# ---- block 1 ----
**Block 1: met2 routing**

(2 px per micron) Cells faint in the background.
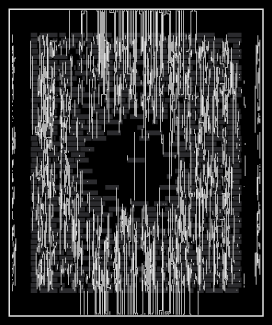

**src/rtl/hmc_rf_access_master_if.sv**
```systemverilog
// hmc_rf_access_master_if: request/response handshake and RF enable bus of the HMC RF access master
//  Parameters: HMC_RF_AWIDTH (address), HMC_RF_WWIDTH (write data), HMC_RF_RWIDTH (read data)
//  req_*  : request channel (valid/ready), write flag, address, write data
//  resp_* : response channel (valid/ready), read data, error, timeout
//  rf_*   : controller register-file port (address, write data, enables, read data, status)
//  modport master: the access master's view; modport slave: the host/RF environment's view
interface hmc_rf_access_master_if #(
    parameter int HMC_RF_AWIDTH = 4,
    parameter int HMC_RF_WWIDTH = 64,
    parameter int HMC_RF_RWIDTH = 64
);
    logic                     req_valid;
    logic                     req_ready;
    logic                     req_write;
    logic [HMC_RF_AWIDTH-1:0] req_address;
    logic [HMC_RF_WWIDTH-1:0] req_wdata;
    logic                     resp_valid;
    logic                     resp_ready;
    logic [HMC_RF_RWIDTH-1:0] resp_rdata;
    logic                     resp_error;
    logic                     resp_timeout;
    logic [HMC_RF_AWIDTH-1:0] rf_address;
    logic [HMC_RF_WWIDTH-1:0] rf_write_data;
    logic                     rf_read_en;
    logic                     rf_write_en;
    logic [HMC_RF_RWIDTH-1:0] rf_read_data;
    logic                     rf_invalid_address;
    logic                     rf_access_complete;

    modport master (
        input  req_valid, req_write, req_address, req_wdata, resp_ready,
               rf_read_data, rf_invalid_address, rf_access_complete,
        output req_ready, resp_valid, resp_rdata, resp_error, resp_timeout,
               rf_address, rf_write_data, rf_read_en, rf_write_en
    );

    modport slave (
        output req_valid, req_write, req_address, req_wdata, resp_ready,
               rf_read_data, rf_invalid_address, rf_access_complete,
        input  req_ready, resp_valid, resp_rdata, resp_error, resp_timeout,
               rf_address, rf_write_data, rf_read_en, rf_write_en
    );
endinterface

```
**src/rtl/hmc_rf_access_master.sv**
```systemverilog
// hmc_rf_access_master: single-outstanding bridge from a valid/ready register request to the HMC RF enable protocol
//  clk_hmc   : clock, rising edge
//  res_n_hmc : asynchronous active-low reset
//  bus       : hmc_rf_access_master_if.master (request, response and RF port signals)
//  Optional macro HMC_RF_TIMEOUT_EN: abort an access after TIMEOUT_CYCLES cycles without rf_access_complete
module hmc_rf_access_master #(
    parameter int TIMEOUT_CYCLES = 255
) (
    input  logic                   clk_hmc,
    input  logic                   res_n_hmc,
    hmc_rf_access_master_if.master bus
);
    typedef enum logic [1:0] {IDLE, ACCESS, RESP} state_t;
    state_t state;
`ifdef HMC_RF_TIMEOUT_EN
    localparam int CW = $clog2(TIMEOUT_CYCLES + 1);
    logic [CW-1:0] cnt;
`else
    logic unused_timeout_cycles;
    assign unused_timeout_cycles = ^TIMEOUT_CYCLES;
    assign bus.resp_timeout = 1'b0;
`endif

    always_ff @(posedge clk_hmc or negedge res_n_hmc) begin
        if (!res_n_hmc) begin
            state             <= IDLE;
            bus.req_ready     <= 1'b0;
            bus.resp_valid    <= 1'b0;
            bus.resp_rdata    <= '0;
            bus.resp_error    <= 1'b0;
            bus.rf_address    <= '0;
            bus.rf_write_data <= '0;
            bus.rf_read_en    <= 1'b0;
            bus.rf_write_en   <= 1'b0;
`ifdef HMC_RF_TIMEOUT_EN
            bus.resp_timeout  <= 1'b0;
            cnt               <= '0;
`endif
        end else begin
            case (state)
                IDLE: begin
                    bus.req_ready <= 1'b1;
                    if (bus.req_valid && bus.req_ready) begin
                        state             <= ACCESS;
                        bus.req_ready     <= 1'b0;
                        bus.rf_address    <= bus.req_address;
                        bus.rf_write_data <= bus.req_write ? bus.req_wdata : '0;
                        bus.rf_write_en   <= bus.req_write;
                        bus.rf_read_en    <= !bus.req_write;
`ifdef HMC_RF_TIMEOUT_EN
                        cnt               <= '0;
`endif
                    end
                end
                ACCESS: begin
                    // rf_write_en still identifies the access type on the completion edge
                    if (bus.rf_access_complete) begin
                        state           <= RESP;
                        bus.rf_read_en  <= 1'b0;
                        bus.rf_write_en <= 1'b0;
                        bus.resp_rdata  <= bus.rf_write_en ? '0 : bus.rf_read_data;
                        bus.resp_error  <= bus.rf_invalid_address;
                        bus.resp_valid  <= 1'b1;
`ifdef HMC_RF_TIMEOUT_EN
                        bus.resp_timeout <= 1'b0;
                    end else if (cnt == CW'(TIMEOUT_CYCLES - 1)) begin
                        state            <= RESP;
                        bus.rf_read_en   <= 1'b0;
                        bus.rf_write_en  <= 1'b0;
                        bus.resp_rdata   <= '0;
                        bus.resp_error   <= 1'b1;
                        bus.resp_timeout <= 1'b1;
                        bus.resp_valid   <= 1'b1;
                    end else begin
                        cnt <= cnt + 1'b1;
`endif
                    end
                end
                RESP: begin
                    if (bus.resp_ready) begin
                        state          <= IDLE;
                        bus.resp_valid <= 1'b0;
                        bus.req_ready  <= 1'b1;
                    end
                end
                default: state <= IDLE;
            endcase
        end
    end
endmodule

```
**src/flat_wrapper.sv**
```systemverilog
// flat-port wrapper written by rule: the top's interface ports become plain ports
module hmc_rf_access_master_flat 
#(
    parameter int TIMEOUT_CYCLES = 255
)
  (clk_hmc, res_n_hmc, bus_req_valid, bus_req_write, bus_req_address, bus_req_wdata, bus_resp_ready, bus_rf_read_data, bus_rf_invalid_address, bus_rf_access_complete, bus_req_ready, bus_resp_valid, bus_resp_rdata, bus_resp_error, bus_resp_timeout, bus_rf_address, bus_rf_write_data, bus_rf_read_en, bus_rf_write_en);
  hmc_rf_access_master_if #(.HMC_RF_AWIDTH(4), .HMC_RF_WWIDTH(64), .HMC_RF_RWIDTH(64)) bus_i ();
  input  logic clk_hmc;
  input  logic res_n_hmc;
  input wire logic [$bits(bus_i.req_valid)-1:0] bus_req_valid;
  input wire logic [$bits(bus_i.req_write)-1:0] bus_req_write;
  input wire logic [$bits(bus_i.req_address)-1:0] bus_req_address;
  input wire logic [$bits(bus_i.req_wdata)-1:0] bus_req_wdata;
  input wire logic [$bits(bus_i.resp_ready)-1:0] bus_resp_ready;
  input wire logic [$bits(bus_i.rf_read_data)-1:0] bus_rf_read_data;
  input wire logic [$bits(bus_i.rf_invalid_address)-1:0] bus_rf_invalid_address;
  input wire logic [$bits(bus_i.rf_access_complete)-1:0] bus_rf_access_complete;
  output wire logic [$bits(bus_i.req_ready)-1:0] bus_req_ready;
  output wire logic [$bits(bus_i.resp_valid)-1:0] bus_resp_valid;
  output wire logic [$bits(bus_i.resp_rdata)-1:0] bus_resp_rdata;
  output wire logic [$bits(bus_i.resp_error)-1:0] bus_resp_error;
  output wire logic [$bits(bus_i.resp_timeout)-1:0] bus_resp_timeout;
  output wire logic [$bits(bus_i.rf_address)-1:0] bus_rf_address;
  output wire logic [$bits(bus_i.rf_write_data)-1:0] bus_rf_write_data;
  output wire logic [$bits(bus_i.rf_read_en)-1:0] bus_rf_read_en;
  output wire logic [$bits(bus_i.rf_write_en)-1:0] bus_rf_write_en;
  assign bus_i.req_valid = bus_req_valid;
  assign bus_i.req_write = bus_req_write;
  assign bus_i.req_address = bus_req_address;
  assign bus_i.req_wdata = bus_req_wdata;
  assign bus_i.resp_ready = bus_resp_ready;
  assign bus_i.rf_read_data = bus_rf_read_data;
  assign bus_i.rf_invalid_address = bus_rf_invalid_address;
  assign bus_i.rf_access_complete = bus_rf_access_complete;
  assign bus_req_ready = bus_i.req_ready;
  assign bus_resp_valid = bus_i.resp_valid;
  assign bus_resp_rdata = bus_i.resp_rdata;
  assign bus_resp_error = bus_i.resp_error;
  assign bus_resp_timeout = bus_i.resp_timeout;
  assign bus_rf_address = bus_i.rf_address;
  assign bus_rf_write_data = bus_i.rf_write_data;
  assign bus_rf_read_en = bus_i.rf_read_en;
  assign bus_rf_write_en = bus_i.rf_write_en;
  hmc_rf_access_master #(.TIMEOUT_CYCLES(TIMEOUT_CYCLES)) u_core (.clk_hmc(clk_hmc), .res_n_hmc(res_n_hmc), .bus(bus_i));
endmodule
```
**config.mk**
```make
export PLATFORM = sky130hd
export DESIGN_NAME = hmc_rf_access_master_flat
export DESIGN_NICKNAME = d
export VERILOG_FILES = /design/src/rtl/hmc_rf_access_master_if.sv /design/src/rtl/hmc_rf_access_master.sv /design/src/flat_wrapper.sv
export SDC_FILE = /design/constraint.sdc
export NUM_CORES = 1
export LEC_CHECK = 0
export CORE_ASPECT_RATIO = 1.25
export CORE_MARGIN = 10
export CORE_UTILIZATION = 40
export DETAILED_ROUTE_END_ITERATION = 12
export MAX_ROUTING_LAYER = met4
export PLACE_DENSITY = 0.87
export SLEW_MARGIN = 15
export SYNTH_ARGS = -nofsm -noshare
export SYNTH_HDL_FRONTEND = slang
export SYNTH_SLANG_ARGS = --single-unit
```
**constraint.sdc**
```tcl
create_clock -name clk_hmc -period 1.5 [get_ports clk_hmc]
set_input_delay 0.375 -clock clk_hmc [delete_from_list [all_inputs] [get_ports clk_hmc]]
set_output_delay 0.375 -clock clk_hmc [all_outputs]
set_load 0.05 [all_outputs]
```
# ---- block 2 ----
## src/rtl/relu_forward_if.sv

```systemverilog
// ---------------------------------------------------------------------------
// relu_forward_if
// Memory handle used by the forward ReLU stage. The block holds the master
// side of one handle for the source tensor and one for the destination.
//
// Signals (master = block, slave = memory):
//   r_en, w_en     read / write enable            (master -> slave)
//   avail          request valid, mirrors enable  (master -> slave)
//   ptr            word address                   (master -> slave)
//   data_store     write data                     (master -> slave)
//   write_through  marks the last tensor write    (master -> slave)
//   data_load      read data                      (slave -> master)
//   done           access completed this cycle    (slave -> master)
//   region_begin   first word of the tensor       (slave -> master)
//   region_end     one past the last tensor word  (slave -> master)
// ---------------------------------------------------------------------------
interface relu_forward_if #(
   parameter int PTR_W = 16
);
   logic             r_en;
   logic             w_en;
   logic             avail;
   logic [PTR_W-1:0] ptr;
   logic [31:0]      data_store;
   logic             write_through;
   logic [31:0]      data_load;
   logic             done;
   logic [PTR_W-1:0] region_begin;
   logic [PTR_W-1:0] region_end;

   modport master (
      output r_en, w_en, avail, ptr, data_store, write_through,
      input  data_load, done, region_begin, region_end
   );

   modport slave (
      input  r_en, w_en, avail, ptr, data_store, write_through,
      output data_load, done, region_begin, region_end
   );
endinterface

```

## src/rtl/relu_forward.sv

```systemverilog
// ---------------------------------------------------------------------------
// relu_forward
// Forward ReLU stage. Copies the tensor header from handle a to handle d
// unchanged, then streams every element X from a and writes
// Y = max(X, +0.0) to d. Any element with the sign bit set (including -0.0
// and negative NaN) is written as +0.0.
//
// Ports:
//   clk        rising-edge clock
//   rst_l      asynchronous active-low reset
//   a          source tensor handle (reads only)
//   d          destination tensor handle (writes only)
//   go         level start request, sampled in WAIT and DONE only
//   done       high while the stage sits in DONE
//   neg_count  number of negative elements seen in the last pass
//              (only when RELU_FWD_NEG_COUNT_EN is defined)
//
// Optional feature macro: RELU_FWD_NEG_COUNT_EN
// ---------------------------------------------------------------------------
module relu_forward #(
   parameter int HDR_MAX = 3,
   parameter int PTR_W   = 16
) (
   input  logic           clk,
   input  logic           rst_l,
   relu_forward_if.master a,
   relu_forward_if.master d,
   input  logic           go,
   output logic           done
`ifdef RELU_FWD_NEG_COUNT_EN
   ,
   output logic [31:0]    neg_count
`endif
);

   typedef enum logic [2:0] {
      WAIT,
      START,
      HDR_RD,
      HDR_WR,
      LOOP,
      RD,
      WR,
      DONE
   } state_t;

   localparam logic [PTR_W-1:0] PTR_ONE     = {{(PTR_W-1){1'b0}}, 1'b1};
   localparam logic [1:0]       HDR_LEN_1D  = 2'd2;
   localparam logic [1:0]       HDR_LEN_ND  = 2'(HDR_MAX);

   state_t           state;
   state_t           state_next;
   logic [31:0]      hbuf;
   logic [31:0]      x;
   logic [31:0]      y;
   logic [1:0]       hdr_cnt;
   logic [1:0]       hdr_len;
   logic [PTR_W-1:0] a_ptr;
   logic [PTR_W-1:0] d_ptr;
   logic             unused_inputs;

   assign unused_inputs = ^{a.region_end, d.data_load};

   // Any element with the sign bit set becomes +0.0, which also folds
   // -0.0 and negative NaNs onto +0.0.
   assign y = x[31] ? 32'h0000_0000 : x;

   // State register. Reset drops straight back to WAIT so a transfer in
   // flight is abandoned without finishing its current write.
   always_ff @(posedge clk or negedge rst_l) begin
      if (!rst_l) begin
         state <= WAIT;
      end else begin
         state <= state_next;
      end
   end

   // Next-state logic. Each memory access lives in its own state and the
   // state is left in the cycle the memory reports done, so enables drop
   // with the transition. The header loop runs until hdr_len words have
   // been copied; the element loop stops when d has reached region_end,
   // which also covers the empty tensor.
   always_comb begin
      state_next = state;
      case (state)
         WAIT:    if (go) state_next = START;
         START:   state_next = HDR_RD;
         HDR_RD:  if (a.done) state_next = HDR_WR;
         HDR_WR: begin
            if (d.done) begin
               if (hdr_cnt + 2'd1 == hdr_len) state_next = LOOP;
               else                           state_next = HDR_RD;
            end
         end
         LOOP:    state_next = (d_ptr == d.region_end) ? DONE : RD;
         RD:      if (a.done) state_next = WR;
         WR:      if (d.done) state_next = LOOP;
         DONE:    if (!go) state_next = WAIT;
         default: state_next = WAIT;
      endcase
   end

   // Datapath registers: pointers, header bookkeeping and the captured
   // read words. Pointers advance by one in the cycle each access
   // completes. The header length comes from the ndims word, which is
   // always the first header word read.
   always_ff @(posedge clk or negedge rst_l) begin
      if (!rst_l) begin
         a_ptr   <= '0;
         d_ptr   <= '0;
         hbuf    <= '0;
         x       <= '0;
         hdr_cnt <= '0;
         hdr_len <= '0;
      end else begin
         case (state)
            START: begin
               a_ptr   <= a.region_begin;
               d_ptr   <= d.region_begin;
               hdr_cnt <= '0;
            end
            HDR_RD: begin
               if (a.done) begin
                  hbuf  <= a.data_load;
                  a_ptr <= a_ptr + PTR_ONE;
                  if (hdr_cnt == 2'd0) begin
                     hdr_len <= (a.data_load == 32'd1) ? HDR_LEN_1D : HDR_LEN_ND;
                  end
               end
            end
            HDR_WR: begin
               if (d.done) begin
                  d_ptr   <= d_ptr + PTR_ONE;
                  hdr_cnt <= hdr_cnt + 2'd1;
               end
            end
            RD: begin
               if (a.done) begin
                  x     <= a.data_load;
                  a_ptr <= a_ptr + PTR_ONE;
               end
            end
            WR: begin
               if (d.done) begin
                  d_ptr <= d_ptr + PTR_ONE;
               end
            end
            default: begin
            end
         endcase
      end
   end

`ifdef RELU_FWD_NEG_COUNT_EN
   // Negative-element counter. Cleared at the start of each pass, bumped
   // when a negative element's write completes, saturating at all ones,
   // and left untouched afterwards so it can be read in DONE or WAIT.
   always_ff @(posedge clk or negedge rst_l) begin
      if (!rst_l) begin
         neg_count <= '0;
      end else if (state == START) begin
         neg_count <= '0;
      end else if (state == WR && d.done && x[31] && neg_count != 32'hFFFF_FFFF) begin
         neg_count <= neg_count + 32'd1;
      end
   end
`endif

   // Handle outputs decoded from the current state. Enable and avail
   // are the same request, so they rise and fall together. Write data
   // comes straight from the captured word, which cannot change while
   // the write state is held. write_through is only possible in the
   // element write state and only for the last destination word.
   always_comb begin
      a.r_en          = (state == HDR_RD) || (state == RD);
      a.avail         = a.r_en;
      a.w_en          = 1'b0;
      a.ptr           = a_ptr;
      a.data_store    = 32'h0000_0000;
      a.write_through = 1'b0;

      d.r_en          = 1'b0;
      d.w_en          = (state == HDR_WR) || (state == WR);
      d.avail         = d.w_en;
      d.ptr           = d_ptr;
      d.data_store    = 32'h0000_0000;
      d.write_through = 1'b0;

      if (state == HDR_WR) begin
         d.data_store = hbuf;
      end else if (state == WR) begin
         d.data_store    = y;
         d.write_through = (d_ptr == d.region_end - PTR_ONE);
      end

      done = (state == DONE);
   end

endmodule
```

## src/flat_wrapper.sv

```systemverilog
// flat-port wrapper written by rule: the top's interface ports become plain ports
module relu_forward_flat 
#(
   parameter int HDR_MAX = 3,
   parameter int PTR_W   = 16
)
  (clk, rst_l, go, done, a_r_en, a_w_en, a_avail, a_ptr, a_data_store, a_write_through, a_data_load, a_done, a_region_begin, a_region_end, d_r_en, d_w_en, d_avail, d_ptr, d_data_store, d_write_through, d_data_load, d_done, d_region_begin, d_region_end);
  relu_forward_if #(.PTR_W(PTR_W)) a_i ();
  relu_forward_if #(.PTR_W(PTR_W)) d_i ();
  input  logic clk;
  input  logic rst_l;
  input  logic go;
  output logic done;
  output wire logic [$bits(a_i.r_en)-1:0] a_r_en;
  output wire logic [$bits(a_i.w_en)-1:0] a_w_en;
  output wire logic [$bits(a_i.avail)-1:0] a_avail;
  output wire logic [$bits(a_i.ptr)-1:0] a_ptr;
  output wire logic [$bits(a_i.data_store)-1:0] a_data_store;
  output wire logic [$bits(a_i.write_through)-1:0] a_write_through;
  input wire logic [$bits(a_i.data_load)-1:0] a_data_load;
  input wire logic [$bits(a_i.done)-1:0] a_done;
  input wire logic [$bits(a_i.region_begin)-1:0] a_region_begin;
  input wire logic [$bits(a_i.region_end)-1:0] a_region_end;
  output wire logic [$bits(d_i.r_en)-1:0] d_r_en;
  output wire logic [$bits(d_i.w_en)-1:0] d_w_en;
  output wire logic [$bits(d_i.avail)-1:0] d_avail;
  output wire logic [$bits(d_i.ptr)-1:0] d_ptr;
  output wire logic [$bits(d_i.data_store)-1:0] d_data_store;
  output wire logic [$bits(d_i.write_through)-1:0] d_write_through;
  input wire logic [$bits(d_i.data_load)-1:0] d_data_load;
  input wire logic [$bits(d_i.done)-1:0] d_done;
  input wire logic [$bits(d_i.region_begin)-1:0] d_region_begin;
  input wire logic [$bits(d_i.region_end)-1:0] d_region_end;
  assign a_r_en = a_i.r_en;
  assign a_w_en = a_i.w_en;
  assign a_avail = a_i.avail;
  assign a_ptr = a_i.ptr;
  assign a_data_store = a_i.data_store;
  assign a_write_through = a_i.write_through;
  assign a_i.data_load = a_data_load;
  assign a_i.done = a_done;
  assign a_i.region_begin = a_region_begin;
  assign a_i.region_end = a_region_end;
  assign d_r_en = d_i.r_en;
  assign d_w_en = d_i.w_en;
  assign d_avail = d_i.avail;
  assign d_ptr = d_i.ptr;
  assign d_data_store = d_i.data_store;
  assign d_write_through = d_i.write_through;
  assign d_i.data_load = d_data_load;
  assign d_i.done = d_done;
  assign d_i.region_begin = d_region_begin;
  assign d_i.region_end = d_region_end;
  relu_forward #(.HDR_MAX(HDR_MAX), .PTR_W(PTR_W)) u_core (.clk(clk), .rst_l(rst_l), .a(a_i), .d(d_i), .go(go), .done(done));
endmodule
```

## config.mk

```make
export PLATFORM = sky130hd
export DESIGN_NAME = relu_forward_flat
export DESIGN_NICKNAME = d
export VERILOG_FILES = /design/src/rtl/relu_forward_if.sv /design/src/rtl/relu_forward.sv /design/src/flat_wrapper.sv
export SDC_FILE = /design/constraint.sdc
export NUM_CORES = 1
export LEC_CHECK = 0
export ABC_AREA = 1
export CELL_PAD_IN_SITES_DETAIL_PLACEMENT = 0
export CELL_PAD_IN_SITES_GLOBAL_PLACEMENT = 2
export CORE_MARGIN = 3
export CORE_UTILIZATION = 22
export DETAILED_ROUTE_END_ITERATION = 8
export GPL_ROUTABILITY_DRIVEN = 0
export MAX_ROUTING_LAYER = met4
export PLACE_DENSITY = 0.9
export SLEW_MARGIN = 25
export SYNTH_ARGS = -nofsm -noshare
export SYNTH_HDL_FRONTEND = slang
export SYNTH_SLANG_ARGS = --single-unit
```

## constraint.sdc

```tcl
create_clock -name clk -period 1.8 [get_ports clk]
set_input_delay 0.36 -clock clk [delete_from_list [all_inputs] [get_ports clk]]
set_output_delay 0.36 -clock clk [all_outputs]
set_load 0.02 [all_outputs]
```


==> gallery <==
Signal wires on met3.
panel A
(2 px per micron)
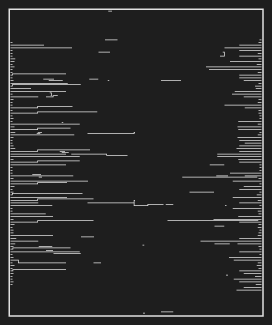
panel B
(1.5 px per micron)
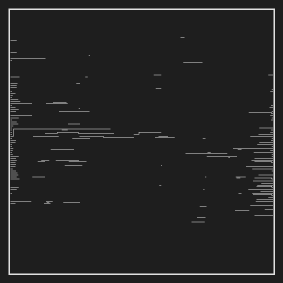
For block 2, see panel B.
For block 1, see panel A.
- largest die: panel B

Key to panel B:
The layer carries 1070 microns of wire. The wires run mostly horizontal. The layer holds 4.8% of the routed length. 133 nets have wire on it.

**Block 2: met2 routing**

(1.5 px per micron) Cells faint in the background.
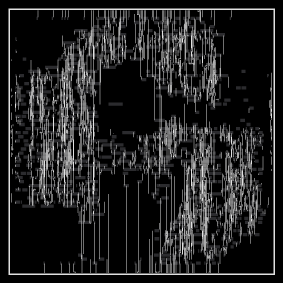
The layer holds 46% of the routed length. The layer carries 10400 microns of wire. The wires run mostly vertical.
Routed WL: 22600 microns
via count: 6600
routing usage on met2: 22.3%

==> flow_metrics.tcl, block 2 <==
# place-and-route summary
set metrics [dict create \
    edf_count 0 \
    ioPinCount 238 \
    warnings 76 \
    violations "negative hold slack, negative setup slack" \
    portBuffers 154 \
    sh_comb_area_pct 33.2 \
    hold_ws_ns -0.00911 \
    min_period_ns 2.21 \
    setup_slack_ns -0.411 \
    finalHoldViolations 11 \
    synth_top_area_share_pct 40.7 \
    synthCells 864 \
    mux_share_pct 0 \
    max-cap-violations 0 \
    outcome "finished, violations left" \
    path_buffers 5 \
    reg.largest.list "u_core.hbuf: 32 flops, u_core.x: 32 flops" \
    finalSetupViolCount 54 \
    syn_to_final_growth_pct 60.7 \
    area_leaders "dfrtp_1 41%, nand2_1 17%, o21ai_0 5.1%" \
]
block 2: worst register-to-register path, delay by kind of cell, from the launching register on:
| kind | cells | cell delay (ns) |
|---|---|---|
| compound gates | 2 | 0.22 |
| simple gates | 5 | 0.45 |
| flops | 1 | 0.41 |
| buf+inv | 7 | 0.85 |
block 2: repair_timing:
action / in CTS / in global routing
setup buffers: 15 / 7
cloned: 6 / 5
resized: 350 / 38
pin swaps: 37 / 15
endpoints found under the setup margin: 87 / 63
block 2: routing by layer:
metal | up-vias | global-route usage, % | share of wire, %
li1 | 3324 | - | -
met5 | - | - | 0
met1 | 3073 | 20.1 | 48
met3 | 21 | 2.12 | 4.8
met2 | 182 | 22.3 | 46
met4 | 0 | 4.03 | 1.5
block 2: through the flow:
stage	TNS, ns	hold WS, ns	utilization [%]	setup WS (ns)	power [uW]
global placement	-16.71	0.396	32.4	-1.19	11900
finish	-16.39	-0.00911	36.2	-0.411	15300
CTS	-14.20	0.00426	35.3	-0.406	15000
global route	-21.91	0.0291	36.2	-0.525	16500
floorplan	0	0.0644	-	0.00640	8390
detailed placement	-17.25	0.397	32.4	-1.19	12000
**Block 1: cell sizes after repair**

(3 px per micron)
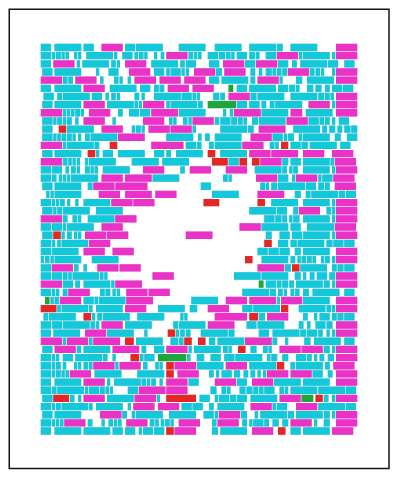
Key: x1 and smaller = cyan [cells 678]; x3 and x4 = red [cells 32]; x2 = green [cells 6]; x6 and larger = magenta [cells 168]
bufs w/o clock: 307
Syn-to-layout area delta: 90.6%
slack of the critical path: 0.0714 ns

**Block 1: track usage over the die**

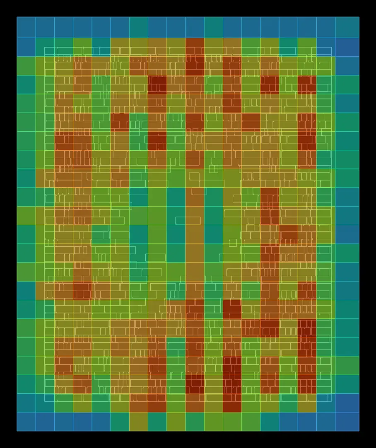
routing usage on met2: 35.6%
global-route track usage on met3: 9.64%
Total GRT Usage: 21.2%
met1 GRT Util: 21.7%
most used routing layer: met2

## Picture notes: 'met2 routing' of block 1
The layer carries 10400 microns of wire. 870 nets have wire on it.
Routed WL: 20300 microns
via count: 5181

==> flow_metrics.tcl, block 1 <==
# place-and-route summary
set metrics [dict create \
    timing.fmax_ghz 0.700 \
    path_buffers 1 \
    nets 1012 \
    crit_required_ns 1.12 \
    reg2reg_from "u_core.state[0]" \
    critPathArrivalTime_ns 1.05 \
    root_buffer "clkbuf_16" \
    peakVddDrop_uv 1820 \
    flop_area_sq_um 3480 \
    combGateArea_sq_um 1940 \
    die_h_microns 153 \
    grt_pass1_vias 5658 \
    max-cap-violations 0 \
    common_cells "194 x nand2_1, 139 x dfrtp_1, 127 x o21ai_0, 64 x nand2b_1, 24 x clkbuf_1" \
    rows 48 \
    outcome "completed" \
    drt_first_pass_iters 5 \
    crit_start "u_core.bus.rf_write_en" \
    cts_htree_levels 4 \
    layout_top_cell "nand2_1" \
    layout-drive-gt1-share_pct 23.3 \
    viasPerCell 4.89 \
    ff2ff_path_depth 5 \
    cts_resized 1 \
]
-- block 1: sequential cells by signal (all words and copies together) (netlist names) --
register	count
u_core.bus.resp_valid	1
u_core.bus.rf_read_en	1
u_core.state	2
u_core.bus.resp_rdata	64
u_core.bus.rf_write_en	1
u_core.bus.req_ready	1
u_core.bus.resp_error	1
u_core.bus.rf_write_data	64
u_core.bus.rf_address	4
-- block 1: per-layer routing --
metal | up-vias | track usage (%) | wire (microns)
li1 | 2457 | - | -
met2 | 250 | 35.6 | 10400
met1 | 2459 | 21.7 | 7510
met4 | 0 | 6.52 | 261
met5 | - | - | 0
met3 | 15 | 9.64 | 2110
-- block 1: where the power goes --
part | internal, uW | switching (uW)
Sequential | 5380 | 1860
Clock | 2600 | 1560
Combinational | 7640 | 8530
Total | 15600 | 11900
-- block 1: cell families after synthesis --
logic type / Yosys count / share of synthesized area, %
and+or+nand+nor: 263 / 20.6
DFF: 139 / 61.8
AOI/OAI and AO/OA: 136 / 12.2
buffers and inverters: 47 / 4.00
muxes: 5 / 1.27
other: 1 / 0.0667

# ---- block 3 ----
**Block 3: gate-type map**

(3 px per micron)
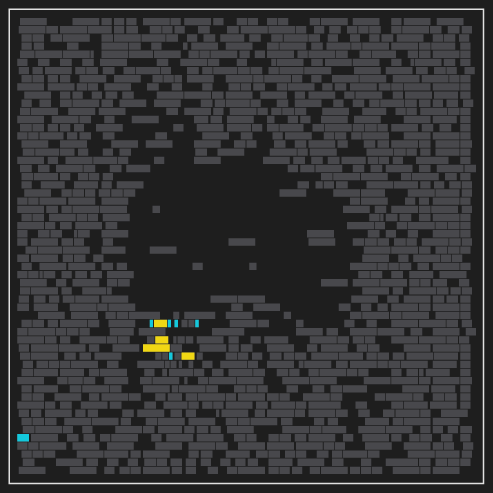

--- src/rtl/systolic_pkg.sv ---
// Shared types and helpers for the systolic matmul output drain stage.
package systolic_pkg;

    typedef enum logic [1:0] {ST_IDLE, ST_WAIT, ST_DRAIN} drain_state_t;

    // Width for an index/counter covering 0..n-1, never narrower than one bit.
    function automatic int clog2_min1(input int n);
        return (n <= 2) ? 1 : $clog2(n);
    endfunction

endpackage

--- src/rtl/systolic_matmul_drain.sv ---
// Captures the array result LATENCY cycles after i_start and streams it out one row per beat.
// Latency: first o_valid one cycle after capture. Backpressure: beat and row held while i_ready is low.
module systolic_matmul_drain
    import systolic_pkg::*;
#(
    parameter int x_rows      = 4,
    parameter int y_cols      = 4,
    parameter int out_width   = 8,
    parameter int scale_width = 8,
    parameter int LATENCY     = 1
) (
    input  logic                                                  i_clk,
    input  logic                                                  i_rst,
    input  logic                                                  i_start,
    input  logic signed [x_rows-1:0][y_cols-1:0][out_width-1:0]   C_i,
    input  logic        [x_rows-1:0][y_cols-1:0][scale_width-1:0] S_C_i,
    output logic                                                  o_busy,
    output logic                                                  o_start_dropped,
    output logic                                                  o_valid,
    input  logic                                                  i_ready,
    output logic signed [y_cols-1:0][out_width-1:0]               o_data,
    output logic        [y_cols-1:0][scale_width-1:0]             o_scale,
    output logic        [clog2_min1(x_rows)-1:0]                  o_row_idx,
    output logic                                                  o_last
);

    localparam int RW = clog2_min1(x_rows);
    localparam int LW = clog2_min1(LATENCY + 1);
    localparam logic [LW-1:0] LAT_INIT = LW'((LATENCY > 0) ? LATENCY - 1 : 0);
    localparam logic [RW-1:0] LAST_ROW = RW'(x_rows - 1);

    drain_state_t state_q, state_d;
    logic [LW-1:0] lat_cnt_q, lat_cnt_d;
    logic [RW-1:0] row_q, row_d;
    logic          drop_q, drop_d;
    logic [x_rows-1:0][y_cols-1:0][out_width-1:0]   c_q, c_d;
    logic [x_rows-1:0][y_cols-1:0][scale_width-1:0] s_q, s_d;

    logic beat_xfer;
    logic final_xfer;
    logic accept_start;
    logic capture;

    always_comb begin
        state_d      = state_q;
        lat_cnt_d    = lat_cnt_q;
        row_d        = row_q;
        drop_d       = 1'b0;
        c_d          = c_q;
        s_d          = s_q;
        capture      = 1'b0;
        beat_xfer    = (state_q == ST_DRAIN) && i_ready;
        final_xfer   = beat_xfer && (row_q == LAST_ROW);
        // A start is only taken when the shadow reg is free or freeing this very cycle.
        accept_start = i_start && ((state_q == ST_IDLE) || final_xfer);

        case (state_q)
            ST_IDLE: begin
            end
            ST_WAIT: begin
                if (lat_cnt_q == '0) begin
                    capture = 1'b1;
                end else begin
                    lat_cnt_d = lat_cnt_q - 1'b1;
                end
            end
            ST_DRAIN: begin
                if (beat_xfer) begin
                    if (final_xfer) begin
                        state_d = ST_IDLE;
                        row_d   = '0;
                    end else begin
                        row_d = row_q + 1'b1;
                    end
                end
            end
            default: state_d = ST_IDLE;
        endcase

        if (accept_start) begin
            if (LATENCY > 0) begin
                state_d   = ST_WAIT;
                lat_cnt_d = LAT_INIT;
            end else begin
                capture = 1'b1;
            end
        end

        if (i_start && !accept_start) begin
            drop_d = 1'b1;
        end

        if (capture) begin
            c_d     = C_i;
            s_d     = S_C_i;
            row_d   = '0;
            state_d = ST_DRAIN;
        end
    end

    always_ff @(posedge i_clk or posedge i_rst) begin
        if (i_rst) begin
            state_q   <= ST_IDLE;
            lat_cnt_q <= '0;
            row_q     <= '0;
            drop_q    <= 1'b0;
            c_q       <= '0;
            s_q       <= '0;
        end else begin
            state_q   <= state_d;
            lat_cnt_q <= lat_cnt_d;
            row_q     <= row_d;
            drop_q    <= drop_d;
            c_q       <= c_d;
            s_q       <= s_d;
        end
    end

    assign o_valid         = (state_q == ST_DRAIN);
    assign o_busy          = (state_q != ST_IDLE);
    assign o_last          = (state_q == ST_DRAIN) && (row_q == LAST_ROW);
    assign o_start_dropped = drop_q;
    assign o_row_idx       = row_q;
    assign o_data          = c_q[row_q];
    assign o_scale         = s_q[row_q];

endmodule

--- config.mk ---
export PLATFORM = sky130hd
export DESIGN_NAME = systolic_matmul_drain
export DESIGN_NICKNAME = d
export VERILOG_FILES = /design/src/rtl/systolic_pkg.sv /design/src/rtl/systolic_matmul_drain.sv
export SDC_FILE = /design/constraint.sdc
export NUM_CORES = 1
export LEC_CHECK = 0
export CORE_MARGIN = 2
export CORE_UTILIZATION = 48
export DETAILED_ROUTE_END_ITERATION = 12
export PLACE_DENSITY = 0.84
export SYNTH_ARGS = -nofsm -noshare
export SYNTH_HDL_FRONTEND = slang
export SYNTH_SLANG_ARGS = --single-unit
--- constraint.sdc ---
create_clock -name i_clk -period 10 [get_ports i_clk]
set_input_delay 1 -clock i_clk [delete_from_list [all_inputs] [get_ports i_clk]]
set_output_delay 1 -clock i_clk [all_outputs]
set_load 0.01 [all_outputs]
# ---- block 4 ----
[src/rtl/alu_mul_if.sv]
// Multiply sequencer handshake plus its borrowed-ALU port group.
interface alu_mul_if #(parameter int P_WIDTH = 16);
    logic               start;
    logic [P_WIDTH-1:0] a;
    logic [P_WIDTH-1:0] b;
    logic               busy;
    logic               done;
    logic [P_WIDTH-1:0] product;
    logic               carry;
    logic               alu_enable;
    logic [3:0]         alu_opcode;
    logic [P_WIDTH-1:0] alu_a;
    logic [P_WIDTH-1:0] alu_b;
    logic [P_WIDTH-1:0] alu_c;
    logic [4:0]         alu_status;

    // Requester side: issues multiplies and supplies the shared ALU's results.
    modport master (
        output start, a, b, alu_c, alu_status,
        input  busy, done, product, carry, alu_enable, alu_opcode, alu_a, alu_b
    );

    // Sequencer side.
    modport slave (
        input  start, a, b, alu_c, alu_status,
        output busy, done, product, carry, alu_enable, alu_opcode, alu_a, alu_b
    );
endinterface

[src/rtl/alu_mul_sequencer.sv]
// Shift-and-add unsigned multiplier that borrows the shared combinational ALU,
// issuing one ADDU/LSH/RSH per cycle. Product is the low P_WIDTH bits.
module alu_mul_sequencer #(
    parameter int P_WIDTH = 16
) (
    input  logic      clk,
    input  logic      reset,
    alu_mul_if.slave  bus
);
    localparam int CW = $clog2(P_WIDTH + 1);
    localparam logic [CW-1:0] LAST_ITER = CW'(P_WIDTH - 1);

    localparam logic [3:0] OP_ADDU = 4'd1;
    localparam logic [3:0] OP_LSH  = 4'd10;
    localparam logic [3:0] OP_RSH  = 4'd11;

    typedef enum logic [2:0] {S_IDLE, S_ADD, S_SHL, S_SHR, S_DONE} state_t;

    state_t             state, state_nxt;
    logic [P_WIDTH-1:0] mcand, mplier, prod;
    logic               carry;
    logic [CW-1:0]      cnt;

    // State register; reset wins over everything, including a same-cycle start.
    always_ff @(posedge clk) begin
        if (reset) state <= S_IDLE;
        else       state <= state_nxt;
    end

    // Next state: iterations end once the shifted multiplier is zero (ALU zero
    // flag on the RSH) or after the last bit position.
    always_comb begin
        state_nxt = state;
        case (state)
            S_IDLE: begin
                if (bus.start) begin
                    if (bus.b == '0)  state_nxt = S_DONE;
                    else if (bus.b[0]) state_nxt = S_ADD;
                    else               state_nxt = S_SHL;
                end
            end
            S_ADD:  state_nxt = S_SHL;
            S_SHL:  state_nxt = S_SHR;
            S_SHR: begin
                if (bus.alu_status[3] || cnt == LAST_ITER) state_nxt = S_DONE;
                else if (bus.alu_c[0])                      state_nxt = S_ADD;
                else                                        state_nxt = S_SHL;
            end
            S_DONE: state_nxt = S_IDLE;
            default: state_nxt = S_IDLE;
        endcase
    end

    // Datapath registers: latch operands on an accepted start, then take each
    // ALU result back into the register the current step is working on.
    always_ff @(posedge clk) begin
        if (reset) begin
            mcand  <= '0;
            mplier <= '0;
            prod   <= '0;
            carry  <= 1'b0;
            cnt    <= '0;
        end else begin
            case (state)
                S_IDLE: begin
                    if (bus.start) begin
                        mcand  <= bus.a;
                        mplier <= bus.b;
                        prod   <= '0;
                        carry  <= 1'b0;
                        cnt    <= '0;
                    end
                end
                S_ADD: begin
                    prod  <= bus.alu_c;
                    carry <= carry | bus.alu_status[0];
                end
                S_SHL: mcand <= bus.alu_c;
                S_SHR: begin
                    mplier <= bus.alu_c;
                    cnt    <= cnt + 1'b1;
                end
                default: ;
            endcase
        end
    end

    // Outputs: ALU bus is zeroed whenever the sequencer does not own the ALU.
    always_comb begin
        bus.alu_enable = 1'b0;
        bus.alu_opcode = 4'd0;
        bus.alu_a      = '0;
        bus.alu_b      = '0;
        case (state)
            S_ADD: begin
                bus.alu_enable = 1'b1;
                bus.alu_opcode = OP_ADDU;
                bus.alu_a      = mcand;
                bus.alu_b      = prod;
            end
            S_SHL: begin
                bus.alu_enable = 1'b1;
                bus.alu_opcode = OP_LSH;
                bus.alu_a      = mcand;
                bus.alu_b      = P_WIDTH'(1);
            end
            S_SHR: begin
                bus.alu_enable = 1'b1;
                bus.alu_opcode = OP_RSH;
                bus.alu_a      = mplier;
                bus.alu_b      = P_WIDTH'(1);
            end
            default: ;
        endcase
        bus.busy    = (state != S_IDLE);
        bus.done    = (state == S_DONE);
        bus.product = prod;
        bus.carry   = carry;
    end
endmodule
[src/flat_wrapper.sv]
// flat-port wrapper written by rule: the top's interface ports become plain ports
module alu_mul_sequencer_flat 
#(
    parameter int P_WIDTH = 16
)
  (clk, reset, bus_start, bus_a, bus_b, bus_alu_c, bus_alu_status, bus_busy, bus_done, bus_product, bus_carry, bus_alu_enable, bus_alu_opcode, bus_alu_a, bus_alu_b);
  alu_mul_if #(.P_WIDTH(P_WIDTH)) bus_i ();
  input  logic clk;
  input  logic reset;
  input wire logic [$bits(bus_i.start)-1:0] bus_start;
  input wire logic [$bits(bus_i.a)-1:0] bus_a;
  input wire logic [$bits(bus_i.b)-1:0] bus_b;
  input wire logic [$bits(bus_i.alu_c)-1:0] bus_alu_c;
  input wire logic [$bits(bus_i.alu_status)-1:0] bus_alu_status;
  output wire logic [$bits(bus_i.busy)-1:0] bus_busy;
  output wire logic [$bits(bus_i.done)-1:0] bus_done;
  output wire logic [$bits(bus_i.product)-1:0] bus_product;
  output wire logic [$bits(bus_i.carry)-1:0] bus_carry;
  output wire logic [$bits(bus_i.alu_enable)-1:0] bus_alu_enable;
  output wire logic [$bits(bus_i.alu_opcode)-1:0] bus_alu_opcode;
  output wire logic [$bits(bus_i.alu_a)-1:0] bus_alu_a;
  output wire logic [$bits(bus_i.alu_b)-1:0] bus_alu_b;
  assign bus_i.start = bus_start;
  assign bus_i.a = bus_a;
  assign bus_i.b = bus_b;
  assign bus_i.alu_c = bus_alu_c;
  assign bus_i.alu_status = bus_alu_status;
  assign bus_busy = bus_i.busy;
  assign bus_done = bus_i.done;
  assign bus_product = bus_i.product;
  assign bus_carry = bus_i.carry;
  assign bus_alu_enable = bus_i.alu_enable;
  assign bus_alu_opcode = bus_i.alu_opcode;
  assign bus_alu_a = bus_i.alu_a;
  assign bus_alu_b = bus_i.alu_b;
  alu_mul_sequencer #(.P_WIDTH(P_WIDTH)) u_core (.clk(clk), .reset(reset), .bus(bus_i));
endmodule
[config.mk]
export PLATFORM = sky130hd
export DESIGN_NAME = alu_mul_sequencer_flat
export DESIGN_NICKNAME = d
export VERILOG_FILES = /design/src/rtl/alu_mul_if.sv /design/src/rtl/alu_mul_sequencer.sv /design/src/flat_wrapper.sv
export SDC_FILE = /design/constraint.sdc
export NUM_CORES = 1
export LEC_CHECK = 0
export ABC_AREA = 1
export CAP_MARGIN = 20
export CORE_UTILIZATION = 39
export CTS_CLUSTER_SIZE = 40
export DETAILED_ROUTE_END_ITERATION = 6
export HOLD_SLACK_MARGIN = 0.06
export PLACE_DENSITY = 0.74
export SLEW_MARGIN = 25
export SYNTH_ARGS = -nofsm -noshare
export SYNTH_HDL_FRONTEND = slang
export SYNTH_SLANG_ARGS = --single-unit
[constraint.sdc]
create_clock -name clk -period 1.25 [get_ports clk]
set_input_delay 0.25 -clock clk [delete_from_list [all_inputs] [get_ports clk]]
set_output_delay 0.25 -clock clk [all_outputs]
set_load 0.05 [all_outputs]
# ---- block 5 ----
===== src/rtl/scmp_muldiv_if.sv =====
// Operand/result bundle between the SC/MP microcode sequencer and the multiply/divide unit.
// The sequencer drives requests through the master modport; the unit uses the slave modport.
interface scmp_muldiv_if;
  logic       start;
  logic       op;
  logic [7:0] ac_i;
  logic [7:0] e_i;
  logic [7:0] div_i;
  logic       busy;
  logic       done;
  logic [7:0] ac_o;
  logic [7:0] e_o;
  logic [7:0] rem_o;
  logic       dz_o;

  modport master (
    output start, op, ac_i, e_i, div_i,
    input  busy, done, ac_o, e_o, rem_o, dz_o
  );

  modport slave (
    input  start, op, ac_i, e_i, div_i,
    output busy, done, ac_o, e_o, rem_o, dz_o
  );
endinterface


===== src/rtl/scmp_muldiv.sv =====
// Multi-cycle MPY (signed 8x8 shift-add) and DIV (unsigned 16/8 restoring) unit for SC/MP.
// Results land in AC:E on the single-cycle done pulse and hold until the next result or reset.
module scmp_muldiv #(
  parameter int unsigned MPY_ITERS = 8,
  parameter int unsigned DIV_ITERS = 16
) (
  input logic          clk,
  input logic          rst,
  scmp_muldiv_if.slave bus
);

  typedef enum logic [2:0] {StIdle, StSetup, StIter, StFixup, StFinish} state_e;

  state_e      state_q, state_d;
  logic        op_q, op_d;
  logic [7:0]  a_q, a_d, e_q, e_d, dv_q, dv_d;
  logic        sign_q, sign_d;
  logic [15:0] acc_q, acc_d;
  logic [15:0] mc_q, mc_d;
  logic [8:0]  mp_q, mp_d;
  logic [7:0]  rem_q, rem_d;
  logic [3:0]  cnt_q, cnt_d;
  logic [7:0]  res_ac_q, res_ac_d, res_e_q, res_e_d, res_rem_q, res_rem_d;
  logic        res_dz_q, res_dz_d;

  logic [8:0]  a_sx, e_sx, a_mag, e_mag;
  logic [8:0]  div_shift;
  logic        div_ge;
  logic [3:0]  last_cnt;
  logic [15:0] fix_val;

  // 9-bit magnitudes so that -128 maps cleanly to +128.
  assign a_sx  = {a_q[7], a_q};
  assign e_sx  = {e_q[7], e_q};
  assign a_mag = a_q[7] ? (~a_sx + 9'd1) : a_sx;
  assign e_mag = e_q[7] ? (~e_sx + 9'd1) : e_sx;

  assign div_shift = {rem_q, acc_q[15]};
  assign div_ge    = div_shift >= {1'b0, dv_q};
  assign last_cnt  = op_q ? 4'(DIV_ITERS - 1) : 4'(MPY_ITERS - 1);
  assign fix_val   = (!op_q && sign_q) ? (~acc_q + 16'd1) : acc_q;

  always_comb begin
    state_d   = state_q;
    op_d      = op_q;
    a_d       = a_q;
    e_d       = e_q;
    dv_d      = dv_q;
    sign_d    = sign_q;
    acc_d     = acc_q;
    mc_d      = mc_q;
    mp_d      = mp_q;
    rem_d     = rem_q;
    cnt_d     = cnt_q;
    res_ac_d  = res_ac_q;
    res_e_d   = res_e_q;
    res_rem_d = res_rem_q;
    res_dz_d  = res_dz_q;
    unique case (state_q)
      StIdle: begin
        if (bus.start) begin
          op_d    = bus.op;
          a_d     = bus.ac_i;
          e_d     = bus.e_i;
          dv_d    = bus.div_i;
          state_d = StSetup;
        end
      end
      StSetup: begin
        cnt_d = '0;
        if (op_q) begin
          if (dv_q == 8'h00) begin
            res_ac_d  = 8'hFF;
            res_e_d   = 8'hFF;
            res_rem_d = 8'h00;
            res_dz_d  = 1'b1;
            state_d   = StFinish;
          end else begin
            rem_d   = '0;
            acc_d   = {a_q, e_q};
            state_d = StIter;
          end
        end else begin
          sign_d  = a_q[7] ^ e_q[7];
          mc_d    = {7'd0, a_mag};
          mp_d    = e_mag;
          acc_d   = '0;
          state_d = StIter;
        end
      end
      StIter: begin
        if (op_q) begin
          // acc shifts the dividend out the top and the quotient bits in at the bottom.
          rem_d = div_ge ? 8'(div_shift - {1'b0, dv_q}) : div_shift[7:0];
          acc_d = {acc_q[14:0], div_ge};
        end else begin
          if (mp_q[0]) acc_d = acc_q + mc_q;
          mc_d = {mc_q[14:0], 1'b0};
          mp_d = {1'b0, mp_q[8:1]};
        end
        cnt_d = cnt_q + 4'd1;
        if (cnt_q == last_cnt) state_d = StFixup;
      end
      StFixup: begin
        acc_d     = fix_val;
        res_ac_d  = fix_val[15:8];
        res_e_d   = fix_val[7:0];
        res_rem_d = op_q ? rem_q : 8'h00;
        res_dz_d  = 1'b0;
        state_d   = StFinish;
      end
      StFinish: state_d = StIdle;
      default:  state_d = StIdle;
    endcase
  end

  always_ff @(posedge clk) begin
    if (rst) begin
      state_q   <= StIdle;
      op_q      <= 1'b0;
      a_q       <= '0;
      e_q       <= '0;
      dv_q      <= '0;
      sign_q    <= 1'b0;
      acc_q     <= '0;
      mc_q      <= '0;
      mp_q      <= '0;
      rem_q     <= '0;
      cnt_q     <= '0;
      res_ac_q  <= '0;
      res_e_q   <= '0;
      res_rem_q <= '0;
      res_dz_q  <= 1'b0;
    end else begin
      state_q   <= state_d;
      op_q      <= op_d;
      a_q       <= a_d;
      e_q       <= e_d;
      dv_q      <= dv_d;
      sign_q    <= sign_d;
      acc_q     <= acc_d;
      mc_q      <= mc_d;
      mp_q      <= mp_d;
      rem_q     <= rem_d;
      cnt_q     <= cnt_d;
      res_ac_q  <= res_ac_d;
      res_e_q   <= res_e_d;
      res_rem_q <= res_rem_d;
      res_dz_q  <= res_dz_d;
    end
  end

  assign bus.busy  = (state_q != StIdle);
  assign bus.done  = (state_q == StFinish);
  assign bus.ac_o  = res_ac_q;
  assign bus.e_o   = res_e_q;
  assign bus.rem_o = res_rem_q;
  assign bus.dz_o  = res_dz_q;

endmodule


===== src/flat_wrapper.sv =====
// flat-port wrapper written by rule: the top's interface ports become plain ports
module scmp_muldiv_flat 
#(
  parameter int unsigned MPY_ITERS = 8,
  parameter int unsigned DIV_ITERS = 16
)
  (clk, rst, bus_start, bus_op, bus_ac_i, bus_e_i, bus_div_i, bus_busy, bus_done, bus_ac_o, bus_e_o, bus_rem_o, bus_dz_o);
  scmp_muldiv_if bus_i ();
  input logic clk;
  input logic rst;
  input wire logic [$bits(bus_i.start)-1:0] bus_start;
  input wire logic [$bits(bus_i.op)-1:0] bus_op;
  input wire logic [$bits(bus_i.ac_i)-1:0] bus_ac_i;
  input wire logic [$bits(bus_i.e_i)-1:0] bus_e_i;
  input wire logic [$bits(bus_i.div_i)-1:0] bus_div_i;
  output wire logic [$bits(bus_i.busy)-1:0] bus_busy;
  output wire logic [$bits(bus_i.done)-1:0] bus_done;
  output wire logic [$bits(bus_i.ac_o)-1:0] bus_ac_o;
  output wire logic [$bits(bus_i.e_o)-1:0] bus_e_o;
  output wire logic [$bits(bus_i.rem_o)-1:0] bus_rem_o;
  output wire logic [$bits(bus_i.dz_o)-1:0] bus_dz_o;
  assign bus_i.start = bus_start;
  assign bus_i.op = bus_op;
  assign bus_i.ac_i = bus_ac_i;
  assign bus_i.e_i = bus_e_i;
  assign bus_i.div_i = bus_div_i;
  assign bus_busy = bus_i.busy;
  assign bus_done = bus_i.done;
  assign bus_ac_o = bus_i.ac_o;
  assign bus_e_o = bus_i.e_o;
  assign bus_rem_o = bus_i.rem_o;
  assign bus_dz_o = bus_i.dz_o;
  scmp_muldiv #(.MPY_ITERS(MPY_ITERS), .DIV_ITERS(DIV_ITERS)) u_core (.clk(clk), .rst(rst), .bus(bus_i));
endmodule

===== config.mk =====
export PLATFORM = sky130hd
export DESIGN_NAME = scmp_muldiv_flat
export DESIGN_NICKNAME = d
export VERILOG_FILES = /design/src/rtl/scmp_muldiv_if.sv /design/src/rtl/scmp_muldiv.sv /design/src/flat_wrapper.sv
export SDC_FILE = /design/constraint.sdc
export NUM_CORES = 1
export LEC_CHECK = 0
export CAP_MARGIN = 20
export CORE_MARGIN = 2
export CORE_UTILIZATION = 45
export DETAILED_ROUTE_END_ITERATION = 8
export HOLD_SLACK_MARGIN = 0.05
export PLACE_DENSITY_LB_ADDON = 0.3
export SLEW_MARGIN = 0
export SYNTH_ARGS = -nofsm -noshare
export SYNTH_HDL_FRONTEND = slang
export SYNTH_SLANG_ARGS = --single-unit

===== constraint.sdc =====
create_clock -name clk -period 7.4 [get_ports clk]
set_clock_uncertainty 0.05 [all_clocks]
set_input_delay 1.11 -clock clk [delete_from_list [all_inputs] [get_ports clk]]
set_output_delay 1.11 -clock clk [all_outputs]
set_load 0.03 [all_outputs]

**Block 3: track usage over the die**

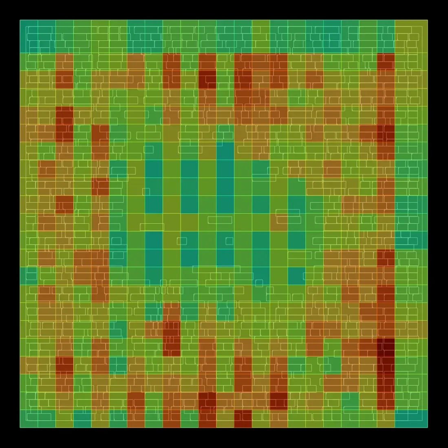
most used routing layer: met2
post-layout util: 67.7%
drt wl/cell: 20.8 microns
routing usage on met2: 37.5%

Notes on 'gate-type map' of block 3 above:
Key: fa/ha/maj cells = yellow [cells 4, most used ha_1]; inv cells = cyan [cells 6, most used inv_1]
Non-Filler Instances: 1315
most common logic cell in the routed design: clkdlybuf4s50_1
fraction of area in multi-input gates: 28.4%

==> flow_metrics.tcl, block 3 <==
# place-and-route summary
set metrics [dict create \
    outcome "completed" \
    worstSetupPathType "flop to output pin" \
    hold_path.class "flop to flop" \
    worst_pin_slew_ns 1.14 \
    p_clk_share_pct 20.5 \
    nets 1239 \
    yosysUniqueCellTypes 20 \
    finalHoldViolations 0 \
    pwr-share-comb_pct 43.0 \
    ioPinCount 330 \
    coreArea_sq_um 23300 \
    setup_slack_ns 5.85 \
    grt_util_met1_pct 25.6 \
    async_flop_share_pct 100 \
    dp_hpwl_microns 19300 \
    yosys-stat-area_sq_um 11300 \
    clock_latency_ns 0.53 \
    met3_length_microns 2770 \
    timing.final.crit_share_pct 41.5 \
    whs_endpoint "s_q[59]" \
    cts_tree "done" \
    timing.fmax_ghz 0.241 \
    crit_end "o_data[17]" \
    die_w_microns 158 \
    portBuffers 329 \
    hold_ws_ns 0.502 \
    finClkSkew_ns 0.0112 \
]
[block 3: flip-flops by register name, summed over array words and instances (netlist names)]
name	count
s_q	128
o_start_dropped	1
c_q	128
o_row_idx	2
state_q	2
[block 3: power groups by stage]
stage	Combinational (uW)	Sequential [uW]	Clock (uW)
finish	2290	1950	1090
global route	2440	2020	1160
detailed placement	2300	1970	0
floorplan	1580	1800	0
CTS	2310	1960	1110
global placement	2250	1950	0
[block 3: layout by cell type, fill, tap and decap left out, drive strengths merged, types with 4 or more instances in the layout]
cell and n:
mux4 64, mux2 256, dfrtp 261, clkinv 5, buf 7, inv 6
clkbuf 42, clkdlybuf4s50 329, ha 4, bufinv 4
[block 3: layout make-up]
class / count / area [sq um] / area share [%]
flip-flops and latches: 261 / 6540 / 41.4
multi-input cells: 342 / 4490 / 28.4
repair buffers: 336 / 3350 / 21.2
clock buffers: 42 / 845 / 5.35
well taps: 319 / 399 / 2.53
clock inverters: 9 / 145 / 0.919
inverters: 6 / 30.0 / 0.190
**Block 5: gate-type map**

(4 px per micron)
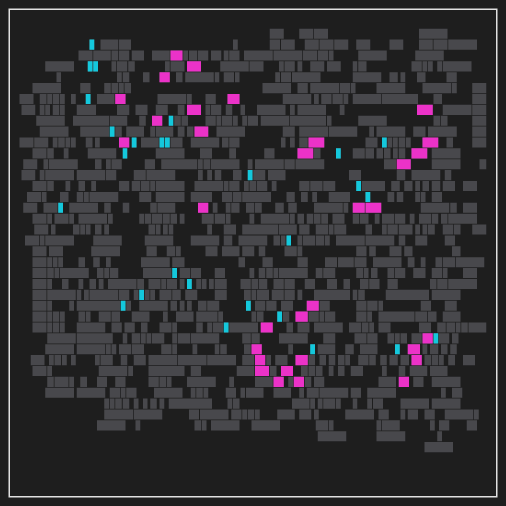
Key: non-inverting ao/oa cells = magenta [cells 32]; inv cells = cyan [cells 27, most used inv_1]
most common logic cell in the routed design: nand2_1
Non-Filler Instances: 996

**Block 5: met2 routing**

(2 px per micron) Cells faint in the background.
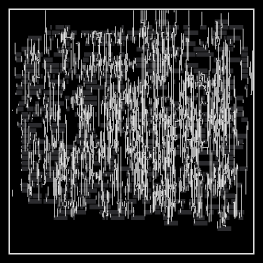
The wires run mostly vertical. The longest straight run is 45.6 microns. The layer holds 45% of the routed length. The layer carries 7910 microns of wire.
Routed WL: 17400 microns
via count: 5972
routing usage on met2: 38.3%

==> flow_metrics.tcl, block 5 <==
# place-and-route summary
set metrics [dict create \
    viasPerCell 6.00 \
    first_iter_violations 601 \
    chip_area_sq_um 14800 \
    ant_nets 0 \
    seq_area_share_pct 29.9 \
    post-route-util_pct 53.6 \
    n_all_inverters 27 \
    ff_count 107 \
    num-nonclk-buffers 61 \
    p_clk_share_pct 36.1 \
    netlist_area_sq_um 6220 \
    outcome "completed" \
    portBuffers 54 \
    root_buffer "clkbuf_16" \
    hp-start "u_core.dv_q[2]" \
    hold_ws_ns 0.415 \
    cts_htree_levels 3 \
    layout-drive-gt1-share_pct 4.51 \
    cp_max_fo 51 \
]
block 5: placed cells by master (no fill, tap or decap), drive strengths merged, types with 10 or more instances in the layout:
cell type        n
nand2          111
dfxtp          107
nor2            91
a21oi           82
clkdlybuf4s50   53
o21ai           35
xnor2           28
inv             28
ha              27
a22oi           24
o211ai          21
a211oi          19
xor2            14
nand3           11
nor3            11
clkbuf          11
o31ai           10
nor3b           10
block 5: worst max-delay path by stage:
stage	start	end	depth (start not counted)
final	rst	u_core.rem_q[1]	5
after global routing	rst	u_core.rem_q[1]	5
after CTS	rst	u_core.rem_q[1]	5
after detailed placement	rst	u_core.rem_q[1]	5
after global placement	rst	u_core.rem_q[7]	5
after floorplan	u_core.state_q[0]	bus_done	3
block 5: cell families after synthesis:
| family | after synthesis | synth area share [%] |
|---|---|---|
| simple gates | 277 | 20.1 |
| compound gates | 260 | 27.7 |
| flops | 107 | 34.5 |
| buf+inv | 87 | 5.45 |
| xor+xnor | 42 | 6.04 |
| fa+ha+maj | 29 | 6.08 |
| mux | 1 | 0.161 |
block 5: worst max-delay path, stage by stage:
cell	delay, ns
buf_2	0.59
buf_4	0.57
clkinv_1	0.63
o31a_1	0.37
a32o_1	0.24
**Block 4: track usage over the die**

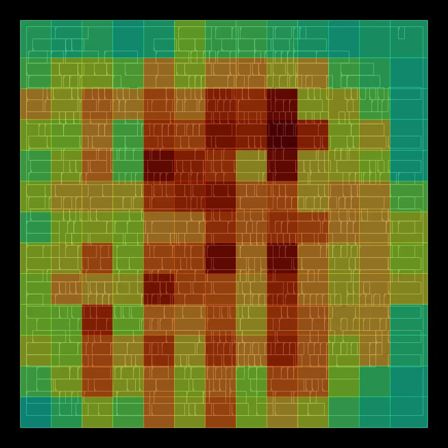
drt wl/cell: 14.6 microns
most used routing layer: met2

==> flow_metrics.tcl, block 4 <==
# place-and-route summary
set metrics [dict create \
    outcome "finished, violations left" \
    violations "negative setup slack" \
    power_sequential_uw 2090 \
    cts_buffers 9 \
    drc 0 \
    synth_top_area_share_pct 36.8 \
    crit_end "bus_alu_a[0]" \
    num_vias 3823 \
    area_leaders "dfxtp_1 37%, nand2_1 16%, nor2_1 12%" \
    num-nonclk-buffers 175 \
    overflow 0 \
    peakVddDrop_uv 711 \
    die_h_microns 91.2 \
    grt_util_met2_pct 47.7 \
    crit_path_cell_trace "inv_2, nand3_2, nand2_4, inv_6, buf_12, o21ai_4, buf_12" \
    warnings 32 \
    setup_slack_ns -0.581 \
    first_iter_violations 289 \
    coreArea_sq_um 7730 \
    finClkSkew_ns 0.00740 \
    maxPowerGroup "combinational logic" \
    layout.nonclk_buf_share_pct 38.4 \
    p_seq_share_pct 29.9 \
    start_kind "flop" \
    timing.fmax_ghz 0.546 \
    rows 32 \
    slew_violations 0 \
    finalSetupViolCount 94 \
]
block 4: metal layers:
metal / wire length, microns / part of all wire [%]
met1: 4360 / 39
met2: 5700 / 50
met3: 902 / 8.0
met4: 337 / 3.0
met5: 0 / 0
block 4: metrics by stage:
step,std cells,TNS (ns)
after global routing,773,-33.75
final,773,-28.55
after global placement,747,-16.13
after CTS,770,-24.59
after floorplan,507,-19.16
after detailed placement,747,-18.13
block 4: logic make-up (layout without fill, tap and decap cells):
kind of cell / after synthesis / after routing
flip-flops: 57 / 57
adder cells (fa/ha/maj): 2 / 2
AND/OR/NAND/NOR: 262 / 262
AND-OR/OR-AND: 79 / 79
buffers and inverters: 106 / 270
other: 1 / 1
block 4: synth_stat cells:
cell / number
a21oi_1: 25
buf_2: 15
buf_4: 4
buf_6: 2
clkbuf_1: 6
clkbuf_2: 1
clkinv_1: 1
conb_1: 1
dfxtp_1: 57
ha_1: 2
inv_1: 71
inv_2: 5
inv_4: 1
nand2_1: 129
nand2_2: 3
nand2_4: 1
nand3_1: 25
nand3_2: 2
nor2_1: 97
nor2_4: 2
nor3_1: 2
o211ai_1: 2
o21ai_0: 34
o21ai_1: 3
o22ai_1: 15
or2_2: 1

==> notes/layouts.md <==
Pictures saved along the way, in no particular order.

Signal wires on met3.
Plate I
(2 px per micron)
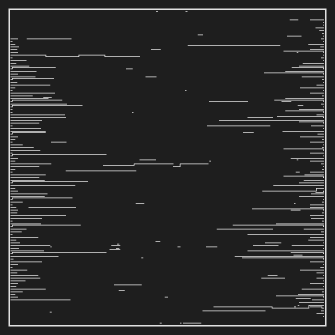
Plate II
(3 px per micron)
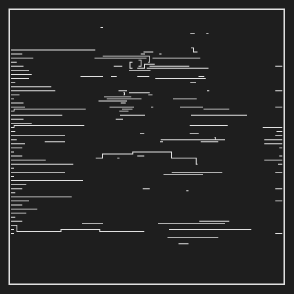
Plate III
(2 px per micron)
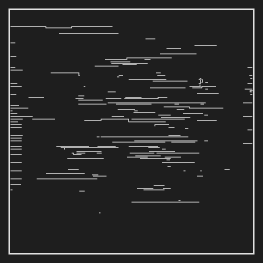
The one with the largest die is Plate I.
The one with the smallest die is Plate II.
block 3 -> Plate I
block 4 -> Plate II
block 5 -> Plate III


# ---- block 6 ----
**Block 6: track usage over the die**

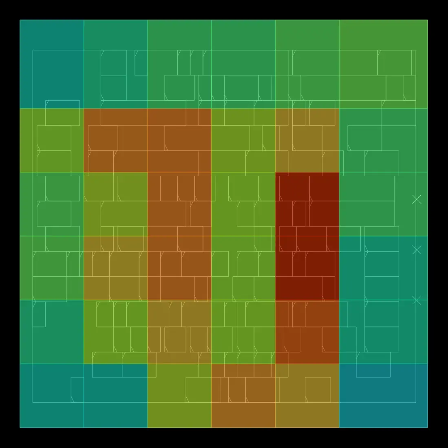

`src/rtl/fj_cells_pkg.sv`:
```
// Shared constants for the fj gate-array cell library: count direction
// encodings and the legal width range for the parametrised counter cells.
package fj_cells_pkg;

    localparam logic CNT_UP   = 1'b1;
    localparam logic CNT_DOWN = 1'b0;

    localparam int CNT_WMIN = 2;
    localparam int CNT_WMAX = 32;

endpackage : fj_cells_pkg

```
`src/rtl/cell_cnt_capture.sv`:
```
// Capture register for cell_updown_counter: snapshots the pre-update count on
// a strobe, tracks capture-valid and a sticky overrun until acknowledged.
module cell_cnt_capture
    import fj_cells_pkg::*;
#(
    parameter int WIDTH = 8
) (
    input  logic             clk_i,
    input  logic             rst_n_i,
    input  logic             cap_i,
    input  logic             ack_i,
    input  logic [WIDTH-1:0] q_i,
    output logic [WIDTH-1:0] cq_o,
    output logic             cv_o,
    output logic             ovr_o
);

    logic [WIDTH-1:0] cq_q, cq_d;
    logic             cv_q, cv_d;
    logic             ovr_q, ovr_d;

    // Next-state: a strobe beats an acknowledge; overrun is a capture onto an unread value.
    always_comb begin
        cq_d  = cq_q;
        cv_d  = cv_q;
        ovr_d = ovr_q;
        if (cap_i) begin
            cq_d = q_i;
            cv_d = 1'b1;
            if (ack_i) begin
                ovr_d = 1'b0;
            end else if (cv_q) begin
                ovr_d = 1'b1;
            end else begin
                ovr_d = ovr_q;
            end
        end else if (ack_i) begin
            cv_d  = 1'b0;
            ovr_d = 1'b0;
        end else begin
            cv_d = cv_q;
        end
    end

    // Capture state registers.
    always_ff @(posedge clk_i or negedge rst_n_i) begin
        if (!rst_n_i) begin
            cq_q  <= {WIDTH{1'b0}};
            cv_q  <= 1'b0;
            ovr_q <= 1'b0;
        end else begin
            cq_q  <= cq_d;
            cv_q  <= cv_d;
            ovr_q <= ovr_d;
        end
    end

    assign cq_o  = cq_q;
    assign cv_o  = cv_q;
    assign ovr_o = ovr_q;

endmodule : cell_cnt_capture

```
`src/rtl/cell_updown_counter.sv`:
```
// Parametrised up/down counter cell with cascade out, registered terminal-count
// pulse and optional divider reload. Capture logic enabled by RDPIANO_CNT_CAPTURE_EN.
module cell_updown_counter
    import fj_cells_pkg::*;
#(
    parameter int WIDTH  = 8,
    parameter int RELOAD = 0
) (
    input  logic             CK,
    input  logic             nR,
    input  logic [WIDTH-1:0] D,
    input  logic             nL,
    input  logic             nCL,
    input  logic             EN,
    input  logic             CI,
    input  logic             UD,
    input  logic             CAP,
    input  logic             ACK,
    output logic [WIDTH-1:0] Q,
    output logic             CO,
    output logic             TCP,
    output logic [WIDTH-1:0] CQ,
    output logic             CV,
    output logic             OVR
);

    if ((WIDTH < CNT_WMIN) || (WIDTH > CNT_WMAX)) begin : g_width_check
        $error("cell_updown_counter: WIDTH out of range");
    end

    localparam logic [WIDTH-1:0] ALL_ONES = {WIDTH{1'b1}};
    localparam logic [WIDTH-1:0] ALL_ZERO = {WIDTH{1'b0}};
    localparam logic [WIDTH-1:0] ONE      = {{(WIDTH-1){1'b0}}, 1'b1};

    logic [WIDTH-1:0] q_q, q_d;
    logic             tcp_q, tcp_d;
    logic             terminal_s;
    logic             step_s;

    assign terminal_s = (UD == CNT_UP) ? (q_q == ALL_ONES) : (q_q == ALL_ZERO);
    assign step_s     = EN & CI;
    assign CO         = terminal_s & CI;

    // Next-state: load beats clear beats step; only a step off terminal raises TCP.
    always_comb begin
        q_d   = q_q;
        tcp_d = 1'b0;
        if (!nL) begin
            q_d = D;
        end else if (!nCL) begin
            q_d = ALL_ZERO;
        end else if (step_s) begin
            tcp_d = terminal_s;
            if (terminal_s && (RELOAD != 0)) begin
                q_d = D;
            end else if (UD == CNT_UP) begin
                q_d = q_q + ONE;
            end else begin
                q_d = q_q - ONE;
            end
        end else begin
            q_d = q_q;
        end
    end

    // Count and terminal-pulse registers.
    always_ff @(posedge CK or negedge nR) begin
        if (!nR) begin
            q_q   <= ALL_ZERO;
            tcp_q <= 1'b0;
        end else begin
            q_q   <= q_d;
            tcp_q <= tcp_d;
        end
    end

    assign Q   = q_q;
    assign TCP = tcp_q;

`ifdef RDPIANO_CNT_CAPTURE_EN
    cell_cnt_capture #(
        .WIDTH (WIDTH)
    ) u_capture (
        .clk_i   (CK),
        .rst_n_i (nR),
        .cap_i   (CAP),
        .ack_i   (ACK),
        .q_i     (q_q),
        .cq_o    (CQ),
        .cv_o    (CV),
        .ovr_o   (OVR)
    );
`else
    logic unused_capture_s;
    assign unused_capture_s = CAP ^ ACK;
    assign CQ  = ALL_ZERO;
    assign CV  = 1'b0;
    assign OVR = 1'b0;
`endif

endmodule : cell_updown_counter

```
`config.mk`:
```
export PLATFORM = sky130hd
export DESIGN_NAME = cell_updown_counter
export DESIGN_NICKNAME = d
export VERILOG_FILES = /design/src/rtl/fj_cells_pkg.sv /design/src/rtl/cell_cnt_capture.sv /design/src/rtl/cell_updown_counter.sv
export SDC_FILE = /design/constraint.sdc
export NUM_CORES = 1
export LEC_CHECK = 0
export CORE_UTILIZATION = 45
export CTS_BUF_LIST = sky130_fd_sc_hd__clkbuf_4
export CTS_CLUSTER_SIZE = 14
export DETAILED_ROUTE_END_ITERATION = 10
export PLACE_DENSITY = 0.87
export SYNTH_ARGS = -nofsm -noshare
export SYNTH_HDL_FRONTEND = slang
export SYNTH_HIERARCHICAL = 1
export SYNTH_SLANG_ARGS = --single-unit
```
`constraint.sdc`:
```
create_clock -name CK -period 3.4 [get_ports CK]
set_input_delay 0.51 -clock CK [delete_from_list [all_inputs] [get_ports CK]]
set_output_delay 0.51 -clock CK [all_outputs]
set_load 0.01 [all_outputs]
```
# ---- block 7 ----
$ cat config.mk
export PLATFORM = sky130hd
export DESIGN_NAME = c_buffer_drain_flat
export DESIGN_NICKNAME = d
export VERILOG_FILES = /design/src/rtl/c_buffer_drain_if.sv /design/src/rtl/c_buffer_drain.sv /design/src/flat_wrapper.sv
export SDC_FILE = /design/constraint.sdc
export NUM_CORES = 1
export LEC_CHECK = 0
export CORE_MARGIN = 5
export CORE_UTILIZATION = 52
export DETAILED_ROUTE_END_ITERATION = 12
export GPL_ROUTABILITY_DRIVEN = 0
export PLACE_DENSITY_LB_ADDON = 0.1
export SYNTH_ARGS = -nofsm -noshare
export SYNTH_HDL_FRONTEND = slang
export SYNTH_SLANG_ARGS = --single-unit
$ cat constraint.sdc
create_clock -name clk -period 3.4 [get_ports clk]
set_clock_uncertainty 0.15 [all_clocks]
set_input_delay 0.34 -clock clk [delete_from_list [all_inputs] [get_ports clk]]
set_output_delay 0.34 -clock clk [all_outputs]
set_load 0.1 [all_outputs]
$ cat src/rtl/c_buffer_drain_if.sv
// Interface bundling the drain control, the C buffer port and the output word stream of
// c_buffer_drain.
//   Control : start, base_index, row_count (to drain); busy, done (from drain)
//   C port  : C_wr_en, C_index, C_data_in (from drain); C_data_out (to drain)
//   Stream  : out_valid, out_data, out_last (from drain); out_ready (to drain)
// The master modport is the drain block; the slave modport is its environment.
interface c_buffer_drain_if #(
  parameter int unsigned IDX_W = 16
) ();
  logic             start;
  logic [IDX_W-1:0] base_index;
  logic [IDX_W-1:0] row_count;
  logic             busy;
  logic             done;
  logic             C_wr_en;
  logic [IDX_W-1:0] C_index;
  logic [127:0]     C_data_in;
  logic [127:0]     C_data_out;
  logic             out_valid;
  logic             out_ready;
  logic [31:0]      out_data;
  logic             out_last;

  modport master (
    input  start, base_index, row_count, C_data_out, out_ready,
    output busy, done, C_wr_en, C_index, C_data_in, out_valid, out_data, out_last
  );

  modport slave (
    output start, base_index, row_count, C_data_out, out_ready,
    input  busy, done, C_wr_en, C_index, C_data_in, out_valid, out_data, out_last
  );
endinterface

$ cat src/rtl/c_buffer_drain.sv
// Reads 128-bit rows back from the C global buffer and serialises each into four 32-bit beats
// (most-significant lane first) on a valid/ready stream.
//   clk   : rising-edge clock
//   rst_n : synchronous active-low reset
//   bus   : c_buffer_drain_if.master (control, C buffer read port, output stream)
// A 1-cycle-latency read feeds an output shift register plus a one-row prefetch register so
// that a ready sink sees one beat per cycle.
module c_buffer_drain #(
  parameter int unsigned IDX_W = 16
) (
  input logic               clk,
  input logic               rst_n,
  c_buffer_drain_if.master  bus
);
  localparam int unsigned LANES = 4;
  localparam int unsigned LaneW = 32;
  localparam int unsigned RowW  = LANES * LaneW;

  typedef enum logic [1:0] {StIdle, StFill, StStream, StFinish} state_e;

  state_e            state_q, state_d;
  logic [IDX_W-1:0]  c_index_q, c_index_d;
  logic [IDX_W-1:0]  next_idx_q, next_idx_d;
  logic [IDX_W-1:0]  issue_cnt_q, issue_cnt_d;   // reads still to issue
  logic [IDX_W-1:0]  rows_left_q, rows_left_d;   // rows not yet fully streamed
  logic [1:0]        committed_q, committed_d;   // rows buffered or in flight (max 2)
  logic              rd_q, rd_d;                 // read address presented this cycle
  logic              dv_q, dv_d;                 // read data present on C_data_out
  logic [RowW-1:0]   shift_q, shift_d;
  logic [1:0]        lane_q, lane_d;
  logic              shift_vld_q, shift_vld_d;
  logic [RowW-1:0]   pf_q, pf_d;
  logic              pf_vld_q, pf_vld_d;
  logic              beat, consume, issue;

  always_comb begin
    state_d     = state_q;
    c_index_d   = c_index_q;
    next_idx_d  = next_idx_q;
    issue_cnt_d = issue_cnt_q;
    rows_left_d = rows_left_q;
    committed_d = committed_q;
    rd_d        = 1'b0;
    dv_d        = rd_q;
    shift_d     = shift_q;
    lane_d      = lane_q;
    shift_vld_d = shift_vld_q;
    pf_d        = pf_q;
    pf_vld_d    = pf_vld_q;

    beat    = shift_vld_q & bus.out_ready;
    consume = beat & (lane_q == 2'd3);
    // Issue only if the returning row is sure to find a register free.
    issue   = ((state_q == StFill) || (state_q == StStream)) && (issue_cnt_q != '0) &&
              ((committed_q - {1'b0, consume}) < 2'd2);

    if (issue) begin
      c_index_d   = next_idx_q;
      next_idx_d  = next_idx_q + IDX_W'(1);
      issue_cnt_d = issue_cnt_q - IDX_W'(1);
      rd_d        = 1'b1;
    end
    if ((state_q == StFill) || (state_q == StStream)) begin
      committed_d = committed_q + {1'b0, issue} - {1'b0, consume};
    end
    if (consume) begin
      rows_left_d = rows_left_q - IDX_W'(1);
    end

    // Output shift register: the top lane is always the current beat.
    if (beat) begin
      shift_d = {shift_q[RowW-LaneW-1:0], {LaneW{1'b0}}};
      lane_d  = lane_q + 2'd1;
      if (lane_q == 2'd3) begin
        if (pf_vld_q) begin
          shift_d  = pf_q;
          pf_vld_d = 1'b0;
        end else begin
          shift_vld_d = 1'b0;
        end
      end
    end
    if (dv_q) begin
      if (!shift_vld_d) begin
        shift_d     = bus.C_data_out;
        shift_vld_d = 1'b1;
        lane_d      = 2'd0;
      end else begin
        pf_d     = bus.C_data_out;
        pf_vld_d = 1'b1;
      end
    end

    unique case (state_q)
      StIdle, StFinish: begin
        state_d = StIdle;
        if (bus.start) begin
          state_d     = StFill;
          rows_left_d = bus.row_count;
          if (bus.row_count != '0) begin
            c_index_d   = bus.base_index;
            next_idx_d  = bus.base_index + IDX_W'(1);
            issue_cnt_d = bus.row_count - IDX_W'(1);
            rd_d        = 1'b1;
            committed_d = 2'd1;
          end
        end
      end
      StFill: begin
        if (rows_left_q == '0) begin
          state_d = StFinish;
        end else if (dv_q) begin
          state_d = StStream;
        end
      end
      StStream: begin
        if (consume && (rows_left_q == IDX_W'(1))) begin
          state_d = StFinish;
        end
      end
      default: state_d = StIdle;
    endcase
  end

  always_ff @(posedge clk) begin
    if (!rst_n) begin
      state_q     <= StIdle;
      c_index_q   <= '0;
      next_idx_q  <= '0;
      issue_cnt_q <= '0;
      rows_left_q <= '0;
      committed_q <= '0;
      rd_q        <= 1'b0;
      dv_q        <= 1'b0;
      shift_q     <= '0;
      lane_q      <= '0;
      shift_vld_q <= 1'b0;
      pf_q        <= '0;
      pf_vld_q    <= 1'b0;
    end else begin
      state_q     <= state_d;
      c_index_q   <= c_index_d;
      next_idx_q  <= next_idx_d;
      issue_cnt_q <= issue_cnt_d;
      rows_left_q <= rows_left_d;
      committed_q <= committed_d;
      rd_q        <= rd_d;
      dv_q        <= dv_d;
      shift_q     <= shift_d;
      lane_q      <= lane_d;
      shift_vld_q <= shift_vld_d;
      pf_q        <= pf_d;
      pf_vld_q    <= pf_vld_d;
    end
  end

  assign bus.busy      = (state_q == StFill) || (state_q == StStream);
  assign bus.done      = (state_q == StFinish);
  assign bus.C_wr_en   = 1'b0;
  assign bus.C_data_in = '0;
  assign bus.C_index   = c_index_q;
  assign bus.out_valid = shift_vld_q;
  assign bus.out_data  = shift_q[RowW-1 -: LaneW];
  assign bus.out_last  = shift_vld_q && (lane_q == 2'd3) && (rows_left_q == IDX_W'(1));
endmodule

$ cat src/flat_wrapper.sv
// flat-port wrapper written by rule: the top's interface ports become plain ports
module c_buffer_drain_flat 
#(
  parameter int unsigned IDX_W = 16
)
  (clk, rst_n, bus_start, bus_base_index, bus_row_count, bus_C_data_out, bus_out_ready, bus_busy, bus_done, bus_C_wr_en, bus_C_index, bus_C_data_in, bus_out_valid, bus_out_data, bus_out_last);
  c_buffer_drain_if #(.IDX_W(IDX_W)) bus_i ();
  input logic clk;
  input logic rst_n;
  input wire logic [$bits(bus_i.start)-1:0] bus_start;
  input wire logic [$bits(bus_i.base_index)-1:0] bus_base_index;
  input wire logic [$bits(bus_i.row_count)-1:0] bus_row_count;
  input wire logic [$bits(bus_i.C_data_out)-1:0] bus_C_data_out;
  input wire logic [$bits(bus_i.out_ready)-1:0] bus_out_ready;
  output wire logic [$bits(bus_i.busy)-1:0] bus_busy;
  output wire logic [$bits(bus_i.done)-1:0] bus_done;
  output wire logic [$bits(bus_i.C_wr_en)-1:0] bus_C_wr_en;
  output wire logic [$bits(bus_i.C_index)-1:0] bus_C_index;
  output wire logic [$bits(bus_i.C_data_in)-1:0] bus_C_data_in;
  output wire logic [$bits(bus_i.out_valid)-1:0] bus_out_valid;
  output wire logic [$bits(bus_i.out_data)-1:0] bus_out_data;
  output wire logic [$bits(bus_i.out_last)-1:0] bus_out_last;
  assign bus_i.start = bus_start;
  assign bus_i.base_index = bus_base_index;
  assign bus_i.row_count = bus_row_count;
  assign bus_i.C_data_out = bus_C_data_out;
  assign bus_i.out_ready = bus_out_ready;
  assign bus_busy = bus_i.busy;
  assign bus_done = bus_i.done;
  assign bus_C_wr_en = bus_i.C_wr_en;
  assign bus_C_index = bus_i.C_index;
  assign bus_C_data_in = bus_i.C_data_in;
  assign bus_out_valid = bus_i.out_valid;
  assign bus_out_data = bus_i.out_data;
  assign bus_out_last = bus_i.out_last;
  c_buffer_drain #(.IDX_W(IDX_W)) u_core (.clk(clk), .rst_n(rst_n), .bus(bus_i));
endmodule

## Gallery

Met2 routing.
picture 1
(6 px per micron) Cells faint in the background.
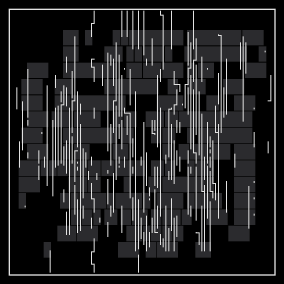
picture 2
(1.5 px per micron) Cells faint in the background.
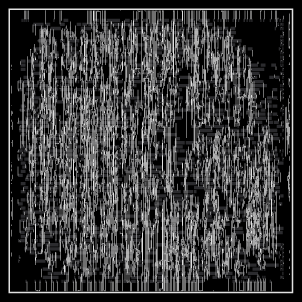
Of these, largest die: picture 2
block 7: picture 2
block 6: picture 1

**Block 6: signal wires on met3**

(6 px per micron)
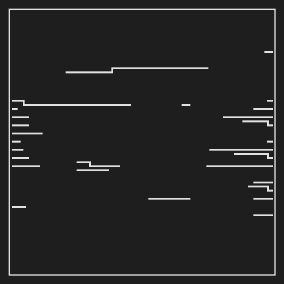
The layer holds 8.0% of the routed length. The layer carries 148 microns of wire.
Routed WL: 1850 microns
global-route track usage on met3: 7.35%
via count: 771

**Block 6: cell sizes after repair**

(12 px per micron)
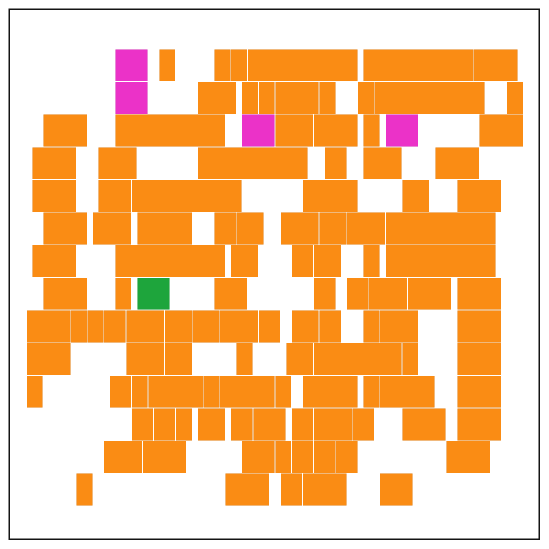
Key: x3 and x4 = magenta [cells 4]; x1 and smaller = orange [cells 113]; x2 = green [cells 1]
finished layout cell area: 1040 sq um
Syn-to-layout area delta: 30.3%
bufs w/o clock: 24
slack of the critical path: 0.684 ns

## Picture notes: 'track usage over the die' of block 6
routing usage on met2: 37.4%
drt wl/cell: 13.8 microns

==> flow_metrics.tcl, block 6 <==
# place-and-route summary
set metrics [dict create \
    outcome "finished, violations left" \
    violations "design-rule violations" \
    grt_pass1_vias 682 \
    mux_share_pct 0 \
    cp_max_fo 6 \
    sh_comb_area_pct 48.1 \
    hold_buffers 0 \
    antenna_found_initial 0 \
    peakVddDrop_uv 234 \
    cts_resized 0 \
    crit_end "CO" \
    drc 3 \
    drt_first_pass_iters 7 \
    yosys-stat-area_sq_um 796 \
    synthCells 93 \
    path_buffers 2 \
    lay_top_cells "24 x clkdlybuf4s50_1, 10 x conb_1, 9 x dfrtp_1" \
    cts_sinks 9 \
    cts_buffer_depth 2 \
    layout.nonclk_buf_share_pct 23.2 \
    grt_first_pass_wirelength_microns 2980 \
    layout_top_cell "clkdlybuf4s50_1" \
    viasPerCell 5.75 \
    fillers 139 \
    layout-drive-gt1-share_pct 4.24 \
    worst_setup_hold_path_clk_slew_ns 0.06 \
]
## block 6: power groups by stage
| stage | sequential [uW] | clock (uW) | combinational, uW |
|---|---|---|---|
| after global routing | 131 | 96.0 | 136 |
| after detailed placement | 131 | 0 | 123 |
| after floorplan | 132 | 0 | 77.5 |
| after global placement | 131 | 0 | 119 |
| final | 129 | 89.1 | 124 |
| after CTS | 129 | 90.3 | 124 |
## block 6: metrics by stage
step | cell area (sq um) | util (%) | cells | power [uW] | hold slack (ns)
finish | 1040 | 65.8 | 134 | 342 | 0.542
global route | 1040 | 65.8 | 134 | 363 | 0.572
CTS | 1040 | 65.8 | 134 | 344 | 0.554
detailed placement | 1010 | 63.9 | 130 | 255 | 0.634
global placement | 1010 | 63.9 | 130 | 249 | 0.626
floorplan | 830 | - | 102 | 209 | 0.214
## block 6: routing by layer
metal | vias to the layer above | wire length [microns] | share of wire, %
li1 | 374 | - | -
met1 | 362 | 740 | 40
met2 | 33 | 942 | 51
met3 | 2 | 147 | 8.0
met4 | 0 | 15 | 0.81
met5 | - | 0 | 0
**Block 7: cell sizes after repair**

(2 px per micron)
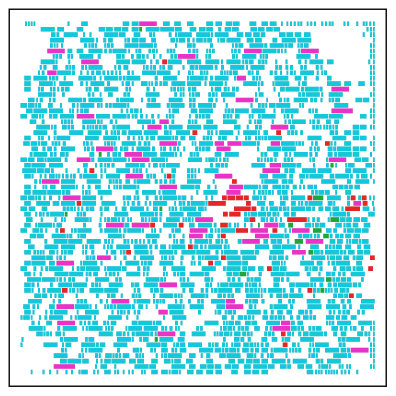
Key: x3 and x4 = red [cells 44]; x6 and larger = magenta [cells 61]; x1 and smaller = cyan [cells 2171]; x2 = green [cells 17]
bufs w/o clock: 251
slack of the critical path: 0.339 ns
finished layout cell area: 19300 sq um

==> flow_metrics.tcl, block 7 <==
# place-and-route summary
set metrics [dict create \
    outcome "completed" \
    dr_wl_met2_microns 23400 \
    pwr-share-comb_pct 36.8 \
    power_sequential_uw 5130 \
    chip_area_sq_um 35300 \
    yosysMostFrequentCell "nand2_1" \
    synthCells 2182 \
    seq_area_share_pct 34.2 \
    die_w_microns 188 \
    n_all_inverters 18 \
    cp_slowest_cell "dfxtp_1" \
    fillers 2847 \
    layout_top_cell "nand2_1" \
    finalHoldViolations 0 \
    wl_met1_microns 21800 \
    drc 0 \
    diodes 2 \
    power_density_nw_per_um2 750 \
    cts_tree "done" \
    busiest_layer "met2" \
    cts_resized 0 \
    root_buffer "clkbuf_16" \
    whs_endpoint "u_core.pf_q[15]" \
    crit_path_cell_trace "and2_4, nand2_1, inv_2, ha_1, xor2_1, or2_2, nor2_1, buf_4, a22oi_1, a21oi_1" \
    ant_nets 0 \
]
-- block 7: through the flow --
stage               setup WS [ns]  cells
global placement            0.190   2628
floorplan                   0.146   2310
detailed placement          0.101   2628
CTS                         0.359   2695
finish                      0.339   2697
global route                0.157   2697
-- block 7: cell families (layout without fill, tap and decap cells) --
group,Yosys count,after routing,synth area share (%)
other,1,131,0.0228
multiplexers,6,6,0.365
AND-OR/OR-AND,488,488,17.9
adder cells (fa/ha/maj),12,12,0.914
XOR/XNOR,68,68,3.62
flip-flops,330,330,40.2
buffers and inverters,353,336,12.2
AND/OR/NAND/NOR,924,924,24.8
-- block 7: sequential cells by signal, indices dropped and copies added (netlist names) --
register,cells
u_core.dv_d,1
u_core.issue_cnt_q,16
u_core.lane_q,2
u_core.committed_q,2
u_core.pf_vld_q,1
u_core.state_q,2
u_core.bus.out_valid,1
u_core.pf_q,128
u_core.dv_q,1
u_core.bus.C_index,16
u_core.shift_q,128
u_core.rows_left_q,16
u_core.next_idx_q,16

# ---- block 8 ----
**Block 8: cell sizes after repair**

(4 px per micron)
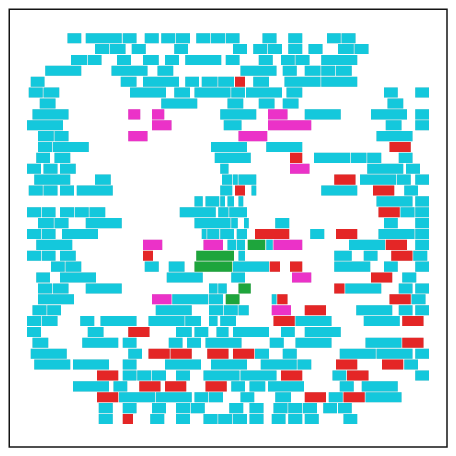

`config.mk`:
```
export PLATFORM = sky130hd
export DESIGN_NAME = isramsd_ctrl
export DESIGN_NICKNAME = d
export VERILOG_FILES = /design/src/rtl/isramsd_ctrl.sv
export SDC_FILE = /design/constraint.sdc
export NUM_CORES = 1
export LEC_CHECK = 0
export ABC_AREA = 0
export CORE_MARGIN = 4
export CORE_UTILIZATION = 30
export DETAILED_ROUTE_END_ITERATION = 12
export HOLD_SLACK_MARGIN = 0.03
export PLACE_DENSITY = 0.7
export SYNTH_ARGS = -nofsm -noshare
export SYNTH_HDL_FRONTEND = slang
export SYNTH_SLANG_ARGS = --single-unit
```
`constraint.sdc`:
```
create_clock -name clk -period 2.1 [get_ports clk]
set_input_delay 0.21 -clock clk [delete_from_list [all_inputs] [get_ports clk]]
set_output_delay 0.21 -clock clk [all_outputs]
set_load 0.02 [all_outputs]
```
`src/rtl/isramsd_ctrl.sv`:
```
// rtl/isramsd_ctrl.sv - single-port SRAM macro access sequencer (precharge, wordline, sense/write, ack)
module isramsd_ctrl #(
    parameter int PRE_CYC = 1,
    parameter int DW      = 32
) (
    input  logic          clk,
    input  logic          rst_n,
    input  logic          req,
    input  logic          we,
    input  logic [2:0]    addr,
    input  logic [DW-1:0] wdata,
    output logic          rdy,
    output logic [2:0]    dec_a,
    output logic          dec_en,
    output logic          pre,
    output logic          wr_en,
    output logic [DW-1:0] bl_din,
    output logic          sa_en,
    input  logic [DW-1:0] sa_dout,
    output logic [DW-1:0] rdata,
    output logic          ack,
    output logic          rvalid
);

    typedef enum logic [2:0] {
        S_IDLE,
        S_PRE,
        S_ACC,
        S_XFER,
        S_DONE
    } state_t;

    localparam logic [3:0] PRE_LOAD = 4'(PRE_CYC);

    state_t        state;
    state_t        state_nxt;
    logic [3:0]    cnt;
    logic          lat_we;
    logic [2:0]    lat_addr;
    logic [DW-1:0] lat_wdata;
    logic [DW-1:0] rdata_q;

    always_ff @(posedge clk or negedge rst_n) begin
        if (!rst_n) begin
            state <= S_IDLE;
        end else begin
            state <= state_nxt;
        end
    end

    // Request fields are captured only on acceptance so later input changes cannot disturb the access.
    always_ff @(posedge clk or negedge rst_n) begin
        if (!rst_n) begin
            cnt       <= 4'd0;
            lat_we    <= 1'b0;
            lat_addr  <= 3'd0;
            lat_wdata <= '0;
            rdata_q   <= '0;
        end else begin
            if (state == S_IDLE && req) begin
                cnt       <= PRE_LOAD;
                lat_we    <= we;
                lat_addr  <= addr;
                lat_wdata <= wdata;
            end else if (state == S_PRE) begin
                cnt <= cnt - 4'd1;
            end
            if (state == S_XFER && !lat_we) begin
                rdata_q <= sa_dout;
            end
        end
    end

    always_comb begin
        state_nxt = state;
        rdy       = 1'b0;
        pre       = 1'b0;
        dec_en    = 1'b0;
        wr_en     = 1'b0;
        sa_en     = 1'b0;
        ack       = 1'b0;
        rvalid    = 1'b0;
        case (state)
            S_IDLE: begin
                rdy = 1'b1;
                if (req) begin
                    state_nxt = S_PRE;
                end
            end
            S_PRE: begin
                pre = 1'b1;
                // Last precharge cycle is the one entered with the counter at 1.
                if (cnt <= 4'd1) begin
                    state_nxt = S_ACC;
                end
            end
            S_ACC: begin
                dec_en    = 1'b1;
                wr_en     = lat_we;
                state_nxt = S_XFER;
            end
            S_XFER: begin
                dec_en    = 1'b1;
                wr_en     = lat_we;
                sa_en     = !lat_we;
                state_nxt = S_DONE;
            end
            S_DONE: begin
                ack       = 1'b1;
                rvalid    = !lat_we;
                state_nxt = S_IDLE;
            end
            default: begin
                state_nxt = S_IDLE;
            end
        endcase
    end

    assign dec_a  = lat_addr;
    assign bl_din = lat_wdata;
    assign rdata  = rdata_q;

endmodule

```
# ---- block 9 ----
File: src/rtl/exec_sequencer.sv
// Instruction sequencer: steps IDLE/FETCH/EXEC1/EXEC2/HALT, owns the program
// counter, the latched instruction and the retired-instruction count.
module exec_sequencer (
  input  logic        clk,
  input  logic        rstn,
  input  logic        run,
  input  logic [15:0] instr_rdata,
  input  logic [15:0] rout,
  input  logic        jump,
  input  logic [15:0] stackout,
  input  logic        stack_full,
  input  logic        stack_empty,
  output logic [10:0] pc,
  output logic [15:0] ir,
  output logic        exec2,
  output logic        alu_en_n,
  output logic        reg_we,
  output logic        ram_we,
  output logic        stack_push,
  output logic        stack_pop,
  output logic        halted,
  output logic        fault,
  output logic [15:0] retired
);

  typedef enum logic [2:0] {
    S_IDLE, S_FETCH, S_EXEC1, S_EXEC2, S_HALT
  } state_t;

  localparam logic [5:0] OP_MUL = 6'b011100;
  localparam logic [5:0] OP_MLA = 6'b011101;
  localparam logic [5:0] OP_MLS = 6'b011110;
  localparam logic [5:0] OP_CLL = 6'b100110;
  localparam logic [5:0] OP_RTN = 6'b100111;
  localparam logic [5:0] OP_PSH = 6'b101000;
  localparam logic [5:0] OP_POP = 6'b101001;
  localparam logic [5:0] OP_LDR = 6'b101010;
  localparam logic [5:0] OP_STR = 6'b101011;
  localparam logic [5:0] OP_STP = 6'b111111;

  state_t      state_q, state_d;
  logic [10:0] pc_d;
  logic [10:0] pc_inc;
  logic [5:0]  op;
  logic        retire;
  logic        fault_set;
  logic        unused_hi_bits;

  assign op             = ir[14:9];
  assign pc_inc         = pc + 11'd1;
  assign unused_hi_bits = ^{rout[15:11], stackout[15:11]};

  function automatic logic is_two_cycle(input logic [5:0] o);
    return (o == OP_MUL) || (o == OP_MLA) || (o == OP_MLS) ||
           (o == OP_RTN) || (o == OP_LDR);
  endfunction

  // Undefined codes 010111 and 100011 sit inside the writing ranges but are NOPs.
  function automatic logic writes_reg(input logic [5:0] o);
    return (o >= 6'd12 && o <= 6'd26 && o != 6'd23) ||
           (o >= 6'd28 && o <= 6'd31) ||
           (o >= 6'd32 && o <= 6'd36 && o != 6'd35) ||
           (o == OP_POP) || (o == OP_LDR);
  endfunction

  function automatic logic is_branch(input logic [5:0] o);
    return o <= 6'd11;
  endfunction

  always_comb begin
    state_d    = state_q;
    pc_d       = pc;
    retire     = 1'b0;
    fault_set  = 1'b0;
    reg_we     = 1'b0;
    ram_we     = 1'b0;
    stack_push = 1'b0;
    stack_pop  = 1'b0;
    unique case (state_q)
      S_IDLE:  if (run) state_d = S_FETCH;
      S_FETCH: state_d = S_EXEC1;
      S_EXEC1: begin
        if (op == OP_STP) begin
          state_d = S_HALT;
          retire  = 1'b1;
        end else if (((op == OP_PSH || op == OP_CLL) && stack_full) ||
                     ((op == OP_POP || op == OP_RTN) && stack_empty)) begin
          state_d   = S_HALT;
          fault_set = 1'b1;
        end else begin
          stack_push = (op == OP_PSH) || (op == OP_CLL);
          stack_pop  = (op == OP_POP) || (op == OP_RTN);
          ram_we     = (op == OP_STR);
          if (is_two_cycle(op)) begin
            state_d = S_EXEC2;
          end else begin
            state_d = S_FETCH;
            retire  = 1'b1;
            reg_we  = writes_reg(op);
            if ((is_branch(op) && jump) || op == OP_CLL) pc_d = rout[10:0];
            else                                          pc_d = pc_inc;
          end
        end
      end
      S_EXEC2: begin
        state_d = S_FETCH;
        retire  = 1'b1;
        reg_we  = writes_reg(op);
        pc_d    = (op == OP_RTN) ? stackout[10:0] : pc_inc;
      end
      S_HALT:  if (!run) state_d = S_IDLE;
      default: state_d = S_IDLE;
    endcase
    // An instruction aborted by reset must not write anything on the reset edge.
    if (!rstn) begin
      reg_we     = 1'b0;
      ram_we     = 1'b0;
      stack_push = 1'b0;
      stack_pop  = 1'b0;
    end
  end

  always_ff @(posedge clk) begin
    if (!rstn) begin
      state_q <= S_IDLE;
      pc      <= 11'd0;
      ir      <= 16'd0;
      retired <= 16'd0;
      fault   <= 1'b0;
    end else begin
      state_q <= state_d;
      pc      <= pc_d;
      if (state_q == S_FETCH) ir <= instr_rdata;
      if (retire)             retired <= retired + 16'd1;
      if (fault_set)          fault <= 1'b1;
    end
  end

  assign exec2    = (state_q == S_EXEC2);
  assign alu_en_n = !((state_q == S_EXEC1) || (state_q == S_EXEC2));
  assign halted   = (state_q == S_HALT);

endmodule
File: config.mk
export PLATFORM = sky130hd
export DESIGN_NAME = exec_sequencer
export DESIGN_NICKNAME = d
export VERILOG_FILES = /design/src/rtl/exec_sequencer.sv
export SDC_FILE = /design/constraint.sdc
export NUM_CORES = 1
export LEC_CHECK = 0
export ABC_AREA = 1
export CAP_MARGIN = 10
export CORE_UTILIZATION = 45
export CTS_BUF_LIST = sky130_fd_sc_hd__clkbuf_4 sky130_fd_sc_hd__clkbuf_8 sky130_fd_sc_hd__clkbuf_16
export CTS_CLUSTER_SIZE = 14
export DETAILED_ROUTE_END_ITERATION = 12
export PLACE_DENSITY_LB_ADDON = 0.25
export SLEW_MARGIN = 20
export SYNTH_ARGS = -nofsm -noshare
export SYNTH_HDL_FRONTEND = slang
export SYNTH_SLANG_ARGS = --single-unit
File: constraint.sdc
create_clock -name clk -period 1.65 [get_ports clk]
set_input_delay 0.2475 -clock clk [delete_from_list [all_inputs] [get_ports clk]]
set_output_delay 0.2475 -clock clk [all_outputs]
set_load 0.01 [all_outputs]
# ---- block 10 ----
$ cat src/rtl/rv32_ctrl_pkg.sv
// Decode control bundle layout and write-back source encodings shared by
// the decode unit and the ID/EX stage.
package rv32_ctrl_pkg;

    // The ALU_Ctrl field sits on top of a fixed 10-bit block of single-bit flags.
    localparam int CTRL_FIXED_W       = 10;
    localparam int ALU_DECODER_IN_DEF = 3;
    localparam int CTRL_W             = CTRL_FIXED_W + ALU_DECODER_IN_DEF;

    localparam int MEM_WR_EN_BIT      = 0;
    localparam int SRC_TO_REG_LSB     = 1;
    localparam int SRC_TO_REG_MSB     = 2;
    localparam int REG_WR_EN_BIT      = 3;
    localparam int ALU_SRC1_SEL_BIT   = 4;
    localparam int ALU_SRC2_SEL_BIT   = 5;
    localparam int SUB_BIT            = 6;
    localparam int BRANCH_BIT         = 7;
    localparam int JUMP_BIT           = 8;
    localparam int UNDEF_INSTR_BIT    = 9;
    localparam int ALU_CTRL_LSB       = 10;

    typedef enum logic [1:0] {
        SRC_ALU = 2'b00,
        SRC_MEM = 2'b01,
        SRC_PC4 = 2'b10
    } src_to_reg_e;

    // Field view of the default-width bundle; the first member is the MSB.
    typedef struct packed {
        logic [ALU_DECODER_IN_DEF-1:0] alu_ctrl;
        logic                          undef_instr;
        logic                          jump;
        logic                          branch;
        logic                          sub;
        logic                          alu_src2_sel;
        logic                          alu_src1_sel;
        logic                          reg_wr_en;
        src_to_reg_e                   src_to_reg;
        logic                          mem_wr_en;
    } ctrl_t;

endpackage

$ cat src/rtl/id_ex_stage_hazard_detect.sv
// Combinational load-use comparator: the instruction in EX is a load whose
// destination is a source of the instruction currently in decode.
module hazard_detect
    import rv32_ctrl_pkg::*;
(
    input  logic       i_id_valid,
    input  logic       i_ex_valid,
    input  logic       i_ex_reg_wr_en,
    input  logic [1:0] i_ex_src_to_reg,
    input  logic [4:0] i_ex_rd_addr,
    input  logic [4:0] i_rs1_addr,
    input  logic [4:0] i_rs2_addr,
    input  logic       i_flush,
    input  logic       i_stall_ex,
    output logic       o_load_use_stall
);

    logic w_ex_is_load;
    logic w_rd_nonzero;
    logic w_src_match;
    logic w_raw_hazard;

    assign w_ex_is_load = i_ex_valid && i_ex_reg_wr_en &&
                          (i_ex_src_to_reg == SRC_MEM);
    // x0 is hard-wired to zero, so a load targeting it never creates a dependency.
    assign w_rd_nonzero = (i_ex_rd_addr != 5'd0);
    assign w_src_match  = (i_rs1_addr == i_ex_rd_addr) ||
                          (i_rs2_addr == i_ex_rd_addr);
    assign w_raw_hazard = i_id_valid && w_ex_is_load && w_rd_nonzero && w_src_match;

    // A flush kills the consumer and a stall keeps the load in EX, so neither
    // cycle may freeze the front end on the hazard's behalf.
    assign o_load_use_stall = w_raw_hazard && !i_flush && !i_stall_ex;

endmodule

$ cat src/rtl/id_ex_stage.sv
// ID/EX pipeline register of the RV32I core with load-use bubble insertion,
// flush / back-pressure handling and a saturating bubble counter.
module id_ex_stage
    import rv32_ctrl_pkg::*;
#(
    parameter int ALU_DECODER_IN = 3,
    parameter int XLEN           = 32,
    parameter int CNT_W          = 16
) (
    input  logic                                   CLK,
    input  logic                                   rst_n,
    input  logic                                   ID_Valid,
    input  logic [CTRL_FIXED_W+ALU_DECODER_IN-1:0] Ctrl_In,
    input  logic [2:0]                             Funct3_In,
    input  logic [XLEN-1:0]                        PC_In,
    input  logic [XLEN-1:0]                        Rs1_Data_In,
    input  logic [XLEN-1:0]                        Rs2_Data_In,
    input  logic [XLEN-1:0]                        Imm_In,
    input  logic [4:0]                             Rs1_Addr_In,
    input  logic [4:0]                             Rs2_Addr_In,
    input  logic [4:0]                             Rd_Addr_In,
    input  logic                                   Flush,
    input  logic                                   Stall_EX,
    output logic                                   EX_Valid,
    output logic [CTRL_FIXED_W+ALU_DECODER_IN-1:0] EX_Ctrl,
    output logic [2:0]                             EX_Funct3,
    output logic [XLEN-1:0]                        EX_PC,
    output logic [XLEN-1:0]                        EX_Rs1_Data,
    output logic [XLEN-1:0]                        EX_Rs2_Data,
    output logic [XLEN-1:0]                        EX_Imm,
    output logic [4:0]                             EX_Rs1_Addr,
    output logic [4:0]                             EX_Rs2_Addr,
    output logic [4:0]                             EX_Rd_Addr,
    output logic                                   EX_Trap,
    output logic                                   Load_Use_Stall,
    output logic [CNT_W-1:0]                       Bubble_Cnt
);

    localparam int BUNDLE_W = CTRL_FIXED_W + ALU_DECODER_IN;

    logic                r_ex_valid;
    logic [BUNDLE_W-1:0] r_ex_ctrl;
    logic                r_ex_trap;
    logic [2:0]          r_ex_funct3;
    logic [XLEN-1:0]     r_ex_pc;
    logic [XLEN-1:0]     r_ex_rs1_data;
    logic [XLEN-1:0]     r_ex_rs2_data;
    logic [XLEN-1:0]     r_ex_imm;
    logic [4:0]          r_ex_rs1_addr;
    logic [4:0]          r_ex_rs2_addr;
    logic [4:0]          r_ex_rd_addr;
    logic [CNT_W-1:0]    r_bubble_cnt;

    logic                w_load_use;
    logic [BUNDLE_W-1:0] w_ctrl_gated;
    logic                w_trap_next;
    logic                w_cnt_saturated;

    hazard_detect u_hazard_detect (
        .i_id_valid       (ID_Valid),
        .i_ex_valid       (r_ex_valid),
        .i_ex_reg_wr_en   (r_ex_ctrl[REG_WR_EN_BIT]),
        .i_ex_src_to_reg  (r_ex_ctrl[SRC_TO_REG_MSB:SRC_TO_REG_LSB]),
        .i_ex_rd_addr     (r_ex_rd_addr),
        .i_rs1_addr       (Rs1_Addr_In),
        .i_rs2_addr       (Rs2_Addr_In),
        .i_flush          (Flush),
        .i_stall_ex       (Stall_EX),
        .o_load_use_stall (w_load_use)
    );

    // A NOP slot must never carry stray write enables into EX.
    assign w_ctrl_gated    = ID_Valid ? Ctrl_In : '0;
    assign w_trap_next     = ID_Valid && Ctrl_In[UNDEF_INSTR_BIT];
    assign w_cnt_saturated = (r_bubble_cnt == {CNT_W{1'b1}});

    // Valid, control bundle and trap flag. Priority: flush, stall, bubble, capture.
    // NOTE: sequential state uses non-blocking assignments so every register
    // samples pre-edge values regardless of block ordering.
    always_ff @(posedge CLK or negedge rst_n) begin
        if (!rst_n) begin
            r_ex_valid <= 1'b0;
            r_ex_ctrl  <= '0;
            r_ex_trap  <= 1'b0;
        end else if (Flush) begin
            r_ex_valid <= 1'b0;
            r_ex_ctrl  <= '0;
            r_ex_trap  <= 1'b0;
        end else if (Stall_EX) begin
            r_ex_valid <= r_ex_valid;
            r_ex_ctrl  <= r_ex_ctrl;
            r_ex_trap  <= r_ex_trap;
        end else if (w_load_use) begin
            r_ex_valid <= 1'b0;
            r_ex_ctrl  <= '0;
            r_ex_trap  <= 1'b0;
        end else begin
            r_ex_valid <= ID_Valid;
            r_ex_ctrl  <= w_ctrl_gated;
            r_ex_trap  <= w_trap_next;
        end
    end

    // Operand payload. Its contents behind a bubble are never consumed, so the
    // bubble path simply keeps capturing; a flush clears it for clean traces.
    always_ff @(posedge CLK or negedge rst_n) begin
        if (!rst_n) begin
            r_ex_funct3   <= '0;
            r_ex_pc       <= '0;
            r_ex_rs1_data <= '0;
            r_ex_rs2_data <= '0;
            r_ex_imm      <= '0;
            r_ex_rs1_addr <= '0;
            r_ex_rs2_addr <= '0;
            r_ex_rd_addr  <= '0;
        end else if (Flush) begin
            r_ex_funct3   <= '0;
            r_ex_pc       <= '0;
            r_ex_rs1_data <= '0;
            r_ex_rs2_data <= '0;
            r_ex_imm      <= '0;
            r_ex_rs1_addr <= '0;
            r_ex_rs2_addr <= '0;
            r_ex_rd_addr  <= '0;
        end else if (!Stall_EX) begin
            r_ex_funct3   <= Funct3_In;
            r_ex_pc       <= PC_In;
            r_ex_rs1_data <= Rs1_Data_In;
            r_ex_rs2_data <= Rs2_Data_In;
            r_ex_imm      <= Imm_In;
            r_ex_rs1_addr <= Rs1_Addr_In;
            r_ex_rs2_addr <= Rs2_Addr_In;
            r_ex_rd_addr  <= Rd_Addr_In;
        end
    end

    // Performance counter: counts only bubbles actually inserted, never wraps.
    always_ff @(posedge CLK or negedge rst_n) begin
        if (!rst_n) begin
            r_bubble_cnt <= '0;
        end else if (!Flush && !Stall_EX && w_load_use && !w_cnt_saturated) begin
            r_bubble_cnt <= r_bubble_cnt + 1'b1;
        end
    end

    assign EX_Valid       = r_ex_valid;
    assign EX_Ctrl        = r_ex_ctrl;
    assign EX_Trap        = r_ex_trap;
    assign EX_Funct3      = r_ex_funct3;
    assign EX_PC          = r_ex_pc;
    assign EX_Rs1_Data    = r_ex_rs1_data;
    assign EX_Rs2_Data    = r_ex_rs2_data;
    assign EX_Imm         = r_ex_imm;
    assign EX_Rs1_Addr    = r_ex_rs1_addr;
    assign EX_Rs2_Addr    = r_ex_rs2_addr;
    assign EX_Rd_Addr     = r_ex_rd_addr;
    assign Load_Use_Stall = w_load_use;
    assign Bubble_Cnt     = r_bubble_cnt;

endmodule

$ cat config.mk
export PLATFORM = sky130hd
export DESIGN_NAME = id_ex_stage
export DESIGN_NICKNAME = d
export VERILOG_FILES = /design/src/rtl/rv32_ctrl_pkg.sv /design/src/rtl/id_ex_stage_hazard_detect.sv /design/src/rtl/id_ex_stage.sv
export SDC_FILE = /design/constraint.sdc
export NUM_CORES = 1
export LEC_CHECK = 0
export CORE_MARGIN = 2
export CORE_UTILIZATION = 37
export DETAILED_ROUTE_END_ITERATION = 10
export GPL_ROUTABILITY_DRIVEN = 0
export PLACE_DENSITY = 0.85
export SETUP_SLACK_MARGIN = 0.02
export SYNTH_ARGS = -nofsm -noshare
export SYNTH_HDL_FRONTEND = slang
export SYNTH_SLANG_ARGS = --single-unit
$ cat constraint.sdc
create_clock -name CLK -period 1.91 [get_ports CLK]
set_input_delay 0.191 -clock CLK [delete_from_list [all_inputs] [get_ports CLK]]
set_output_delay 0.191 -clock CLK [all_outputs]
set_load 0.02 [all_outputs]
# ---- block 11 ----
$ cat config.mk
export PLATFORM = sky130hd
export DESIGN_NAME = fetch_unit
export DESIGN_NICKNAME = d
export VERILOG_FILES = /design/src/rtl/fetch_unit.sv
export SDC_FILE = /design/constraint.sdc
export NUM_CORES = 1
export LEC_CHECK = 0
export ABC_AREA = 1
export CAP_MARGIN = 0
export CELL_PAD_IN_SITES_DETAIL_PLACEMENT = 0
export CELL_PAD_IN_SITES_GLOBAL_PLACEMENT = 1
export CORE_MARGIN = 2
export CORE_UTILIZATION = 45
export DETAILED_ROUTE_END_ITERATION = 10
export DONT_BUFFER_PORTS = 1
export GPL_TIMING_DRIVEN = 1
export PLACE_DENSITY = 0.76
export SETUP_SLACK_MARGIN = 0.2
export SYNTH_ARGS = -nofsm -noshare
export SYNTH_HDL_FRONTEND = slang
export SYNTH_SLANG_ARGS = --single-unit
$ cat constraint.sdc
create_clock -name clk -period 8.3 [get_ports clk]
set_input_delay 0.83 -clock clk [delete_from_list [all_inputs] [get_ports clk]]
set_output_delay 0.83 -clock clk [all_outputs]
set_load 0.05 [all_outputs]
$ cat src/rtl/fetch_unit.sv
// Instruction fetch unit: sequential PC generator, single-cycle memory interface
// and a credit-limited instruction queue toward decode, with redirect and halt.
module fetch_unit #(
    parameter int unsigned                DATA_WIDTH = 32,
    parameter logic [DATA_WIDTH-1:0]      RESET_PC   = 32'h0000_0000,
    parameter int unsigned                DEPTH      = 4
) (
    input  logic                  clk,
    input  logic                  arst_n,
    input  logic                  redirect_valid_i,
    input  logic [DATA_WIDTH-1:0] redirect_pc_i,
    input  logic                  halt_i,
    output logic                  imem_req_o,
    output logic [DATA_WIDTH-1:0] imem_addr_o,
    input  logic [DATA_WIDTH-1:0] imem_rdata_i,
    output logic                  instr_valid_o,
    output logic [DATA_WIDTH-1:0] instr_o,
    output logic [DATA_WIDTH-1:0] pc_o,
    input  logic                  instr_ready_i
);

    localparam int unsigned PTR_W = $clog2(DEPTH);
    localparam int unsigned CNT_W = PTR_W + 1;

    typedef enum logic [1:0] {BOOT, RUN, HALT} state_t;

    state_t                 state_q, state_d;
    logic [DATA_WIDTH-1:0]  pc_q;
    logic                   inflight_q;
    logic [DATA_WIDTH-1:0]  inflight_pc_q;
    logic [PTR_W-1:0]       wr_ptr_q, rd_ptr_q;
    logic [CNT_W-1:0]       count_q;
    logic [DATA_WIDTH-1:0]  instr_mem [DEPTH];
    logic [DATA_WIDTH-1:0]  pc_mem    [DEPTH];

    logic                   has_credit;
    logic [CNT_W:0]         occupancy;
    logic                   issue, pop, wr;
    logic                   unused_redirect_lsbs;

    assign unused_redirect_lsbs = ^redirect_pc_i[1:0];

    // Credit counts the in-flight slot too, so a response always has room.
    assign occupancy  = {1'b0, count_q} + {{CNT_W{1'b0}}, inflight_q};
    assign has_credit = occupancy < (CNT_W+1)'(DEPTH);

    always_ff @(posedge clk or negedge arst_n) begin
        if (!arst_n) state_q <= BOOT;
        else         state_q <= state_d;
    end

    always_comb begin
        state_d = state_q;
        case (state_q)
            BOOT:    state_d = RUN;
            RUN:     if (halt_i)  state_d = HALT;
            HALT:    if (!halt_i) state_d = RUN;
            default: state_d = BOOT;
        endcase
    end

    always_comb begin
        imem_req_o    = (state_q == RUN) && has_credit && !redirect_valid_i;
        instr_valid_o = (count_q != '0) && !redirect_valid_i;
    end

    assign issue       = imem_req_o;
    assign pop         = instr_valid_o && instr_ready_i;
    assign wr          = inflight_q && !redirect_valid_i;
    assign imem_addr_o = pc_q;
    assign instr_o     = instr_mem[rd_ptr_q];
    assign pc_o        = pc_mem[rd_ptr_q];

    always_ff @(posedge clk or negedge arst_n) begin
        if (!arst_n) begin
            pc_q          <= RESET_PC;
            inflight_q    <= 1'b0;
            inflight_pc_q <= '0;
            wr_ptr_q      <= '0;
            rd_ptr_q      <= '0;
            count_q       <= '0;
        end else if (redirect_valid_i) begin
            pc_q       <= {redirect_pc_i[DATA_WIDTH-1:2], 2'b00};
            inflight_q <= 1'b0;
            wr_ptr_q   <= '0;
            rd_ptr_q   <= '0;
            count_q    <= '0;
        end else begin
            inflight_q <= issue;
            if (issue) begin
                pc_q          <= pc_q + DATA_WIDTH'(4);
                inflight_pc_q <= pc_q;
            end
            if (wr)  wr_ptr_q <= wr_ptr_q + PTR_W'(1);
            if (pop) rd_ptr_q <= rd_ptr_q + PTR_W'(1);
            case ({wr, pop})
                2'b10:   count_q <= count_q + CNT_W'(1);
                2'b01:   count_q <= count_q - CNT_W'(1);
                default: count_q <= count_q;
            endcase
        end
    end

    always_ff @(posedge clk) begin
        if (wr) begin
            instr_mem[wr_ptr_q] <= imem_rdata_i;
            pc_mem[wr_ptr_q]    <= inflight_pc_q;
        end
    end

endmodule

**Block 8: gate-type map**

(4 px per micron)
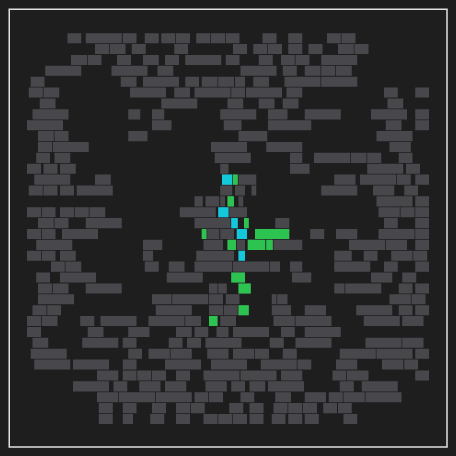
Key: aoi and oai cells = cyan [cells 5, most used a21oi_1, where middle]; nor cells = green [cells 12, most used nor2_1, where middle]
fraction of area in multi-input gates: 22.7%
Non-Filler Instances: 476
most common logic cell in the routed design: clkdlybuf4s50_1

## Picture notes: 'cell sizes after repair' of block 8
Key: x6 and larger = magenta [cells 14]; x3 and x4 = red [cells 39]; x1 and smaller = cyan [cells 285]; x2 = green [cells 5]
slack of the critical path: 0.116 ns
finished layout cell area: 4890 sq um

==> flow_metrics.tcl, block 8 <==
# place-and-route summary
set metrics [dict create \
    p_seq_share_pct 34.1 \
    grt_util_met1_pct 15.0 \
    finalSetupViolCount 0 \
    grt_first_pass_wirelength_microns 11600 \
    synthAoiAreaFrac_pct 1.06 \
    slew_violations 0 \
    p_total_uw 7590 \
    n_all_inverters 2 \
    largestClassByArea "sequential cells" \
    clkCellAreaFrac_pct 4.09 \
    fillers 861 \
    rsz0062_at_grt "false" \
    diodes 0 \
    drc 0 \
    layout-drive-gt1-share_pct 16.9 \
    dp_cells 459 \
    overflow 0 \
    pwr-share-comb_pct 50.9 \
    post-route-util_pct 49.6 \
    reg2reg_from "state[2]" \
    viasPerCell 4.34 \
    die_w_microns 109 \
    outcome "completed" \
    seq_area_share_pct 38.4 \
    p_clk_share_pct 14.9 \
    crit_start "state[1]" \
    grt_max_degree 41 \
]
==> block 8: power by group through the flow <==
stage	Clock, uW	Combinational (uW)	Sequential, uW
final	1130	3870	2590
after global routing	1270	4100	2700
after CTS	1190	3940	2600
after detailed placement	0	3910	2620
after global placement	0	3880	2590
after floorplan	0	1290	3360
==> block 8: Yosys cell counts (3+ instances only) <==
master / number / area (sq um)
dfrtp_1: 75 / 1880
mux2_1: 39 / 439
mux2_4: 29 / 435
buf_2: 5 / 25.0
buf_6: 4 / 45.0
nand2b_1: 3 / 18.8
nor2_1: 3 / 11.3
==> block 8: worst min path at each step <==
stage	to	slack, ns
after global placement	rdata[4]	0.18
after floorplan	bl_din[0]	-0.09
after detailed placement	rdata[4]	0.19
final	rdata[8]	0.35
after global routing	rdata[4]	0.37
after CTS	rdata[4]	0.34
==> block 8: state kept, by name (all words and copies together), names as in the netlist <==
name,count
lat_we,1
bl_din,32
cnt,4
dec_a,3
rdata,32
state,3
==> block 8: timing repair <==
item | CTS | global route
hold endpoints to repair | 31 | 0
endpoints found under the setup margin | 2 | 2
gates resized | 2 | 3
hold buffers | 1 | 0
setup buffers | 0 | 0
**Block 11: track usage over the die**

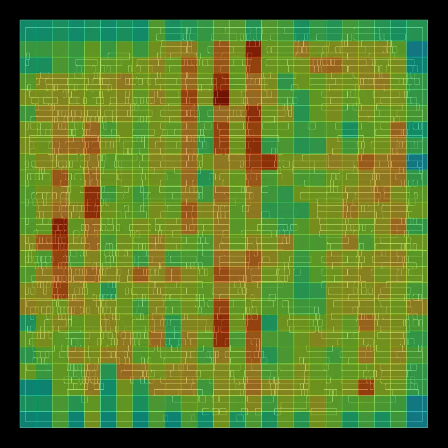
met1 GRT Util: 25.9%
drt wl/cell: 18.4 microns
post-layout util: 51.1%

==> flow_metrics.tcl, block 11 <==
# place-and-route summary
set metrics [dict create \
    outcome "completed" \
    regToRegSetupSlack_ns 5.61 \
    path_buffers 2 \
    endpoint_kind "output pin" \
    layout_top_cell "edfxtp_1" \
    ff2ff_path_depth 5 \
    slowest_delay_ns 0.88 \
    yosys_cells 1121 \
    worst_setup_hold_path_clk_slew_ns 0.05 \
    hold_path.class "input pin to asynchronous set/reset pin" \
    chip_area_sq_um 30500 \
    numSynthFlops 318 \
    p_total_uw 4940 \
    diodes 0 \
    ff_count 318 \
    num_vias 8132 \
    crit_end "pc_o[5]" \
    crit_start "rd_ptr_q[0]" \
    drt_first_pass_iters 5 \
    initial_utilization_pct 45.6 \
    sh_comb_area_pct 22.9 \
    cts_sinks 318 \
    layout-drive-gt1-share_pct 10.2 \
    grt_pass1_vias 8022 \
    nets 1209 \
    timing.fmax_ghz 0.225 \
]
## block 11: power by group
group          switching [uW]  internal [uW]  total, uW
Clock                     597            858       1460
Combinational             867            253       1120
Sequential                389           1970       2360
Total                    1850           3080       4940
## block 11: registers in the layout, summed over array words and instances (netlist names)
| register | count |
|---|---|
| count_q | 3 |
| wr_ptr_q | 2 |
| rd_ptr_q | 2 |
| pc_mem | 120 |
| instr_mem | 128 |
| imem_addr_o | 30 |
| inflight_q | 1 |
| inflight_pc_q | 30 |
| state_q | 2 |
## block 11: routing by layer
| metal | wire length (microns) | share of wire, % | vias to the layer above | track usage, % |
|---|---|---|---|---|
| li1 | - | - | 3975 | - |
| met1 | 12700 | 45 | 3884 | 25.9 |
| met2 | 13000 | 46 | 222 | 29.6 |
| met3 | 1980 | 7.0 | 51 | 4.94 |
| met4 | 670 | 2.4 | 0 | 5.38 |
| met5 | 0 | 0 | - | 0 |
## block 11: cell families after synthesis
kind of cell	share of synthesized area (%)
simple gates	13.0
flops	70.2
compound gates	10.8
buf+inv	4.45
xor+xnor	0.802
fa+ha+maj	0.630
other cells	0.0286
**Block 10: track usage over the die**

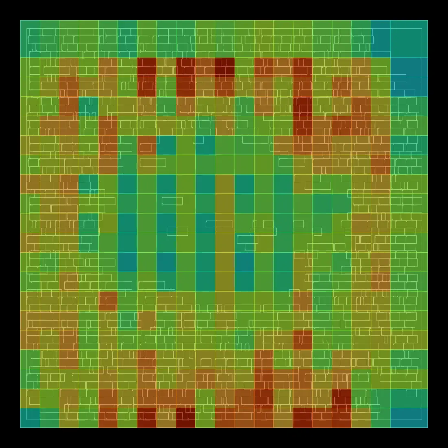
met1 GRT Util: 24.6%
most used routing layer: met2
routing usage on met2: 33.9%
drt wl/cell: 17.4 microns
Total GRT Usage: 20.4%

**Block 10: gate-type map**

(3 px per micron)
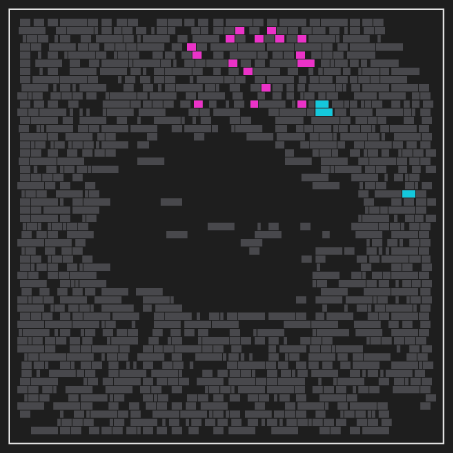
Key: aoi and oai cells = cyan [cells 3]; non-inverting ao/oa cells = magenta [cells 16, most used a22o_1, where top middle]
fraction of area in multi-input gates: 23.9%
most common logic cell in the routed design: clkdlybuf4s50_1

==> flow_metrics.tcl, block 10 <==
# place-and-route summary
set metrics [dict create \
    outcome "finished, violations left" \
    violations "negative setup slack" \
    hold_path.class "input pin to asynchronous set/reset pin" \
    dr_wl_met2_microns 10500 \
    timing.final.crit_share_pct 100 \
    flop_cell "dfrtp_1" \
    final_cell_area_sq_um 11900 \
    setup_slack_ns -0.00833 \
    start_kind "flop" \
    die_w_microns 144 \
    ioPinCount 342 \
    layout-drive-gt1-share_pct 10.1 \
    cp_slowest_cell "or4_4" \
    wl_microns 21400 \
    ant_nets 0 \
    tap_cells 265 \
    finalSetupViolCount 2 \
    num-nonclk-buffers 373 \
    critPathArrivalTime_ns 2.21 \
    yosysMostFrequentCell "dfrtp_1" \
    flop_area_sq_um 4410 \
    root_buffer "clkbuf_16" \
]
==> block 10: flip-flops by register name, indices dropped and copies added, names as in the netlist <==
register and flops:
EX_Funct3 3, EX_Rs1_Addr 5, Bubble_Cnt 16, EX_Imm 32, EX_Rs1_Data 32, EX_PC 32
EX_Rs2_Data 32, EX_Valid 1, EX_Rs2_Addr 5, EX_Rd_Addr 5, EX_Ctrl 13
==> block 10: worst paths after layout <==
check	depth (start not counted)	startpoint	slack [ns]	to
worst max-delay path	7	Bubble_Cnt[1]	-0.008	Bubble_Cnt[2]
worst min-delay path	2	rst_n	0.21	EX_Rs2_Data[8]
worst max register to register	7	Bubble_Cnt[1]	-0.008	Bubble_Cnt[2]
worst min register to register	1	Bubble_Cnt[6]	0.51	Bubble_Cnt[6]
max in group asynchronous	3	rst_n	0.99	EX_Rs2_Data[7]
min in group CLK	3	Flush	0.36	EX_Rs1_Data[23]
==> block 10: power breakdown <==
| part | switching [uW] | leakage [uW] | internal, uW |
|---|---|---|---|
| Sequential | 111 | 0.00234 | 3910 |
| Clock | 1530 | 0.000276 | 1950 |
| Combinational | 755 | 0.00301 | 847 |
| Total | 2400 | 0.00563 | 6710 |
**Block 9: gate-type map**

(6 px per micron)
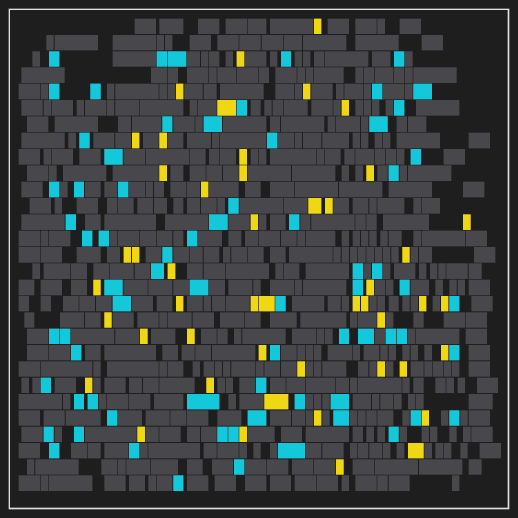
Key: inv cells = yellow [cells 48, most used inv_1]; aoi and oai cells = cyan [cells 71, most used o21ai_0, where spread over the die]
Non-Filler Instances: 729
fraction of area in multi-input gates: 39.9%
most common logic cell in the routed design: nand2_1

==> flow_metrics.tcl, block 9 <==
# place-and-route summary
set metrics [dict create \
    worstSetupPathType "flop to output pin" \
    top_layer "met4" \
    yosysUniqueCellTypes 33 \
    ff_count 47 \
    finalSetupViolCount 32 \
    violations "negative setup slack" \
    cts_tree "done" \
    outcome "finished, violations left" \
    root_buffer "clkbuf_8" \
    hold_ws_ns 0.490 \
    ys_warn_count 0 \
    crit_start "ir[14]" \
    place_congestion 0.940 \
    setup_tns_ns -4.57 \
    p_clk_share_pct 25.3 \
    ys_sh_xor_pct 4.75 \
    crit_required_ns 1.40 \
    yosys-stat-area_sq_um 2950 \
    clkCellAreaFrac_pct 1.93 \
    cts_resized 114 \
    fillers 392 \
    seq_area_share_pct 18.9 \
    setup_slack_ns -0.267 \
    die_w_microns 83.0 \
    slew_headroom_pct 59.9 \
    slew_violations 0 \
    pwr-share-comb_pct 33.1 \
]
-- block 9: synthesized netlist by cell type (2+ instances only) --
library cell	count	share of area, %
a21oi_1	32	5.4
xnor2_1	5	1.5
inv_2	3	0.38
nand2_4	2	0.76
xor2_1	11	3.3
buf_6	3	1.1
buf_2	4	0.68
nor2_1	95	12
dfxtp_1	47	32
buf_4	2	0.51
nand3b_1	2	0.51
buf_1	2	0.25
nand4_1	6	1.3
nor2_4	2	0.76
clkbuf_1	7	0.89
ha_1	2	0.85
nand3_2	3	1.0
o21ai_0	32	5.4
inv_1	44	5.6
nand3_1	43	7.3
nand2_1	118	15
nor3_1	5	0.85
-- block 9: critical path: stages, from the launching register on --
cell	delay, ns
dfxtp_4	0.39
nand2_1	0.08
inv_1	0.07
nand3_2	0.11
nand2_2	0.10
nand2_4	0.09
nand3_2	0.08
inv_2	0.09
nand2_4	0.07
nor3_4	0.12
buf_2	0.15
-- block 9: worst min-delay path by stage --
stage	start	to	slack [ns]	cells after the start
finish	fault	fault	0.49	2
detailed placement	fault	fault	0.46	2
CTS	fault	fault	0.47	2
global route	fault	fault	0.50	2
floorplan	instr_rdata[14]	ir[14]	0.38	2
global placement	fault	fault	0.46	2

## Gallery

Met2 routing.
(a)
(3 px per micron) Cells faint in the background.
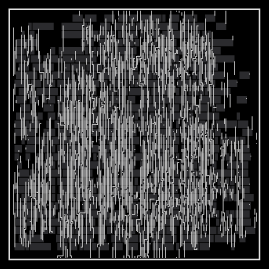
(b)
(2 px per micron) Cells faint in the background.
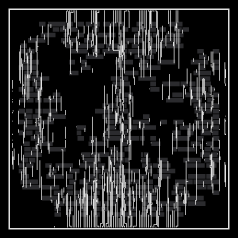
(c)
(2 px per micron) Cells faint in the background.
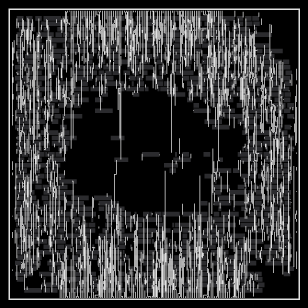
(d)
(1.5 px per micron) Cells faint in the background.
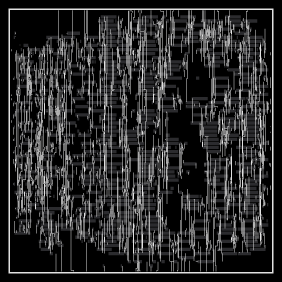
- block 11 = (d)
- block 9 = (a)
- block 10 = (c)
- block 8 = (b)



## Gallery

Gate-type map.
image #1
(3 px per micron)
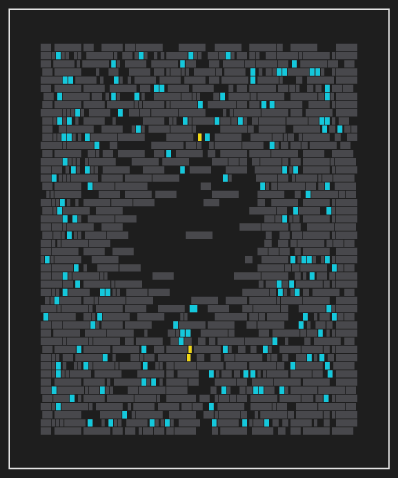
image #2
(12 px per micron)
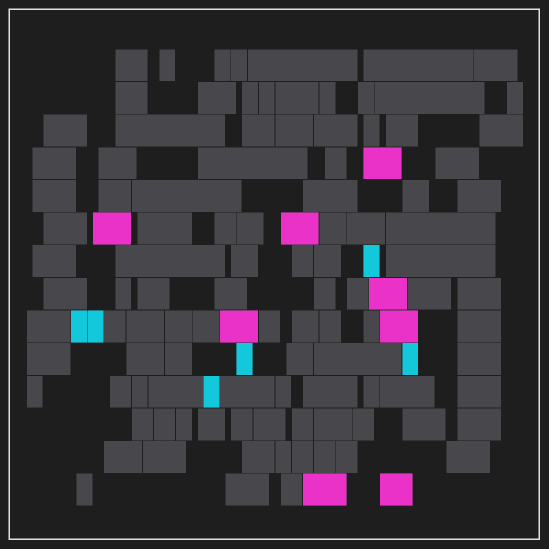
image #3
(3 px per micron)
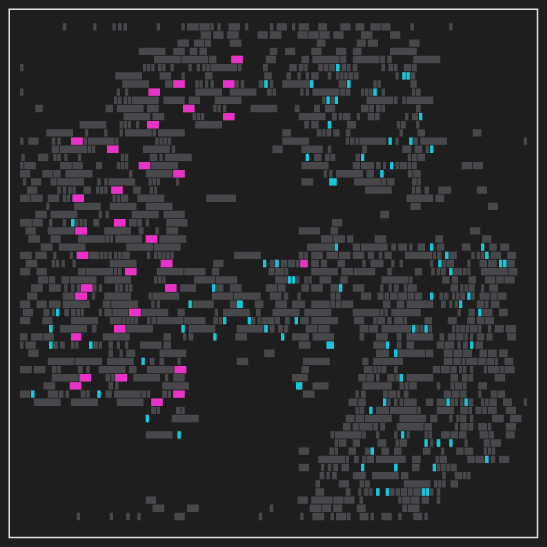
image #4
(3 px per micron)
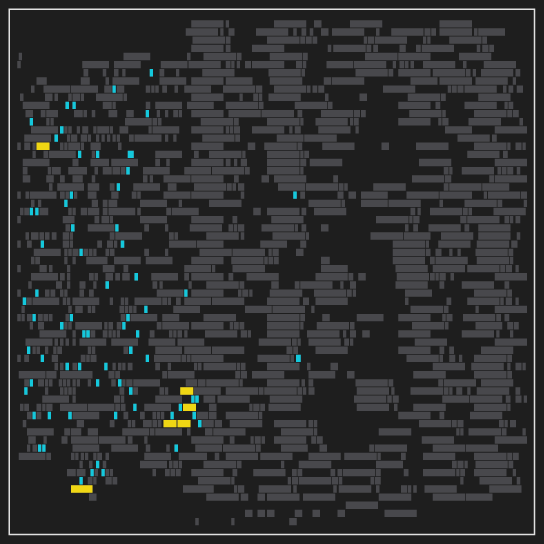
image #5
(2 px per micron)
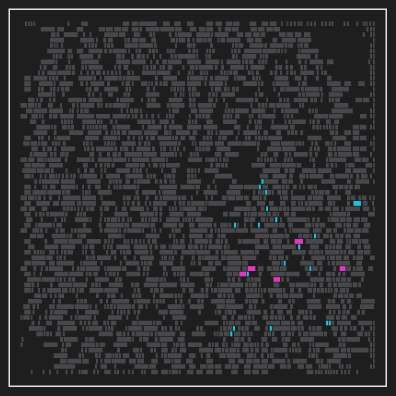
image #6
(4 px per micron)
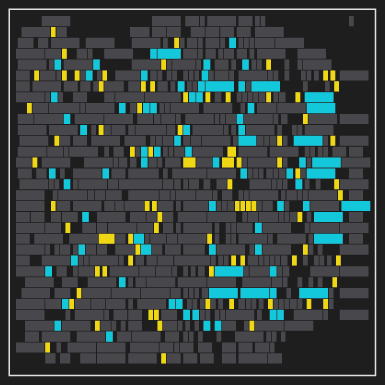
Image #6 is block 4.
Image #4 is block 11.
Image #3 is block 2.
Image #5 is block 7.
Image #1 is block 1.
Image #2 is block 6.
The one with the most cells is image #5.


==> gallery <==
Signal wires on met3.
shot_01.png
(2 px per micron)
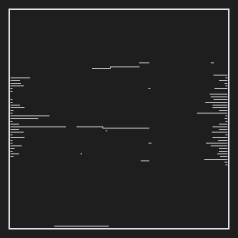
shot_02.png
(1.5 px per micron)
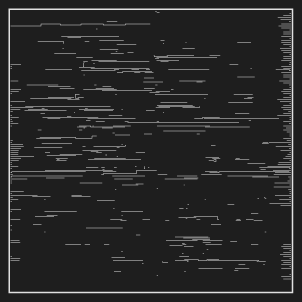
shot_03.png
(3 px per micron)
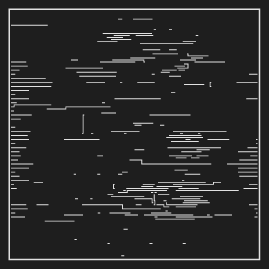
shot_04.png
(1.5 px per micron)
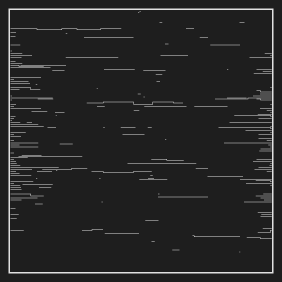
shot_05.png
(2 px per micron)
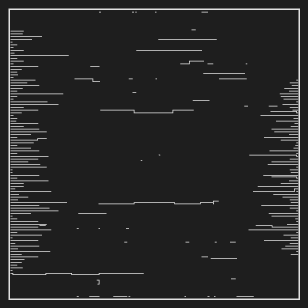
The one with the largest die is shot_02.png.
The one with the smallest die is shot_03.png.
| from | picture |
|---|---|
| block 9 | shot_03.png |
| block 10 | shot_05.png |
| block 11 | shot_04.png |
| block 7 | shot_02.png |
| block 8 | shot_01.png |

Key to shot_04.png:
The layer holds 7.0% of the routed length. The wires run mostly horizontal. The layer carries 1980 microns of wire. 141 nets have wire on it. The longest straight run is 45.5 microns.

No activity file was given, so power comes from the tool's default toggle rates.
